==================== ex_operand_stage
Figure 1. Routed metal, one color a layer (ex_operand_stage).
Scale: 3 px per µm. Two of the layers only.
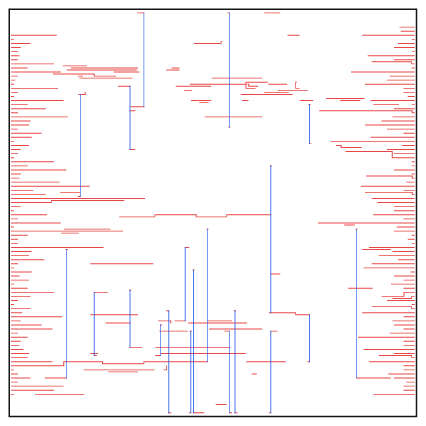

## config.mk

```make
export PLATFORM = sky130hd
export DESIGN_NAME = ex_operand_stage
export DESIGN_NICKNAME = d
export VERILOG_FILES = /design/src/rtl/ex_operand_stage_pkg.sv /design/src/rtl/ex_operand_stage_fwd_mux.sv /design/src/rtl/ex_operand_stage.sv
export SDC_FILE = /design/constraint.sdc
export NUM_CORES = 1
export LEC_CHECK = 0
export CAP_MARGIN = 15
export CORE_MARGIN = 2
export CORE_UTILIZATION = 38
export DETAILED_ROUTE_END_ITERATION = 8
export GPL_TIMING_DRIVEN = 0
export PLACE_DENSITY = 0.78
export REMOVE_ABC_BUFFERS = 1
export SLEW_MARGIN = 20
export SYNTH_ARGS = -nofsm -noshare
export SYNTH_HDL_FRONTEND = slang
export SYNTH_SLANG_ARGS = --single-unit
```

## constraint.sdc

```tcl
create_clock -name Clk -period 3.8 [get_ports Clk]
set_clock_uncertainty 0.05 [all_clocks]
set_input_delay 0.38 -clock Clk [delete_from_list [all_inputs] [get_ports Clk]]
set_output_delay 0.38 -clock Clk [all_outputs]
set_load 0.005 [all_outputs]
```

## src/rtl/ex_operand_stage_pkg.sv

```systemverilog
`default_nettype none
// ============================================================================
// Module   : ex_operand_stage_pkg
// Brief    : Shared CPU widths, ID/EX control record and its bubble value.
// Revision : 1.0
// ============================================================================
package ex_operand_stage_pkg;

    localparam int c_data_w = 32;
    localparam int c_reg_w  = 5;

    typedef logic [c_reg_w-1:0] reg_idx_t;

    typedef struct packed {
        reg_idx_t   rs;
        reg_idx_t   rt;
        reg_idx_t   rd;
        logic [3:0] alu_sel;
        logic       cin;
        logic       use_imm;
        logic       reg_write;
        logic       mem_read;
    } ex_ctrl_t;

    // A bubble is an all-zero record: no write, no load, rd/rs/rt all r0.
    localparam ex_ctrl_t c_ctrl_bubble = '0;

endpackage
`default_nettype wire

```

## src/rtl/ex_operand_stage_fwd_mux.sv

```systemverilog
`default_nettype none
// ============================================================================
// Module   : fwd_mux
// Brief    : Operand bypass select: EX/MEM result, then MEM/WB, then reg file.
// Revision : 1.0
// ============================================================================
module fwd_mux
    import ex_operand_stage_pkg::*;
#(
    parameter int DATA_W = c_data_w
) (
    input  logic [c_reg_w-1:0] i_src_idx,
    input  logic [DATA_W-1:0]  i_src_data,
    input  logic               i_mem_wr,
    input  logic [c_reg_w-1:0] i_mem_rd,
    input  logic [DATA_W-1:0]  i_mem_data,
    input  logic               i_wb_wr,
    input  logic [c_reg_w-1:0] i_wb_rd,
    input  logic [DATA_W-1:0]  i_wb_data,
    output logic [DATA_W-1:0]  o_data
);

    logic w_mem_hit;
    logic w_wb_hit;

    // r0 is hardwired zero, so a write targeting it must never be bypassed.
    assign w_mem_hit = i_mem_wr && (i_mem_rd != '0) && (i_mem_rd == i_src_idx);
    assign w_wb_hit  = i_wb_wr  && (i_wb_rd  != '0) && (i_wb_rd  == i_src_idx);

    always_comb begin
        o_data = i_src_data;
        if (w_mem_hit) begin
            o_data = i_mem_data;
        end else if (w_wb_hit) begin
            o_data = i_wb_data;
        end
    end

endmodule
`default_nettype wire

```

## src/rtl/ex_operand_stage.sv

```systemverilog
`default_nettype none
// ============================================================================
// Module   : ex_operand_stage
// Brief    : ID/EX pipeline register with operand forwarding and load-use detect.
// Revision : 1.0
// ============================================================================
module ex_operand_stage
    import ex_operand_stage_pkg::*;
#(
    parameter int DATA_W = c_data_w
) (
    input  logic               Clk,
    input  logic               Rst,
    input  logic [DATA_W-1:0]  ID_Rs_Data,
    input  logic [DATA_W-1:0]  ID_Rt_Data,
    input  logic [DATA_W-1:0]  ID_Imm,
    input  logic [c_reg_w-1:0] ID_Rs,
    input  logic [c_reg_w-1:0] ID_Rt,
    input  logic [c_reg_w-1:0] ID_Rd,
    input  logic [3:0]         ID_Select,
    input  logic               ID_Cin,
    input  logic               ID_Use_Imm,
    input  logic               ID_Reg_Write,
    input  logic               ID_Mem_Read,
    input  logic               Stall,
    input  logic               Flush,
    input  logic               MEM_Reg_Write,
    input  logic [c_reg_w-1:0] MEM_Rd,
    input  logic [DATA_W-1:0]  MEM_Result,
    input  logic               WB_Reg_Write,
    input  logic [c_reg_w-1:0] WB_Rd,
    input  logic [DATA_W-1:0]  WB_Result,
    output logic [DATA_W-1:0]  ALU_A,
    output logic [DATA_W-1:0]  ALU_B,
    output logic [3:0]         ALU_Select,
    output logic               ALU_Cin,
    output logic [DATA_W-1:0]  Store_Data,
    output logic [c_reg_w-1:0] EX_Rd,
    output logic               EX_Reg_Write,
    output logic               EX_Mem_Read,
    output logic               Load_Use
);

    ex_ctrl_t          r_ctrl;
    logic [DATA_W-1:0] r_rs_data;
    logic [DATA_W-1:0] r_rt_data;
    logic [DATA_W-1:0] r_imm;

    ex_ctrl_t          w_id_ctrl;
    logic              w_bubble;
    logic [DATA_W-1:0] w_fwd_a;
    logic [DATA_W-1:0] w_fwd_b;

    assign w_id_ctrl = '{rs: ID_Rs, rt: ID_Rt, rd: ID_Rd, alu_sel: ID_Select,
                         cin: ID_Cin, use_imm: ID_Use_Imm,
                         reg_write: ID_Reg_Write, mem_read: ID_Mem_Read};

    // A bubble in EX has mem_read=0, so the hazard cannot re-fire on itself.
    assign Load_Use = r_ctrl.mem_read && (r_ctrl.rd != '0) &&
                      ((r_ctrl.rd == ID_Rs) || (r_ctrl.rd == ID_Rt));

    // Flush beats Stall; a load-use bubble only goes in when not stalled.
    assign w_bubble = Flush || (!Stall && Load_Use);

    always_ff @(posedge Clk or posedge Rst) begin
        if (Rst) begin
            r_ctrl    <= c_ctrl_bubble;
            r_rs_data <= '0;
            r_rt_data <= '0;
            r_imm     <= '0;
        end else if (w_bubble) begin
            r_ctrl    <= c_ctrl_bubble;
            r_rs_data <= '0;
            r_rt_data <= '0;
            r_imm     <= '0;
        end else if (!Stall) begin
            r_ctrl    <= w_id_ctrl;
            r_rs_data <= ID_Rs_Data;
            r_rt_data <= ID_Rt_Data;
            r_imm     <= ID_Imm;
        end
    end

    fwd_mux #(.DATA_W(DATA_W)) u_fwd_a (
        .i_src_idx  (r_ctrl.rs),
        .i_src_data (r_rs_data),
        .i_mem_wr   (MEM_Reg_Write),
        .i_mem_rd   (MEM_Rd),
        .i_mem_data (MEM_Result),
        .i_wb_wr    (WB_Reg_Write),
        .i_wb_rd    (WB_Rd),
        .i_wb_data  (WB_Result),
        .o_data     (w_fwd_a)
    );

    fwd_mux #(.DATA_W(DATA_W)) u_fwd_b (
        .i_src_idx  (r_ctrl.rt),
        .i_src_data (r_rt_data),
        .i_mem_wr   (MEM_Reg_Write),
        .i_mem_rd   (MEM_Rd),
        .i_mem_data (MEM_Result),
        .i_wb_wr    (WB_Reg_Write),
        .i_wb_rd    (WB_Rd),
        .i_wb_data  (WB_Result),
        .o_data     (w_fwd_b)
    );

    assign ALU_A        = w_fwd_a;
    assign Store_Data   = w_fwd_b;
    assign ALU_B        = r_ctrl.use_imm ? r_imm : w_fwd_b;
    assign ALU_Select   = r_ctrl.alu_sel;
    assign ALU_Cin      = r_ctrl.cin;
    assign EX_Rd        = r_ctrl.rd;
    assign EX_Reg_Write = r_ctrl.reg_write;
    assign EX_Mem_Read  = r_ctrl.mem_read;

endmodule
`default_nettype wire

```

==================== ctrl_decode_stage
**config.mk**
```make
export PLATFORM = sky130hd
export DESIGN_NAME = ctrl_decode_stage
export DESIGN_NICKNAME = d
export VERILOG_FILES = /design/src/rtl/ctrl_decode_stage.sv
export SDC_FILE = /design/constraint.sdc
export NUM_CORES = 1
export LEC_CHECK = 0
export CORE_MARGIN = 2
export CORE_UTILIZATION = 40
export CTS_CLUSTER_DIAMETER = 120
export DETAILED_ROUTE_END_ITERATION = 8
export HOLD_SLACK_MARGIN = 0.02
export PLACE_DENSITY = 0.85
export SYNTH_ARGS = -nofsm -noshare
export SYNTH_HDL_FRONTEND = slang
export SYNTH_SLANG_ARGS = --single-unit
export TNS_END_PERCENT = 50
```
**constraint.sdc**
```tcl
create_clock -name clk -period 1.9 [get_ports clk]
set_input_delay 0.285 -clock clk [delete_from_list [all_inputs] [get_ports clk]]
set_output_delay 0.285 -clock clk [all_outputs]
set_load 0.01 [all_outputs]
```
**src/rtl/ctrl_decode_stage.sv**
```systemverilog
// LEGv8 main-control decode stage: decodes the IF/ID opcode, detects load-use hazards,
// and registers the control bundle into the ID/EX control register.
module ctrl_decode_stage #(
  parameter int unsigned OP_W       = 11,
  parameter int unsigned REG_W      = 5,
  parameter int unsigned EXT_BRANCH = 1,
  parameter int unsigned CNT_W      = 16
) (
  input  logic             clk,
  input  logic             reset,
  input  logic             in_valid,
  input  logic [OP_W-1:0]  in_op,
  input  logic [REG_W-1:0] in_rn,
  input  logic [REG_W-1:0] in_rm,
  input  logic [REG_W-1:0] in_rt,
  input  logic             flush,
  output logic             stall,
  output logic             ex_valid,
  output logic             ex_reg2loc,
  output logic             ex_memtoreg,
  output logic             ex_regwrite,
  output logic             ex_memread,
  output logic             ex_memwrite,
  output logic             ex_branch,
  output logic             ex_alusrc,
  output logic             ex_branch_nz,
  output logic             ex_uncond,
  output logic [1:0]       ex_aluop,
  output logic [REG_W-1:0] ex_rd,
  output logic             ex_illegal,
  output logic [CNT_W-1:0] stall_count
);

  typedef struct packed {
    logic             valid;
    logic             reg2loc;
    logic             memtoreg;
    logic             regwrite;
    logic             memread;
    logic             memwrite;
    logic             branch;
    logic             alusrc;
    logic             branch_nz;
    logic             uncond;
    logic [1:0]       aluop;
    logic [REG_W-1:0] rd;
    logic             illegal;
  } ex_t;

  ex_t              ex_d, ex_q;
  logic [CNT_W-1:0] cnt_q;

  logic             dec_reg2loc, dec_memtoreg, dec_regwrite, dec_memread;
  logic             dec_memwrite, dec_branch, dec_alusrc, dec_branch_nz, dec_uncond;
  logic             dec_illegal;
  logic [1:0]       dec_aluop;
  logic             use_src1, use_src2;
  logic [REG_W-1:0] src2;
  logic             hazard;

  always_comb begin
    dec_reg2loc   = 1'b0;
    dec_memtoreg  = 1'b0;
    dec_regwrite  = 1'b0;
    dec_memread   = 1'b0;
    dec_memwrite  = 1'b0;
    dec_branch    = 1'b0;
    dec_alusrc    = 1'b0;
    dec_branch_nz = 1'b0;
    dec_uncond    = 1'b0;
    dec_illegal   = 1'b0;
    dec_aluop     = 2'b00;
    use_src1      = 1'b0;
    use_src2      = 1'b0;
    casez (in_op)
      11'b10001011000, 11'b11001011000, 11'b10001010000, 11'b10101010000: begin
        dec_regwrite = 1'b1;
        dec_aluop    = 2'b10;
        use_src1     = 1'b1;
        use_src2     = 1'b1;
      end
      11'b11111000010: begin
        dec_memtoreg = 1'b1;
        dec_regwrite = 1'b1;
        dec_memread  = 1'b1;
        dec_alusrc   = 1'b1;
        use_src1     = 1'b1;
      end
      11'b11111000000: begin
        dec_reg2loc  = 1'b1;
        dec_memwrite = 1'b1;
        dec_alusrc   = 1'b1;
        use_src1     = 1'b1;
        use_src2     = 1'b1;
      end
      11'b10110100???: begin
        dec_reg2loc = 1'b1;
        dec_branch  = 1'b1;
        dec_aluop   = 2'b01;
        use_src2    = 1'b1;
      end
      11'b10110101???: begin
        if (EXT_BRANCH != 0) begin
          dec_reg2loc   = 1'b1;
          dec_branch    = 1'b1;
          dec_branch_nz = 1'b1;
          dec_aluop     = 2'b01;
          use_src2      = 1'b1;
        end else begin
          dec_illegal = 1'b1;
        end
      end
      11'b000101?????: begin
        if (EXT_BRANCH != 0) begin
          dec_uncond = 1'b1;
        end else begin
          dec_illegal = 1'b1;
        end
      end
      default: dec_illegal = 1'b1;
    endcase
  end

  // Stores and compare-branches read their data register through Rt.
  assign src2 = dec_reg2loc ? in_rt : in_rm;

  // XZR (all-ones specifier) is never a real producer.
  assign hazard = in_valid & ex_q.valid & ex_q.memread & (ex_q.rd != '1) &
                  ((use_src1 & (ex_q.rd == in_rn)) | (use_src2 & (ex_q.rd == src2)));

  assign stall = hazard & ~flush;

  always_comb begin
    ex_d = '0;
    if (!flush && !stall && in_valid) begin
      ex_d.valid     = 1'b1;
      ex_d.reg2loc   = dec_reg2loc;
      ex_d.memtoreg  = dec_memtoreg;
      ex_d.regwrite  = dec_regwrite;
      ex_d.memread   = dec_memread;
      ex_d.memwrite  = dec_memwrite;
      ex_d.branch    = dec_branch;
      ex_d.alusrc    = dec_alusrc;
      ex_d.branch_nz = dec_branch_nz;
      ex_d.uncond    = dec_uncond;
      ex_d.aluop     = dec_aluop;
      ex_d.rd        = in_rt;
      ex_d.illegal   = dec_illegal;
    end
  end

  always_ff @(posedge clk or negedge reset) begin
    if (!reset) begin
      ex_q  <= '0;
      cnt_q <= '0;
    end else begin
      ex_q <= ex_d;
      if (stall && (cnt_q != '1)) begin
        cnt_q <= cnt_q + 1'b1;
      end
    end
  end

  assign ex_valid     = ex_q.valid;
  assign ex_reg2loc   = ex_q.reg2loc;
  assign ex_memtoreg  = ex_q.memtoreg;
  assign ex_regwrite  = ex_q.regwrite;
  assign ex_memread   = ex_q.memread;
  assign ex_memwrite  = ex_q.memwrite;
  assign ex_branch    = ex_q.branch;
  assign ex_alusrc    = ex_q.alusrc;
  assign ex_branch_nz = ex_q.branch_nz;
  assign ex_uncond    = ex_q.uncond;
  assign ex_aluop     = ex_q.aluop;
  assign ex_rd        = ex_q.rd;
  assign ex_illegal   = ex_q.illegal;
  assign stall_count  = cnt_q;

endmodule

```

## Gallery

I/O nets highlighted.
Plate I
Scale: 6 px per µm.
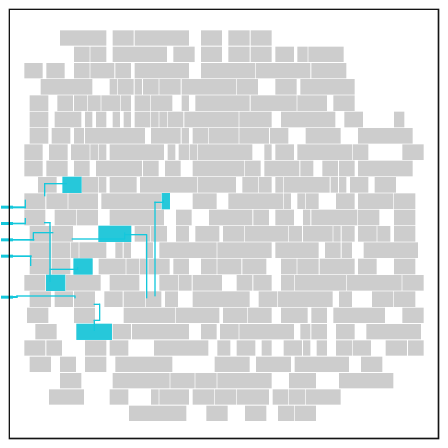
Plate II
Scale: 3 px per µm.
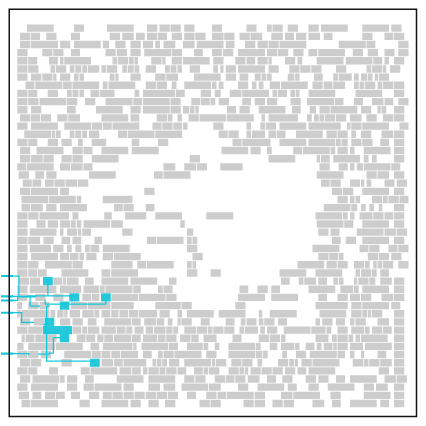
The one with the largest die is Plate II.
The one with the most cells is Plate II.
Plate I -> ctrl_decode_stage
Plate II -> ex_operand_stage

Figure 2. Routed metal, one color a layer (ctrl_decode_stage).
Scale: 6 px per µm. Two of the layers only.
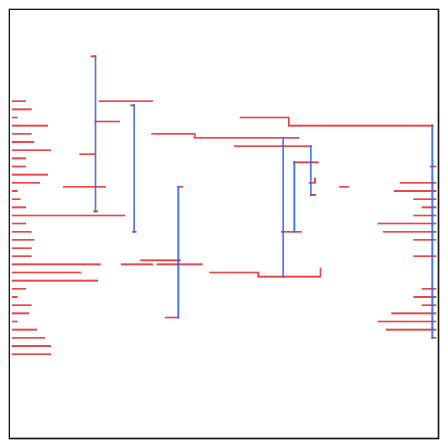
layer	color	wire length
M3	red	374 µm
M4	blue	147 µm
total global-route track usage: 0.222
via count: 1773
DR WL/cell: 16.9 µm

Figure 3. Register map, names as in the netlist (ctrl_decode_stage).
Scale: 8 px per µm.
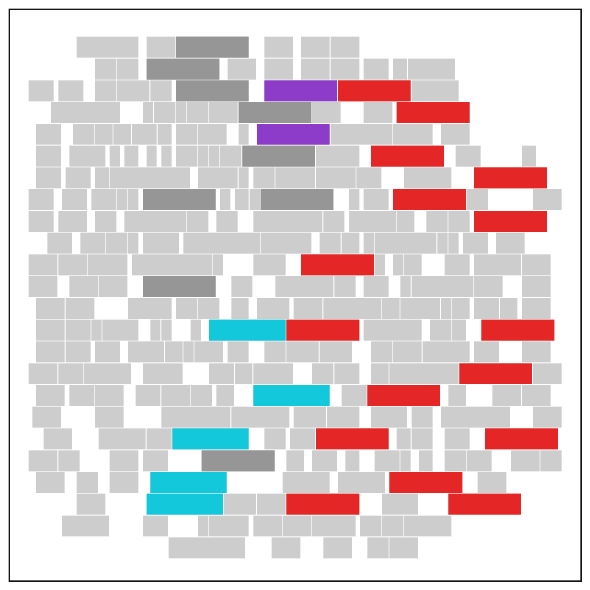
signal	color	placed flops
ex_aluop	purple	2
ex_rd	cyan	5
stall_count	red	16
not colored	9
Seq power: 0.698 mW
Seq/total area: 0.245
Flop area: 807 µm²
Core Util, Final: 0.758

==> metrics.yaml, ctrl_decode_stage <==
run_status: "complete, but fails checks"
violations: "setup timing"
whs_path_depth: 4
crit_end: "stall"
ys_sh_simple: 0.308
n_all_buffers: 113
clk_share: 0.0281
groute.layer.met1.usage: 0.247
antenna_found_initial: 0
io_pins: 65
worstSkewPairLatency_ns: 0.29
hold_viol_final: 0
ff_count: 32
setup_viol_count_final: 32
finalSetupTns_ns: -4.56
combPwrFrac: 0.162
postCtsSetupBuffers: 5
vdd_ir_drop_max_uv: 295
viasPerCell: 5.34
fin_cells: 332
p_leak_nw: 1.63
cts_resized: 63
ys_area_um2: 1810
yosys_cells: 165
mux_share: 0.00622
p_seq_frac: 0.467
largest_class: "logic gates"
rsz0062_at_grt: "yes"
max_freq_ghz: 0.455
worst_ep_required_time_ns: 1.62
layout-drive-gt1-share: 0.421
crit_start: "in_op[1]"
wl_met2_mm: 2.98
largest_register_ffs: 16
hp-start: "in_rt[0]"
cts.sinks: 32
postSynthSeqShare: 0.442
aoi_share: 0.0780
comb_area_um2: 1250
layout_top_cell: "clkdlybuf4s50_1"
top_area_cell: "dfrtp_1"
lay_top_cells: "clkdlybuf4s50_1, buf_4, dfrtp_1, xor2_1, nand2_1"
slew_headroom: 0.720
fin_ws_ns: -0.298
inv_count: 5
fp_util: 0.416
area_leaders: "dfrtp_1, xor2_1, nor3_2"
grt_pass1_vias: 1842
switching_share: 0.255
[ctrl_decode_stage: worst max-delay path, cell delays in order]
cell             delay (ns)
clkdlybuf4s50_1        0.50
nand4b_1               0.28
a2111oi_4              0.45
a221oi_4               0.10
nor2_2                 0.16
buf_2                  0.15
[ctrl_decode_stage: power by group through the flow]
stage	clock [mW]	combinational, mW	sequential, mW
after floorplan	0	0.0614	0.712
after global placement	0	0.199	0.709
after detailed placement	0	0.204	0.709
after CTS	0.554	0.232	0.697
after global routing	0.588	0.260	0.698
final	0.553	0.242	0.698
Figure 4. Register map, names as in the netlist (ex_operand_stage).
Scale: 4 px per µm.
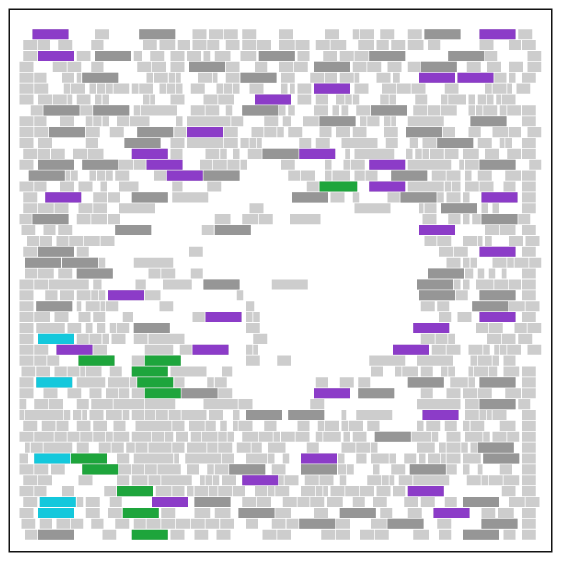
signal	color	placed flops
r_rs_data	purple	32
EX_Rd	cyan	5
r_ctrl	green	11
not colored	71
Flop area: 2980 µm²
Seq/total area: 0.277
Core Util, Final: 0.643
Seq power: 1.40 mW

Notes on Figure 1 above:
layer	color	wire length
M3	red	2270 µm
M4	blue	611 µm
total global-route track usage: 0.275
drt total wl: 25.2 mm
DR WL/cell: 22.1 µm
via count: 6591

==> metrics.yaml, ex_operand_stage <==
clkTransAtPathRegs_ns: 0.06
combPwrFrac: 0.227
layout_top_cell: "clkdlybuf4s50_1"
antenna_found_initial: 0
crit_end: "ALU_A[4]"
worstSetupPathDepth: 9
grt_pass1_vias: 6764
top_cells_by_count: "a22o_1, dfrtp_1, nand3_1, nor2_1, nor3_1"
ff2ff_path_depth: 8
vdd_ir_drop_max_uv: 300
cp_num_buf_inv: 4
worstSkewPairLatency_ns: 0.41
synthCells: 622
p_seq_frac: 0.349
maxCapViolCount: 0
syn_area_um2: 6550
worstSetupEndpointType: "primary output"
slew_headroom: 0.471
cts.sinks: 119
grt_max_degree: 65
clock_path_buffers: 2
top_logic_kind: "AND-OR/OR-AND gates"
finalPower_mw: 4.01
root_buffer: "clkbuf_16"
reg2reg_to: "r_imm[23]$_DFFE_PP0P_"
rsz0062_at_grt: "yes"
cp.arrival_ns: 3.22
ff_type: "dfrtp_1"
wl_met2_mm: 12.4
htree_num_levels: 4
top_area_frac: 0.455
gp_congestion: 0.796
worst_ep_required_time_ns: 3.37
r2r_start: "EX_Rd[2]$_DFFE_PP0P_"
antenna_cells: 0
area_leaders: "dfrtp_1, a22o_1, mux2_2"
ys_ff: 119
powerDensity_nw_per_um2: 373
crit_start: "WB_Rd[2]"
met3_usage: 0.0737
hp-class: "in -> async"
drc: 0
antenna_left: 0
power.internal_mw: 2.98
hold_viol_final: 0
die_h_um: 135
ys_sh_simple: 0.0889
rows: 47
layout-drive-gt1-share: 0.138
finalCritPeriodShare: 0.960
setup_viol_count_final: 0
avgSynthCellArea_um2: 10.5
numPlacedInstances: 1103
run_status: "finished, final reports clean"
cts_resized: 5
-- ex_operand_stage: area by class of cell --
type,instances,area (µm²),area share
clock buffer,21,480,0.0447
clock inverter,11,146,0.0136
inverter,1,8.76,0.000816
timing repair buffer,339,3520,0.328
multi-input combinational,432,3330,0.310
tap,220,275,0.0256
sequential,119,2980,0.277

==================== fetch_unit
Figure 5. Routed metal, one color a layer (fetch_unit).
Scale: 3 px per µm. Two of the layers only.
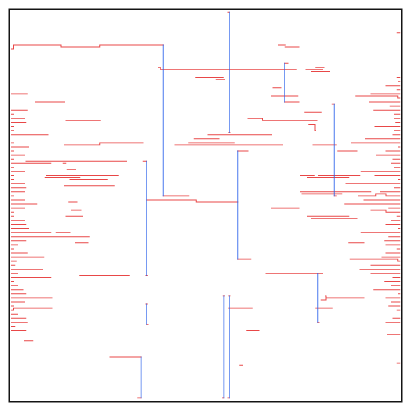

File: config.mk
export PLATFORM = sky130hd
export DESIGN_NAME = fetch_unit
export DESIGN_NICKNAME = d
export VERILOG_FILES = /design/src/rtl/fetch_unit_pkg.sv /design/src/rtl/fetch_unit_fsm.sv /design/src/rtl/fetch_unit.sv
export SDC_FILE = /design/constraint.sdc
export NUM_CORES = 1
export LEC_CHECK = 0
export CORE_UTILIZATION = 42
export CTS_BUF_LIST = sky130_fd_sc_hd__clkbuf_8
export CTS_CLUSTER_DIAMETER = 80
export DETAILED_ROUTE_END_ITERATION = 10
export HOLD_SLACK_MARGIN = 0.1
export PLACE_DENSITY = 0.75
export SYNTH_ARGS = -nofsm -noshare
export SYNTH_HDL_FRONTEND = slang
export SYNTH_SLANG_ARGS = --single-unit
File: constraint.sdc
create_clock -name clk -period 2.8 [get_ports clk]
set_input_delay 0.84 -clock clk [delete_from_list [all_inputs] [get_ports clk]]
set_output_delay 0.84 -clock clk [all_outputs]
set_load 0.005 [all_outputs]
File: src/rtl/fetch_unit_pkg.sv
`default_nettype none
// ============================================================================
// Module      : fetch_unit_pkg
// Description : Shared definitions for the instruction fetch stage: FSM
//               state encoding, the NOP instruction word and the default
//               reset PC.
// Revision    : 1.0 - initial release
// ============================================================================
package fetch_unit_pkg;

    // Fetch control states (2-bit encoding)
    typedef enum logic [1:0] {
        FS_RUN    = 2'd0,
        FS_HALT   = 2'd1,
        FS_RESUME = 2'd2
    } fetch_state_e;

    // All-zero word decodes as sll $0,$0,0, i.e. a NOP bubble
    localparam logic [31:0] NOP_INSTR        = 32'h0000_0000;

    // Default PC loaded on reset
    localparam logic [31:0] DEFAULT_RESET_PC = 32'h0000_0000;

endpackage : fetch_unit_pkg
`default_nettype wire

File: src/rtl/fetch_unit_fsm.sv
`default_nettype none
// ============================================================================
// Module      : fetch_fsm
// Description : Control FSM of the fetch stage. Holds the RUN/HALT/RESUME
//               state register and decides, for each rising edge, whether the
//               datapath advances, takes a redirect or holds.
// Ports       : clk, rst          - clock, synchronous active-high reset
//               go_i              - resume request (only meaningful in HALT)
//               stall_i           - hazard freeze
//               halt_req_i        - halt request from EX
//               redirect_i        - taken branch/jump from EX
//               advance_o         - datapath fetches next sequential word
//               take_redirect_o   - datapath loads redirect target
//               hold_o            - datapath registers keep their value
//               halted_o          - high while in HALT
// Revision    : 1.0 - initial release
// ============================================================================
module fetch_fsm
    import fetch_unit_pkg::*;
(
    input  logic clk,
    input  logic rst,
    input  logic go_i,
    input  logic stall_i,
    input  logic halt_req_i,
    input  logic redirect_i,
    output logic advance_o,
    output logic take_redirect_o,
    output logic hold_o,
    output logic halted_o
);

    fetch_state_e state_q;
    fetch_state_e state_d;

    // State register
    always_ff @(posedge clk) begin
        if (rst) begin
            state_q <= FS_RUN;
        end else begin
            state_q <= state_d;
        end
    end

    // Next-state and control decode.
    // Edge priority outside HALT: redirect > halt_req > stall > advance.
    // Reset is handled by the register and by the datapath directly, so it
    // never reaches this decode as a competing request.
    always_comb begin
        state_d         = state_q;
        advance_o       = 1'b0;
        take_redirect_o = 1'b0;
        hold_o          = 1'b1;

        case (state_q)
            FS_RUN: begin
                if (redirect_i) begin
                    take_redirect_o = 1'b1;
                    hold_o          = 1'b0;
                end else if (halt_req_i) begin
                    state_d = FS_HALT;
                end else if (!stall_i) begin
                    advance_o = 1'b1;
                    hold_o    = 1'b0;
                end
            end

            FS_HALT: begin
                // Everything except go is ignored; registers always hold
                if (go_i) begin
                    state_d = FS_RESUME;
                end
            end

            FS_RESUME: begin
                // halt_req is deliberately ignored here so the instruction
                // after the syscall gets fetched at least once.
                if (redirect_i) begin
                    take_redirect_o = 1'b1;
                    hold_o          = 1'b0;
                    state_d         = FS_RUN;
                end else if (!stall_i) begin
                    advance_o = 1'b1;
                    hold_o    = 1'b0;
                    state_d   = FS_RUN;
                end
            end

            default: begin
                state_d = FS_RUN;
            end
        endcase
    end

    assign halted_o = (state_q == FS_HALT);

endmodule : fetch_fsm
`default_nettype wire

File: src/rtl/fetch_unit.sv
`default_nettype none
// ============================================================================
// Module      : fetch_unit
// Description : Instruction fetch stage. Owns the PC, the IF/ID pipeline
//               register and the fetch/flush counters; sequencing comes from
//               the fetch_fsm sub-module.
// Ports       : clk, rst        - clock, synchronous active-high reset
//               go              - resume request after a halt
//               stall           - hazard freeze of PC and IF/ID
//               halt_req        - halt request (syscall in EX)
//               redirect        - taken branch/jump resolved in EX
//               redirect_pc     - redirect target byte address
//               rom_dout        - combinational ROM data for rom_addr
//               rom_addr        - ROM word address, pc[ROM_ADDR+1:2]
//               pc              - current fetch address
//               id_ir           - IF/ID instruction register
//               id_pc_plus4     - IF/ID PC+4 register
//               id_valid        - IF/ID holds a real instruction
//               halted          - fetch FSM is in HALT
//               fetch_count     - valid instructions delivered to ID
//               flush_count     - accepted redirects
// Revision    : 1.0 - initial release
// ============================================================================
module fetch_unit
    import fetch_unit_pkg::*;
#(
    parameter int                    ROM_ADDR  = 10,
    parameter int                    DATA_BITS = 32,
    parameter logic [DATA_BITS-1:0]  RESET_PC  = DATA_BITS'(DEFAULT_RESET_PC)
) (
    input  logic                  clk,
    input  logic                  rst,
    input  logic                  go,
    input  logic                  stall,
    input  logic                  halt_req,
    input  logic                  redirect,
    input  logic [DATA_BITS-1:0]  redirect_pc,
    input  logic [DATA_BITS-1:0]  rom_dout,
    output logic [ROM_ADDR-1:0]   rom_addr,
    output logic [DATA_BITS-1:0]  pc,
    output logic [DATA_BITS-1:0]  id_ir,
    output logic [DATA_BITS-1:0]  id_pc_plus4,
    output logic                  id_valid,
    output logic                  halted,
    output logic [31:0]           fetch_count,
    output logic [31:0]           flush_count
);

    localparam logic [DATA_BITS-1:0] C_PC_STEP    = DATA_BITS'(4);
    localparam logic [DATA_BITS-1:0] C_ALIGN_MASK = ~DATA_BITS'(3);
    localparam logic [DATA_BITS-1:0] C_NOP        = DATA_BITS'(NOP_INSTR);

    // ------------------------------------------------------------------
    // Control
    // ------------------------------------------------------------------
    logic w_advance;
    logic w_take_redirect;
    logic w_hold;
    logic w_halted;

    fetch_fsm u_fsm (
        .clk             (clk),
        .rst             (rst),
        .go_i            (go),
        .stall_i         (stall),
        .halt_req_i      (halt_req),
        .redirect_i      (redirect),
        .advance_o       (w_advance),
        .take_redirect_o (w_take_redirect),
        .hold_o          (w_hold),
        .halted_o        (w_halted)
    );

    // ------------------------------------------------------------------
    // Datapath
    // ------------------------------------------------------------------
    logic [DATA_BITS-1:0] pc_q,      pc_d;
    logic [DATA_BITS-1:0] ir_q,      ir_d;
    logic [DATA_BITS-1:0] pcp4_q,    pcp4_d;
    logic                 valid_q,   valid_d;
    logic [31:0]          fcnt_q,    fcnt_d;
    logic [31:0]          flcnt_q,   flcnt_d;

    logic [DATA_BITS-1:0] w_pc_plus4;
    logic [DATA_BITS-1:0] w_redirect_aligned;

    // Modulo-2^DATA_BITS increment; the carry out is intentionally dropped
    assign w_pc_plus4 = pc_q + C_PC_STEP;

    // Branch targets are forced to a word boundary
    assign w_redirect_aligned = redirect_pc & C_ALIGN_MASK;

    always_comb begin
        pc_d    = pc_q;
        ir_d    = ir_q;
        pcp4_d  = pcp4_q;
        valid_d = valid_q;
        fcnt_d  = fcnt_q;
        flcnt_d = flcnt_q;

        if (!w_hold) begin
            if (w_take_redirect) begin
                // Squash the wrong-path word already in IF/ID.
                // id_pc_plus4 is left alone: it is meaningless with
                // id_valid low.
                pc_d    = w_redirect_aligned;
                ir_d    = C_NOP;
                valid_d = 1'b0;
                flcnt_d = flcnt_q + 32'd1;
            end else if (w_advance) begin
                pc_d    = w_pc_plus4;
                ir_d    = rom_dout;
                pcp4_d  = w_pc_plus4;
                valid_d = 1'b1;
                fcnt_d  = fcnt_q + 32'd1;
            end
        end
    end

    always_ff @(posedge clk) begin
        if (rst) begin
            pc_q    <= RESET_PC;
            ir_q    <= C_NOP;
            pcp4_q  <= '0;
            valid_q <= 1'b0;
            fcnt_q  <= 32'd0;
            flcnt_q <= 32'd0;
        end else begin
            pc_q    <= pc_d;
            ir_q    <= ir_d;
            pcp4_q  <= pcp4_d;
            valid_q <= valid_d;
            fcnt_q  <= fcnt_d;
            flcnt_q <= flcnt_d;
        end
    end

    // ------------------------------------------------------------------
    // Outputs
    // ------------------------------------------------------------------
    assign rom_addr    = pc_q[ROM_ADDR+1:2];
    assign pc          = pc_q;
    assign id_ir       = ir_q;
    assign id_pc_plus4 = pcp4_q;
    assign id_valid    = valid_q;
    assign halted      = w_halted;
    assign fetch_count = fcnt_q;
    assign flush_count = flcnt_q;

endmodule : fetch_unit
`default_nettype wire
==================== sync_fifo_param
--- src/rtl/sync_fifo_param.sv ---
// Parametrised single-clock FIFO with occupancy count, threshold flags,
// sticky overflow/underflow error flags and synchronous flush.
module sync_fifo_param #(
  parameter int DATA_W   = 8,
  parameter int ADDR_W   = 4,
  parameter int AF_LEVEL = 12,
  parameter int AE_LEVEL = 4
) (
  input  logic              clk,
  input  logic              rstn,
  input  logic              write,
  input  logic [DATA_W-1:0] din,
  input  logic              read,
  output logic [DATA_W-1:0] dout,
  output logic              dout_valid,
  input  logic              flush,
  input  logic              clr_err,
  output logic              empty,
  output logic              full,
  output logic              almost_full,
  output logic              almost_empty,
  output logic [ADDR_W:0]   count,
  output logic              overflow,
  output logic              underflow
);

  localparam int DEPTH = 1 << ADDR_W;
  localparam logic [ADDR_W:0] DEPTH_C = (ADDR_W+1)'(DEPTH);
  localparam logic [ADDR_W:0] AF_C    = (ADDR_W+1)'(AF_LEVEL);
  localparam logic [ADDR_W:0] AE_C    = (ADDR_W+1)'(AE_LEVEL);

  logic [DATA_W-1:0] mem [DEPTH];
  logic [ADDR_W:0]   wr_ptr;
  logic [ADDR_W:0]   rd_ptr;
  logic              rd_acc;
  logic              wr_acc;

  // Wrap bit makes the subtraction exact for count in 0..DEPTH
  assign count        = wr_ptr - rd_ptr;
  assign empty        = (count == '0);
  assign full         = (count == DEPTH_C);
  assign almost_full  = (count >= AF_C);
  assign almost_empty = (count <= AE_C);

  // A read on a full FIFO frees the slot the write lands in
  assign rd_acc = read && !empty && !flush;
  assign wr_acc = write && !flush && (!full || rd_acc);

  always_ff @(posedge clk) begin
    if (wr_acc) begin
      mem[wr_ptr[ADDR_W-1:0]] <= din;
    end
  end

  always_ff @(posedge clk or negedge rstn) begin
    if (!rstn) begin
      wr_ptr     <= '0;
      rd_ptr     <= '0;
      dout       <= '0;
      dout_valid <= 1'b0;
    end else if (flush) begin
      wr_ptr     <= '0;
      rd_ptr     <= '0;
      dout_valid <= 1'b0;
    end else begin
      dout_valid <= rd_acc;
      if (rd_acc) begin
        dout   <= mem[rd_ptr[ADDR_W-1:0]];
        rd_ptr <= rd_ptr + 1'b1;
      end
      if (wr_acc) begin
        wr_ptr <= wr_ptr + 1'b1;
      end
    end
  end

  // Set has priority over clr_err so no rejection is lost
  always_ff @(posedge clk or negedge rstn) begin
    if (!rstn) begin
      overflow  <= 1'b0;
      underflow <= 1'b0;
    end else begin
      if (write && !wr_acc && !flush) begin
        overflow <= 1'b1;
      end else if (clr_err) begin
        overflow <= 1'b0;
      end
      if (read && !rd_acc && !flush) begin
        underflow <= 1'b1;
      end else if (clr_err) begin
        underflow <= 1'b0;
      end
    end
  end

endmodule

--- config.mk ---
export PLATFORM = sky130hd
export DESIGN_NAME = sync_fifo_param
export DESIGN_NICKNAME = d
export VERILOG_FILES = /design/src/rtl/sync_fifo_param.sv
export SDC_FILE = /design/constraint.sdc
export NUM_CORES = 1
export LEC_CHECK = 0
export ABC_AREA = 1
export CAP_MARGIN = 20
export CORE_MARGIN = 2
export CORE_UTILIZATION = 40
export CTS_CLUSTER_DIAMETER = 60
export DETAILED_ROUTE_END_ITERATION = 8
export PLACE_DENSITY_LB_ADDON = 0.12
export SETUP_SLACK_MARGIN = 0.3
export SYNTH_ARGS = -nofsm -noshare
export SYNTH_HDL_FRONTEND = slang
export SYNTH_SLANG_ARGS = --single-unit
--- constraint.sdc ---
create_clock -name clk -period 3.6 [get_ports clk]
set_input_delay 0.36 -clock clk [delete_from_list [all_inputs] [get_ports clk]]
set_output_delay 0.36 -clock clk [all_outputs]
set_load 0.02 [all_outputs]
==================== wb_slave
$ cat src/rtl/wb_slave.sv
// Wishbone classic single-transfer responder with a DATA_COUNT-deep register array.
// Optional: define WB_SLAVE_ERR_EN to complete address misses with err_o instead of ack_o.
module wb_slave #(
    parameter int unsigned BASE_ADDRESS = 0,
    parameter int unsigned DATA_WIDTH   = 32,
    parameter int unsigned ADDR_WIDTH   = 32,
    parameter int unsigned DATA_COUNT   = 16,
    parameter int unsigned WAIT_STATES  = 0
) (
    input  logic                  clk,
    input  logic                  rst,
    input  logic                  cyc_i,
    input  logic                  stb_i,
    input  logic                  we_i,
    input  logic [ADDR_WIDTH-1:0] adr_i,
    input  logic [DATA_WIDTH-1:0] dat_i,
    output logic [DATA_WIDTH-1:0] dat_o,
    output logic                  ack_o,
    output logic                  err_o
);

    localparam int unsigned IDX_W = (DATA_COUNT > 1) ? $clog2(DATA_COUNT) : 1;
    localparam int unsigned CNT_W = 4;
    localparam logic [CNT_W-1:0] WAIT_INIT =
        (WAIT_STATES > 0) ? CNT_W'(WAIT_STATES - 1) : '0;

    localparam logic [1:0] IDLE = 2'd0;
    localparam logic [1:0] WAIT = 2'd1;
    localparam logic [1:0] RESP = 2'd2;

    logic [1:0]            state;
    logic [1:0]            next_state;
    logic [CNT_W-1:0]      wait_cnt;
    logic [ADDR_WIDTH-1:0] lat_adr;
    logic [DATA_WIDTH-1:0] lat_dat;
    logic                  lat_we;
    logic [DATA_WIDTH-1:0] regs [DATA_COUNT];

    logic                  req_c;
    logic [ADDR_WIDTH-1:0] cur_adr_c;
    logic [DATA_WIDTH-1:0] cur_dat_c;
    logic                  cur_we_c;
    logic [ADDR_WIDTH:0]   offset_c;
    logic                  hit_c;
    logic [IDX_W-1:0]      idx_c;
    logic                  enter_resp_c;

    assign req_c = cyc_i && stb_i;

    // In IDLE the live bus is the request; afterwards only the latched copy counts.
    assign cur_adr_c = (state == IDLE) ? adr_i : lat_adr;
    assign cur_dat_c = (state == IDLE) ? dat_i : lat_dat;
    assign cur_we_c  = (state == IDLE) ? we_i  : lat_we;

    // Borrow out of the subtraction flags addresses below the base.
    assign offset_c = {1'b0, cur_adr_c} - {1'b0, ADDR_WIDTH'(BASE_ADDRESS)};
    assign hit_c    = !offset_c[ADDR_WIDTH] &&
                      (offset_c[ADDR_WIDTH-1:0] < ADDR_WIDTH'(DATA_COUNT));
    assign idx_c    = IDX_W'(offset_c[ADDR_WIDTH-1:0]);

    assign enter_resp_c = (next_state == RESP);

    always_ff @(posedge clk or posedge rst) begin
        if (rst) begin
            state <= IDLE;
        end else begin
            state <= next_state;
        end
    end

    always_comb begin
        next_state = state;
        case (state)
            IDLE: begin
                if (req_c) begin
                    next_state = (WAIT_STATES > 0) ? WAIT : RESP;
                end
            end
            WAIT: begin
                if (!req_c) begin
                    next_state = IDLE;
                end else if (wait_cnt == '0) begin
                    next_state = RESP;
                end
            end
            RESP:    next_state = IDLE;
            default: next_state = IDLE;
        endcase
    end

    // Request latch and wait-state counter.
    always_ff @(posedge clk or posedge rst) begin
        if (rst) begin
            wait_cnt <= '0;
            lat_adr  <= '0;
            lat_dat  <= '0;
            lat_we   <= 1'b0;
        end else if (state == IDLE) begin
            if (req_c) begin
                wait_cnt <= WAIT_INIT;
                lat_adr  <= adr_i;
                lat_dat  <= dat_i;
                lat_we   <= we_i;
            end
        end else if (state == WAIT && wait_cnt != '0) begin
            wait_cnt <= wait_cnt - CNT_W'(1);
        end
    end

    // Register file: a write lands on the edge that enters RESP, only on a hit.
    always_ff @(posedge clk or posedge rst) begin
        if (rst) begin
            for (int i = 0; i < int'(DATA_COUNT); i++) begin
                regs[i] <= '0;
            end
        end else if (enter_resp_c && cur_we_c && hit_c) begin
            regs[idx_c] <= cur_dat_c;
        end
    end

    // Response outputs are high only while in RESP.
    always_ff @(posedge clk or posedge rst) begin
        if (rst) begin
            dat_o <= '0;
            ack_o <= 1'b0;
        end else begin
            dat_o <= (enter_resp_c && !cur_we_c && hit_c) ? regs[idx_c] : '0;
`ifdef WB_SLAVE_ERR_EN
            ack_o <= enter_resp_c && hit_c;
`else
            ack_o <= enter_resp_c;
`endif
        end
    end

`ifdef WB_SLAVE_ERR_EN
    always_ff @(posedge clk or posedge rst) begin
        if (rst) begin
            err_o <= 1'b0;
        end else begin
            err_o <= enter_resp_c && !hit_c;
        end
    end
`else
    assign err_o = 1'b0;
`endif

endmodule

$ cat config.mk
export PLATFORM = sky130hd
export DESIGN_NAME = wb_slave
export DESIGN_NICKNAME = d
export VERILOG_FILES = /design/src/rtl/wb_slave.sv
export SDC_FILE = /design/constraint.sdc
export NUM_CORES = 1
export LEC_CHECK = 0
export ABC_CLOCK_PERIOD_IN_PS = 24100
export CORE_MARGIN = 2
export CORE_UTILIZATION = 30
export CTS_CLUSTER_SIZE = 16
export DETAILED_ROUTE_END_ITERATION = 7
export PLACE_DENSITY = 0.48
export SYNTH_ARGS = -nofsm -noshare
export SYNTH_HDL_FRONTEND = slang
export SYNTH_SLANG_ARGS = --single-unit
$ cat constraint.sdc
create_clock -name clk -period 24.1 [get_ports clk]
set_clock_uncertainty 0.2 [all_clocks]
set_input_delay 4.82 -clock clk [delete_from_list [all_inputs] [get_ports clk]]
set_output_delay 4.82 -clock clk [all_outputs]
set_load 0.05 [all_outputs]
==================== uart_tx_arbiter_flat
`config.mk`:
```
export PLATFORM = sky130hd
export DESIGN_NAME = uart_tx_arbiter_flat
export DESIGN_NICKNAME = d
export VERILOG_FILES = /design/src/rtl/uart_tx_arbiter_if.sv /design/src/rtl/uart_tx_arbiter.sv /design/src/flat_wrapper.sv
export SDC_FILE = /design/constraint.sdc
export NUM_CORES = 1
export LEC_CHECK = 0
export CAP_MARGIN = 20
export CORE_MARGIN = 2
export CORE_UTILIZATION = 50
export CTS_CLUSTER_DIAMETER = 200
export DETAILED_ROUTE_END_ITERATION = 10
export PLACE_DENSITY = 0.88
export SLEW_MARGIN = 20
export SYNTH_ARGS = -nofsm -noshare
export SYNTH_HDL_FRONTEND = slang
export SYNTH_SLANG_ARGS = --single-unit
export TNS_END_PERCENT = 5
```
`constraint.sdc`:
```
create_clock -name clk -period 3.2 [get_ports clk]
set_input_delay 0.48 -clock clk [delete_from_list [all_inputs] [get_ports clk]]
set_output_delay 0.48 -clock clk [all_outputs]
set_load 0.1 [all_outputs]
```
`src/rtl/uart_tx_arbiter_if.sv`:
```
// Requester-side byte handshake and transmit-buffer load port of the UART TX arbiter.
// slave = arbiter side, master = requesters plus transmit buffer.
interface uart_tx_arbiter_if #(
  parameter int NUM_REQ = 3
);
  logic [NUM_REQ-1:0]   req_valid;
  logic [8*NUM_REQ-1:0] req_data;
  logic [NUM_REQ-1:0]   req_last;
  logic [NUM_REQ-1:0]   req_ready;
  logic [NUM_REQ-1:0]   grant;
  logic [7:0]           tx_data;
  logic                 tx_data_clk;
  logic                 tx_busy;
  logic                 tx_idle;
  logic                 abort_err;

  modport slave (
    input  req_valid, req_data, req_last, tx_busy, tx_idle,
    output req_ready, grant, tx_data, tx_data_clk, abort_err
  );

  modport master (
    output req_valid, req_data, req_last, tx_busy, tx_idle,
    input  req_ready, grant, tx_data, tx_data_clk, abort_err
  );
endinterface

```
`src/rtl/uart_tx_arbiter.sv`:
```
// Round-robin arbiter granting whole byte messages from NUM_REQ requesters to one UART transmit buffer.
// Latency: grant 1 cycle after request, load strobe 1 cycle after accept; backpressure: tx_busy drops req_ready.
module uart_tx_arbiter #(
  parameter int NUM_REQ     = 3,
  parameter int GAP_TIMEOUT = 65535,
  parameter int DRAIN       = 1
) (
  input  logic             clk,
  input  logic             rst_n,
  uart_tx_arbiter_if.slave bus
);
  localparam int          LG_W    = (NUM_REQ > 1) ? $clog2(NUM_REQ) : 1;
  localparam logic [15:0] GAP_LIM = 16'(GAP_TIMEOUT);

  typedef enum logic [1:0] {IDLE, XFER, STROBE, DRAIN_WAIT} state_t;

  state_t             state, state_nxt;
  logic [NUM_REQ-1:0] grant_q, grant_nxt;
  logic [LG_W-1:0]    cur_idx, cur_idx_nxt;
  logic [LG_W-1:0]    last_grant, last_grant_nxt;
  logic [LG_W-1:0]    pick_idx;
  logic               pick_vld;
  logic [7:0]         tx_data_q, tx_data_nxt;
  logic               strobe_q, strobe_nxt;
  logic               abort_q, abort_nxt;
  logic               last_q, last_nxt;
  logic [15:0]        gap_cnt, gap_nxt, gap_inc;
  logic               cur_vld;
  logic               accept;
  logic [7:0]         cur_dat;

  assign cur_vld       = bus.req_valid[cur_idx];
  assign cur_dat       = bus.req_data[{cur_idx, 3'b000} +: 8];
  assign bus.req_ready = (state == XFER && !bus.tx_busy) ? grant_q : '0;
  assign accept        = |(bus.req_valid & bus.req_ready);
  assign gap_inc       = (gap_cnt == 16'hFFFF) ? gap_cnt : gap_cnt + 16'd1;

  assign bus.grant       = grant_q;
  assign bus.tx_data     = tx_data_q;
  assign bus.tx_data_clk = strobe_q;
  assign bus.abort_err   = abort_q;

  // Search starts one past the previous owner so the last winner has lowest priority.
  always_comb begin : p_pick
    int              cand;
    logic [LG_W-1:0] cand_idx;
    pick_vld = 1'b0;
    pick_idx = '0;
    cand     = 0;
    cand_idx = '0;
    for (int i = 1; i <= NUM_REQ; i++) begin
      cand     = (int'(last_grant) + i) % NUM_REQ;
      cand_idx = LG_W'(cand);
      if (!pick_vld && bus.req_valid[cand_idx]) begin
        pick_vld = 1'b1;
        pick_idx = cand_idx;
      end
    end
  end

  always_comb begin : p_fsm
    state_nxt      = state;
    grant_nxt      = grant_q;
    cur_idx_nxt    = cur_idx;
    last_grant_nxt = last_grant;
    tx_data_nxt    = tx_data_q;
    strobe_nxt     = 1'b0;
    abort_nxt      = 1'b0;
    last_nxt       = last_q;
    gap_nxt        = gap_cnt;
    case (state)
      IDLE: begin
        if (pick_vld) begin
          grant_nxt   = NUM_REQ'(1) << pick_idx;
          cur_idx_nxt = pick_idx;
          gap_nxt     = '0;
          state_nxt   = XFER;
        end
      end
      XFER: begin
        if (accept) begin
          tx_data_nxt = cur_dat;
          strobe_nxt  = 1'b1;
          last_nxt    = bus.req_last[cur_idx];
          gap_nxt     = '0;
          state_nxt   = STROBE;
        end else if (!cur_vld) begin
          // Only an absent byte counts as a gap; a tx_busy stall does not.
          gap_nxt = gap_inc;
          if (gap_inc == GAP_LIM) begin
            abort_nxt      = 1'b1;
            grant_nxt      = '0;
            last_grant_nxt = cur_idx;
            gap_nxt        = '0;
            state_nxt      = IDLE;
          end
        end
      end
      STROBE: begin
        if (!last_q) begin
          gap_nxt   = '0;
          state_nxt = XFER;
        end else if (DRAIN != 0) begin
          state_nxt = DRAIN_WAIT;
        end else begin
          grant_nxt      = '0;
          last_grant_nxt = cur_idx;
          state_nxt      = IDLE;
        end
      end
      DRAIN_WAIT: begin
        if (bus.tx_idle) begin
          grant_nxt      = '0;
          last_grant_nxt = cur_idx;
          state_nxt      = IDLE;
        end
      end
      default: state_nxt = IDLE;
    endcase
  end

  always_ff @(posedge clk or negedge rst_n) begin
    if (!rst_n) begin
      state      <= IDLE;
      grant_q    <= '0;
      cur_idx    <= '0;
      last_grant <= LG_W'(NUM_REQ - 1);
      tx_data_q  <= '0;
      strobe_q   <= 1'b0;
      abort_q    <= 1'b0;
      last_q     <= 1'b0;
      gap_cnt    <= '0;
    end else begin
      state      <= state_nxt;
      grant_q    <= grant_nxt;
      cur_idx    <= cur_idx_nxt;
      last_grant <= last_grant_nxt;
      tx_data_q  <= tx_data_nxt;
      strobe_q   <= strobe_nxt;
      abort_q    <= abort_nxt;
      last_q     <= last_nxt;
      gap_cnt    <= gap_nxt;
    end
  end
endmodule

```
`src/flat_wrapper.sv`:
```
// flat-port wrapper written by rule: the top's interface ports become plain ports
module uart_tx_arbiter_flat 
#(
  parameter int NUM_REQ     = 3,
  parameter int GAP_TIMEOUT = 65535,
  parameter int DRAIN       = 1
)
  (clk, rst_n, bus_req_valid, bus_req_data, bus_req_last, bus_tx_busy, bus_tx_idle, bus_req_ready, bus_grant, bus_tx_data, bus_tx_data_clk, bus_abort_err);
  uart_tx_arbiter_if #(.NUM_REQ(NUM_REQ)) bus_i ();
  input  logic clk;
  input  logic rst_n;
  input wire logic [$bits(bus_i.req_valid)-1:0] bus_req_valid;
  input wire logic [$bits(bus_i.req_data)-1:0] bus_req_data;
  input wire logic [$bits(bus_i.req_last)-1:0] bus_req_last;
  input wire logic [$bits(bus_i.tx_busy)-1:0] bus_tx_busy;
  input wire logic [$bits(bus_i.tx_idle)-1:0] bus_tx_idle;
  output wire logic [$bits(bus_i.req_ready)-1:0] bus_req_ready;
  output wire logic [$bits(bus_i.grant)-1:0] bus_grant;
  output wire logic [$bits(bus_i.tx_data)-1:0] bus_tx_data;
  output wire logic [$bits(bus_i.tx_data_clk)-1:0] bus_tx_data_clk;
  output wire logic [$bits(bus_i.abort_err)-1:0] bus_abort_err;
  assign bus_i.req_valid = bus_req_valid;
  assign bus_i.req_data = bus_req_data;
  assign bus_i.req_last = bus_req_last;
  assign bus_i.tx_busy = bus_tx_busy;
  assign bus_i.tx_idle = bus_tx_idle;
  assign bus_req_ready = bus_i.req_ready;
  assign bus_grant = bus_i.grant;
  assign bus_tx_data = bus_i.tx_data;
  assign bus_tx_data_clk = bus_i.tx_data_clk;
  assign bus_abort_err = bus_i.abort_err;
  uart_tx_arbiter #(.NUM_REQ(NUM_REQ), .GAP_TIMEOUT(GAP_TIMEOUT), .DRAIN(DRAIN)) u_core (.clk(clk), .rst_n(rst_n), .bus(bus_i));
endmodule
```

## Gallery

Routed metal, one color a layer.
(a)
Scale: 4 px per µm. Two of the layers only.
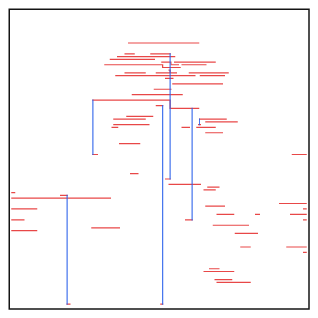
(b)
Scale: 1 px per µm. Two of the layers only.
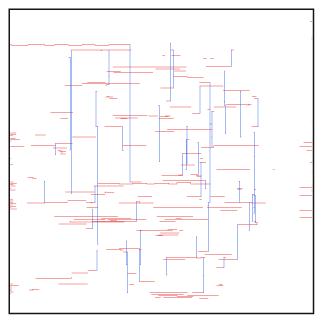
(c)
Scale: 3 px per µm. Two of the layers only.
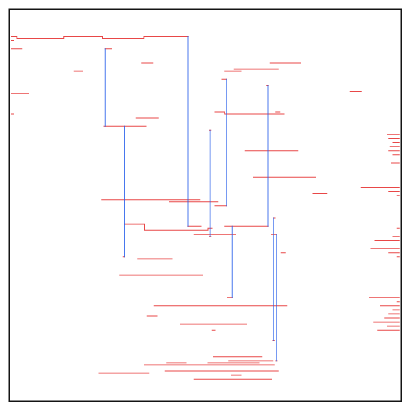
(a) is uart_tx_arbiter_flat.
(b) is wb_slave.
(c) is sync_fifo_param.
The one with the smallest die is (a).

Figure 6. I/O nets highlighted (sync_fifo_param).
Scale: 4 px per µm.
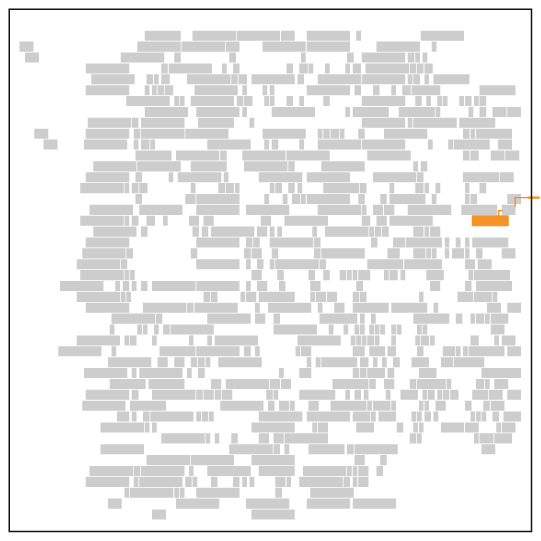
port	color	bits	direction	end cells	wire
dout_valid	orange	1	output	1	10.7 µm
# IOs: 34
IO Port Bufs: 33

==> metrics.yaml, sync_fifo_param <==
run_status: "finished, final reports clean"
finalCritPeriodShare: 0.866
finalClockSkew_ns: 0.00646
crit_end: "almost_empty"
start_kind: "register"
clkbuf_count: 17
criticalPathCategory: "reg -> out"
layout-drive-gt1-share: 0.112
maxSlewViolCount: 0
hold_viol_final: 0
numPlacedInstances: 787
async_flop_share: 0.141
fin_ws_ns: 0.483
ff_type: "edfxtp_1"
wl_met1_mm: 6.99
grt_pass1_vias: 4045
fp_util: 0.405
synth_warnings: 0
fin_cells: 821
top_logic_kind: "simple AND/OR/NAND/NOR gates"
cp.arrival_ns: 2.76
htree_num_levels: 4
reg2reg_to: "mem[7][7]$_DFFE_PP_"
ff_count: 149
groute.layer.met1.usage: 0.270
p_seq_frac: 0.350
r2r_start: "rd_ptr[2]$_DFFE_PN0P_"
path_delay_family: "buffers and inverters"
sh_seq_area: 0.571
gr-usage-met2: 0.297
worstPathCellList: "inv_1 -> ha_1 -> fa_1 -> nand3b_1 -> nand3_1 -> nand2_2 -> nor3_1 -> clkdlybuf4s50_1"
cp_slowest_cell: "clkdlybuf4s50_1"
wl_mm: 15.1
xor_area_frac: 0.00805
pg_seq_mw: 2.02
ys_sh_simple: 0.142
setup_viol_count_final: 0
combPwrFrac: 0.333
grt_max_degree: 68
viasPerCell: 5.07
power_frac_clock: 0.317
max_stage_delay_ns: 0.63
grt_pass1_wl_mm: 23.5
vias: 4163
slew_headroom: 0.457
sync_fifo_param: metrics by stage:
step	area (µm²)	utilization
detailed placement	6990	0.445
global placement	6990	0.445
global route	7650	0.487
floorplan	6370	-
finish	7650	0.487
CTS	7610	0.484
sync_fifo_param: state kept, by name, summed over array words and instances, names as in the netlist:
signal      count
overflow        1
rd_ptr          5
wr_ptr          5
mem           128
dout_valid      1
dout            8
underflow       1
Figure 7. Wire density map (fetch_unit).
Scale: 3 px per µm. 26 x 26 tiles, from dark blue (low) to red (high), scaled to the fullest tile. Values are wire area over tile area, all layers added.
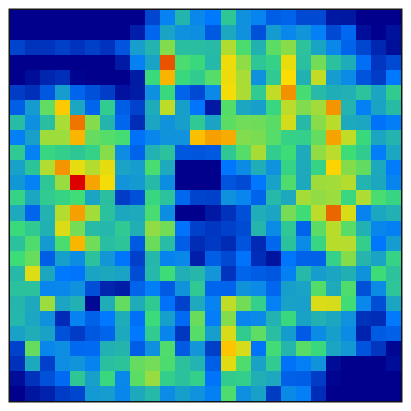
mean over tiles	0.19
fullest tile	0.57
tiles over half the peak	21%
nearly empty tiles	8.4%
drt total wl: 20.4 mm
total global-route track usage: 0.237

Notes on Figure 5 above:
layer	color	wire length
M4	blue	313 µm
M3	red	1330 µm
via count: 6840
DR WL/cell: 16.2 µm

==> metrics.yaml, fetch_unit <==
run_status: "finished, final reports clean"
grt_pass1_vias: 6052
dieArea_um2: 17000
inv_count: 4
top_area_cell: "dfxtp_1"
hp-start: "id_pc_plus4[5]$_SDFFE_PP0P_"
ff2ff_path_depth: 7
ys_sh_simple: 0.283
die_h_um: 130
finalSetupTns_ns: 0
setup_viol_count_final: 0
io_pins: 242
finalCritPeriodShare: 0.954
worst_ep_required_time_ns: 3.17
cts_resized: 0
n_all_buffers: 268
vdd_ir_drop_max_uv: 303
aoi_share: 0.121
worstSetupEndpointType: "register"
ff_type: "dfxtp_1"
top_logic_kind: "simple AND/OR/NAND/NOR gates"
hold_end: "id_pc_plus4[5]$_SDFFE_PP0P_"
fa_ha_area_frac: 0.00543
xor_area_frac: 0.0798
largest_class: "logic gates"
worst_hold_slack_ns: 0.472
comb_power_mw: 0.645
stage_log_warnings: 28
most_common_cell: "dfxtp_1"
ys_area_um2: 6910
synth_warnings: 0
slew_headroom: 0.666
avgSynthCellArea_um2: 8.50
fin_cells: 1262
fin_util: 0.624
reg2reg_to: "fetch_count[18]$_SDFFE_PP0P_"
rows: 46
first_iter_violations: 458
comb_area_um2: 3420
synthCells: 813
cp.arrival_ns: 3.04
critPathMaxFanout: 8
final_nets: 1106
maxSlewViolCount: 0
maxCapViolCount: 0
wl_met1_mm: 9.13
root_buffer: "clkbuf_8"
top_layer: "met4"
comb_share: 0.343
fill_cells: 1418
start_kind: "input port"
p_leak_nw: 3.51
layout_min_cycle_time_ns: 2.67
postCtsHoldBufs: 0
power.switching_mw: 1.21
top_cells_by_count: "dfxtp_1, nor2_1, nor3_1, clkbuf_1, nand4_1"
finalClockSkew_ns: 0.0162
cts.sinks: 159
worstSkewPairLatency_ns: 0.44
grt_pass1_wl_mm: 31.4
crit_start: "redirect"
ys_ff: 159
post_dp_cell_area_um2: 9560
clock_path_buffers: 2
power_frac_clock: 0.372
-- fetch_unit: critical path: stages --
cell and delay [ns]:
clkdlybuf4s50_1 0.42, or2_4 0.24, or3_1 0.37, or4b_1 0.64, or3_1 0.39, a21oi_1 0.14
-- fetch_unit: layer usage --
layer	GRT usage	vias to the layer above
met5	0	-
met4	0.0807	0
met3	0.0496	24
met2	0.385	254
met1	0.311	3242
li1	-	3320
-- fetch_unit: state kept, by name, indices dropped and copies added, names as in the netlist --
name and flops:
flush_count 32, id_pc_plus4 30, u_fsm.state_q 2, pc 30, fetch_count 32, id_valid 1, id_ir 32
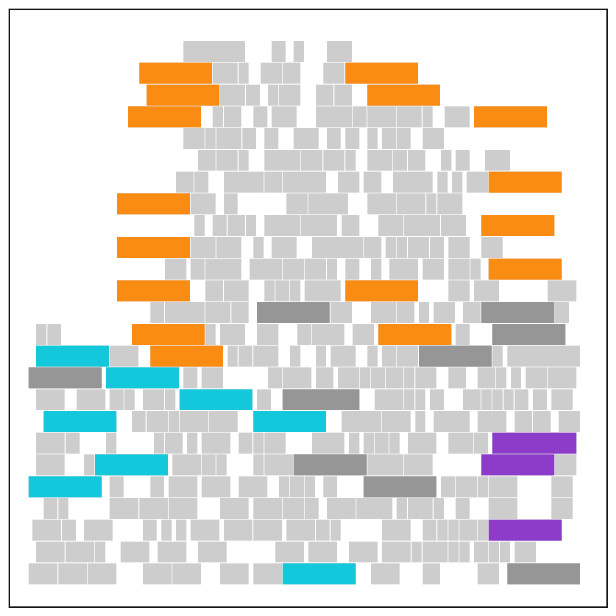
Figure 8: uart_tx_arbiter_flat, register map, names as in the netlist.
Scale: 8 px per µm.
signal	color	placed flops
u_core.bus.tx_data	cyan	8
u_core.bus.grant	purple	3
u_core.gap_cnt	orange	16
not colored	9
Seq/total area: 0.291
Flop area: 906 µm²
Core Util, Final: 0.654

==> metrics.yaml, uart_tx_arbiter_flat <==
final_nets: 370
combPwrFrac: 0.605
vdd_ir_drop_max_uv: 916
finalSetupTns_ns: 0
cts_buffers: 5
gp_congestion: 0.953
r2r_slack_ns: 0.18
worst_hold_slack_ns: 0.152
hold_viol_final: 0
layout_top_cell: "clkdlybuf4s50_1"
layout_min_cycle_time_ns: 3.02
setup_viol_count_final: 0
synth.distinct_cells: 68
fp.coreArea_um2: 4750
rows: 25
die_w_um: 74.6
fill_cells: 416
most_common_cell: "nor2_1"
worst_slew_pin_slew_ns: 0.974
cp.arrival_ns: 3.20
power.switching_mw: 1.46
clock_path_buffers: 2
lay_top_cells: "clkdlybuf4s50_1, nor2_1, dfrtp_1, a21oi_1, nand2_1"
dp_hpwl_mm: 4.78
hp-class: "in -> async"
run_status: "finished, final reports clean"
==> uart_tx_arbiter_flat: critical path, cell delays in order (launching register included) <==
cell      delay, ns
dfrtp_1        0.46
ha_1           0.32
nand3_2        0.22
nor4_2         0.37
buf_4          0.25
nor3_1         0.09
a211oi_2       0.31
o211ai_2       0.22
and2_1         0.33
a221o_1        0.33
==> uart_tx_arbiter_flat: area by class of cell <==
type	instances	area (µm²)	area share
multi-input combinational	222	1480	0.474
sequential	36	906	0.291
timing repair buffer	58	526	0.169
tap	67	83.8	0.0270
clock buffer	7	76.3	0.0245
inverter	10	37.5	0.0121
clock inverter	1	5.00	0.00161
Figure 9. Register map, names as in the netlist (wb_slave).
Scale: 2 px per µm.
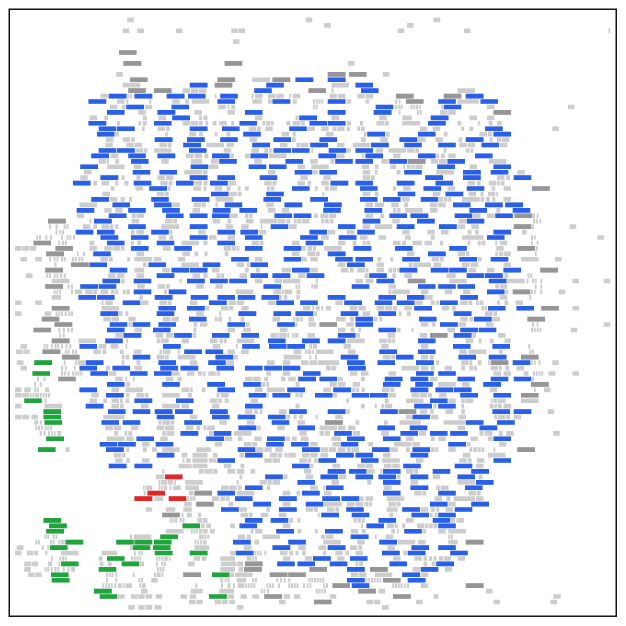
signal	color	placed flops
lat_adr	green	32
wait_cnt	red	4
regs	blue	512
not colored	68
Seq power: 1.06 mW
Seq/total area: 0.498

Figure 10. Wire density map (wb_slave).
Scale: 1 px per µm. 30 x 30 tiles, from dark blue (low) to red (high), scaled to the fullest tile. Values are wire area over tile area, all layers added.
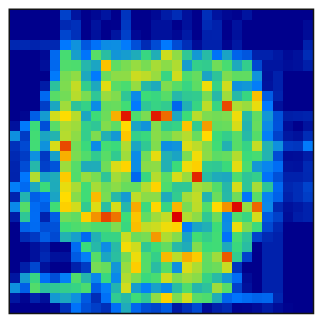
nearly empty tiles	17%
mean over tiles	0.13
densest ninth of the die	center
via count: 17676
DR WL/cell: 23.2 µm
total global-route track usage: 0.174

==> metrics.yaml, wb_slave <==
run_status: "finished, final reports clean"
p_seq_frac: 0.445
tritoncts: "done"
logic_gates: 1337
hold_end: "lat_dat[24]$_DFFE_PP0P_"
fp_util: 0.303
power_frac_clock: 0.471
cts_buffers: 72
syn_nets: 2222
wl_met2_mm: 38.4
maxCapViolCount: 0
top_layer: "met4"
top_area_cell: "dfrtp_1"
xor_area_frac: 0.000654
clk-power_mw: 1.12
die_w_um: 303
lay_top_cells: "dfrtp_1, mux2_2, nand2_1, o22ai_1, o21ai_0"
combPwrFrac: 0.085
synth_warnings: 0
finalCritPeriodShare: 0.352
r2r_slack_ns: 19.16
layout.nonclk_buf_frac: 0.0424
ff2ff_path_depth: 8
numPlacedInstances: 3280
preCtsSetupSlack_ns: 14.96
dieArea_um2: 91700
stage_log_warnings: 29
rsz0062_at_grt: "no"
comb_power_mw: 0.202
mux_share: 0.217
hold_viol_final: 0
regArea_um2: 15400
clock_path_buffers: 3
clk_share: 0.0790
io_pins: 103
aoi_share: 0.0893
die_h_um: 303
[wb_slave: worst max-delay path, cell delays in order]
cell and delay, ns:
clkdlybuf4s50_1 0.56, nor4_1 0.11, a31oi_4 0.72, buf_4 0.82
buf_4 0.76, nor2_4 0.16, buf_4 0.36, mux2_1 0.38
[wb_slave: flip-flops by register name, indices dropped and copies added, names as in the netlist]
signal / count
regs: 512
dat_o: 32
lat_adr: 32
lat_dat: 32
wait_cnt: 4
state: 2
ack_o: 1
lat_we: 1


==> notes/layouts.md <==
Pictures saved along the way, in no particular order.

Wire density map.
shot_01.png
Scale: 3 px per µm. 26 x 26 tiles, from dark blue (low) to red (high), scaled to the fullest tile. Values are wire area over tile area, all layers added.
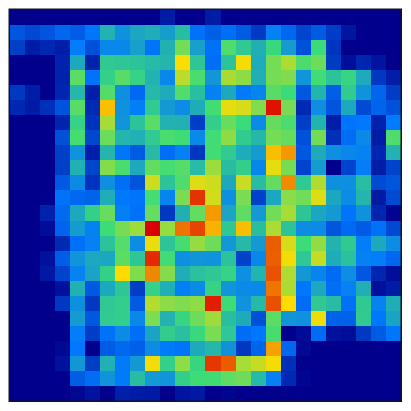
shot_02.png
Scale: 4 px per µm. 15 x 15 tiles, from dark blue (low) to red (high), scaled to the fullest tile. Values are wire area over tile area, all layers added.
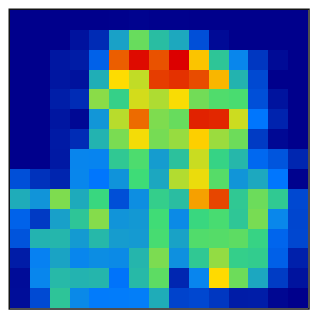
shot_03.png
Scale: 3 px per µm. 27 x 27 tiles, from dark blue (low) to red (high), scaled to the fullest tile. Values are wire area over tile area, all layers added.
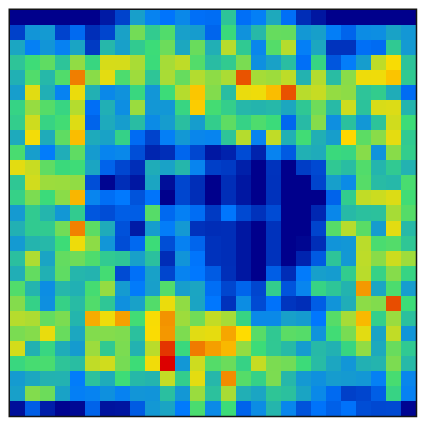
shot_04.png
Scale: 6 px per µm. 14 x 14 tiles, from dark blue (low) to red (high), scaled to the fullest tile. Values are wire area over tile area, all layers added.
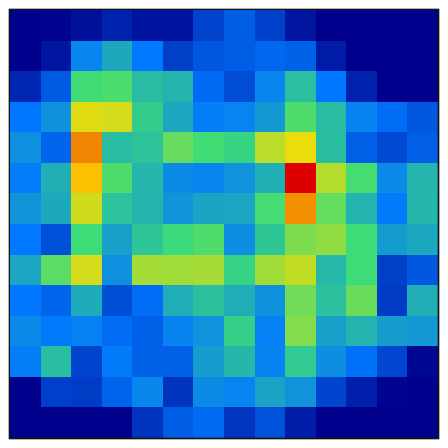
shot_03.png is ex_operand_stage.
shot_02.png is uart_tx_arbiter_flat.
shot_01.png is sync_fifo_param.
shot_04.png is ctrl_decode_stage.


==> screenshots <==
I/O nets highlighted.
image #1
Scale: 4 px per µm.
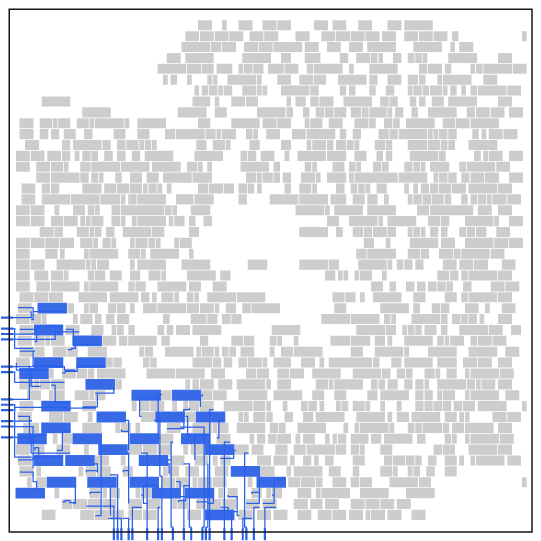
image #2
Scale: 6 px per µm.
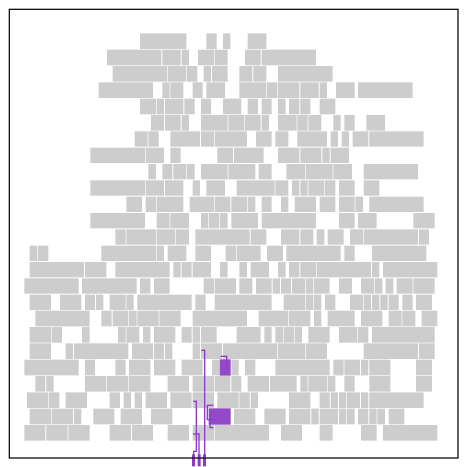
image #3
Scale: 1.5 px per µm.
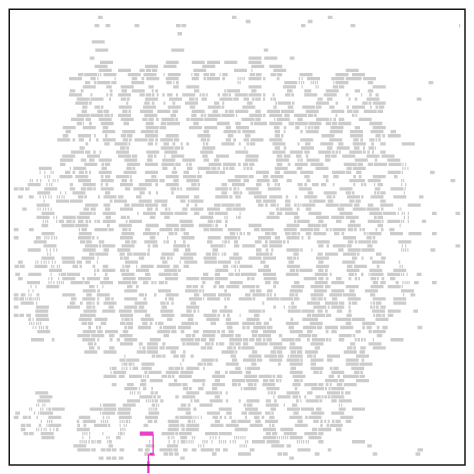
- largest die: image #3
- smallest die: image #2
- image #3 = wb_slave
- image #1 = fetch_unit
- image #2 = uart_tx_arbiter_flat

Power and IR drop assume default switching activity.
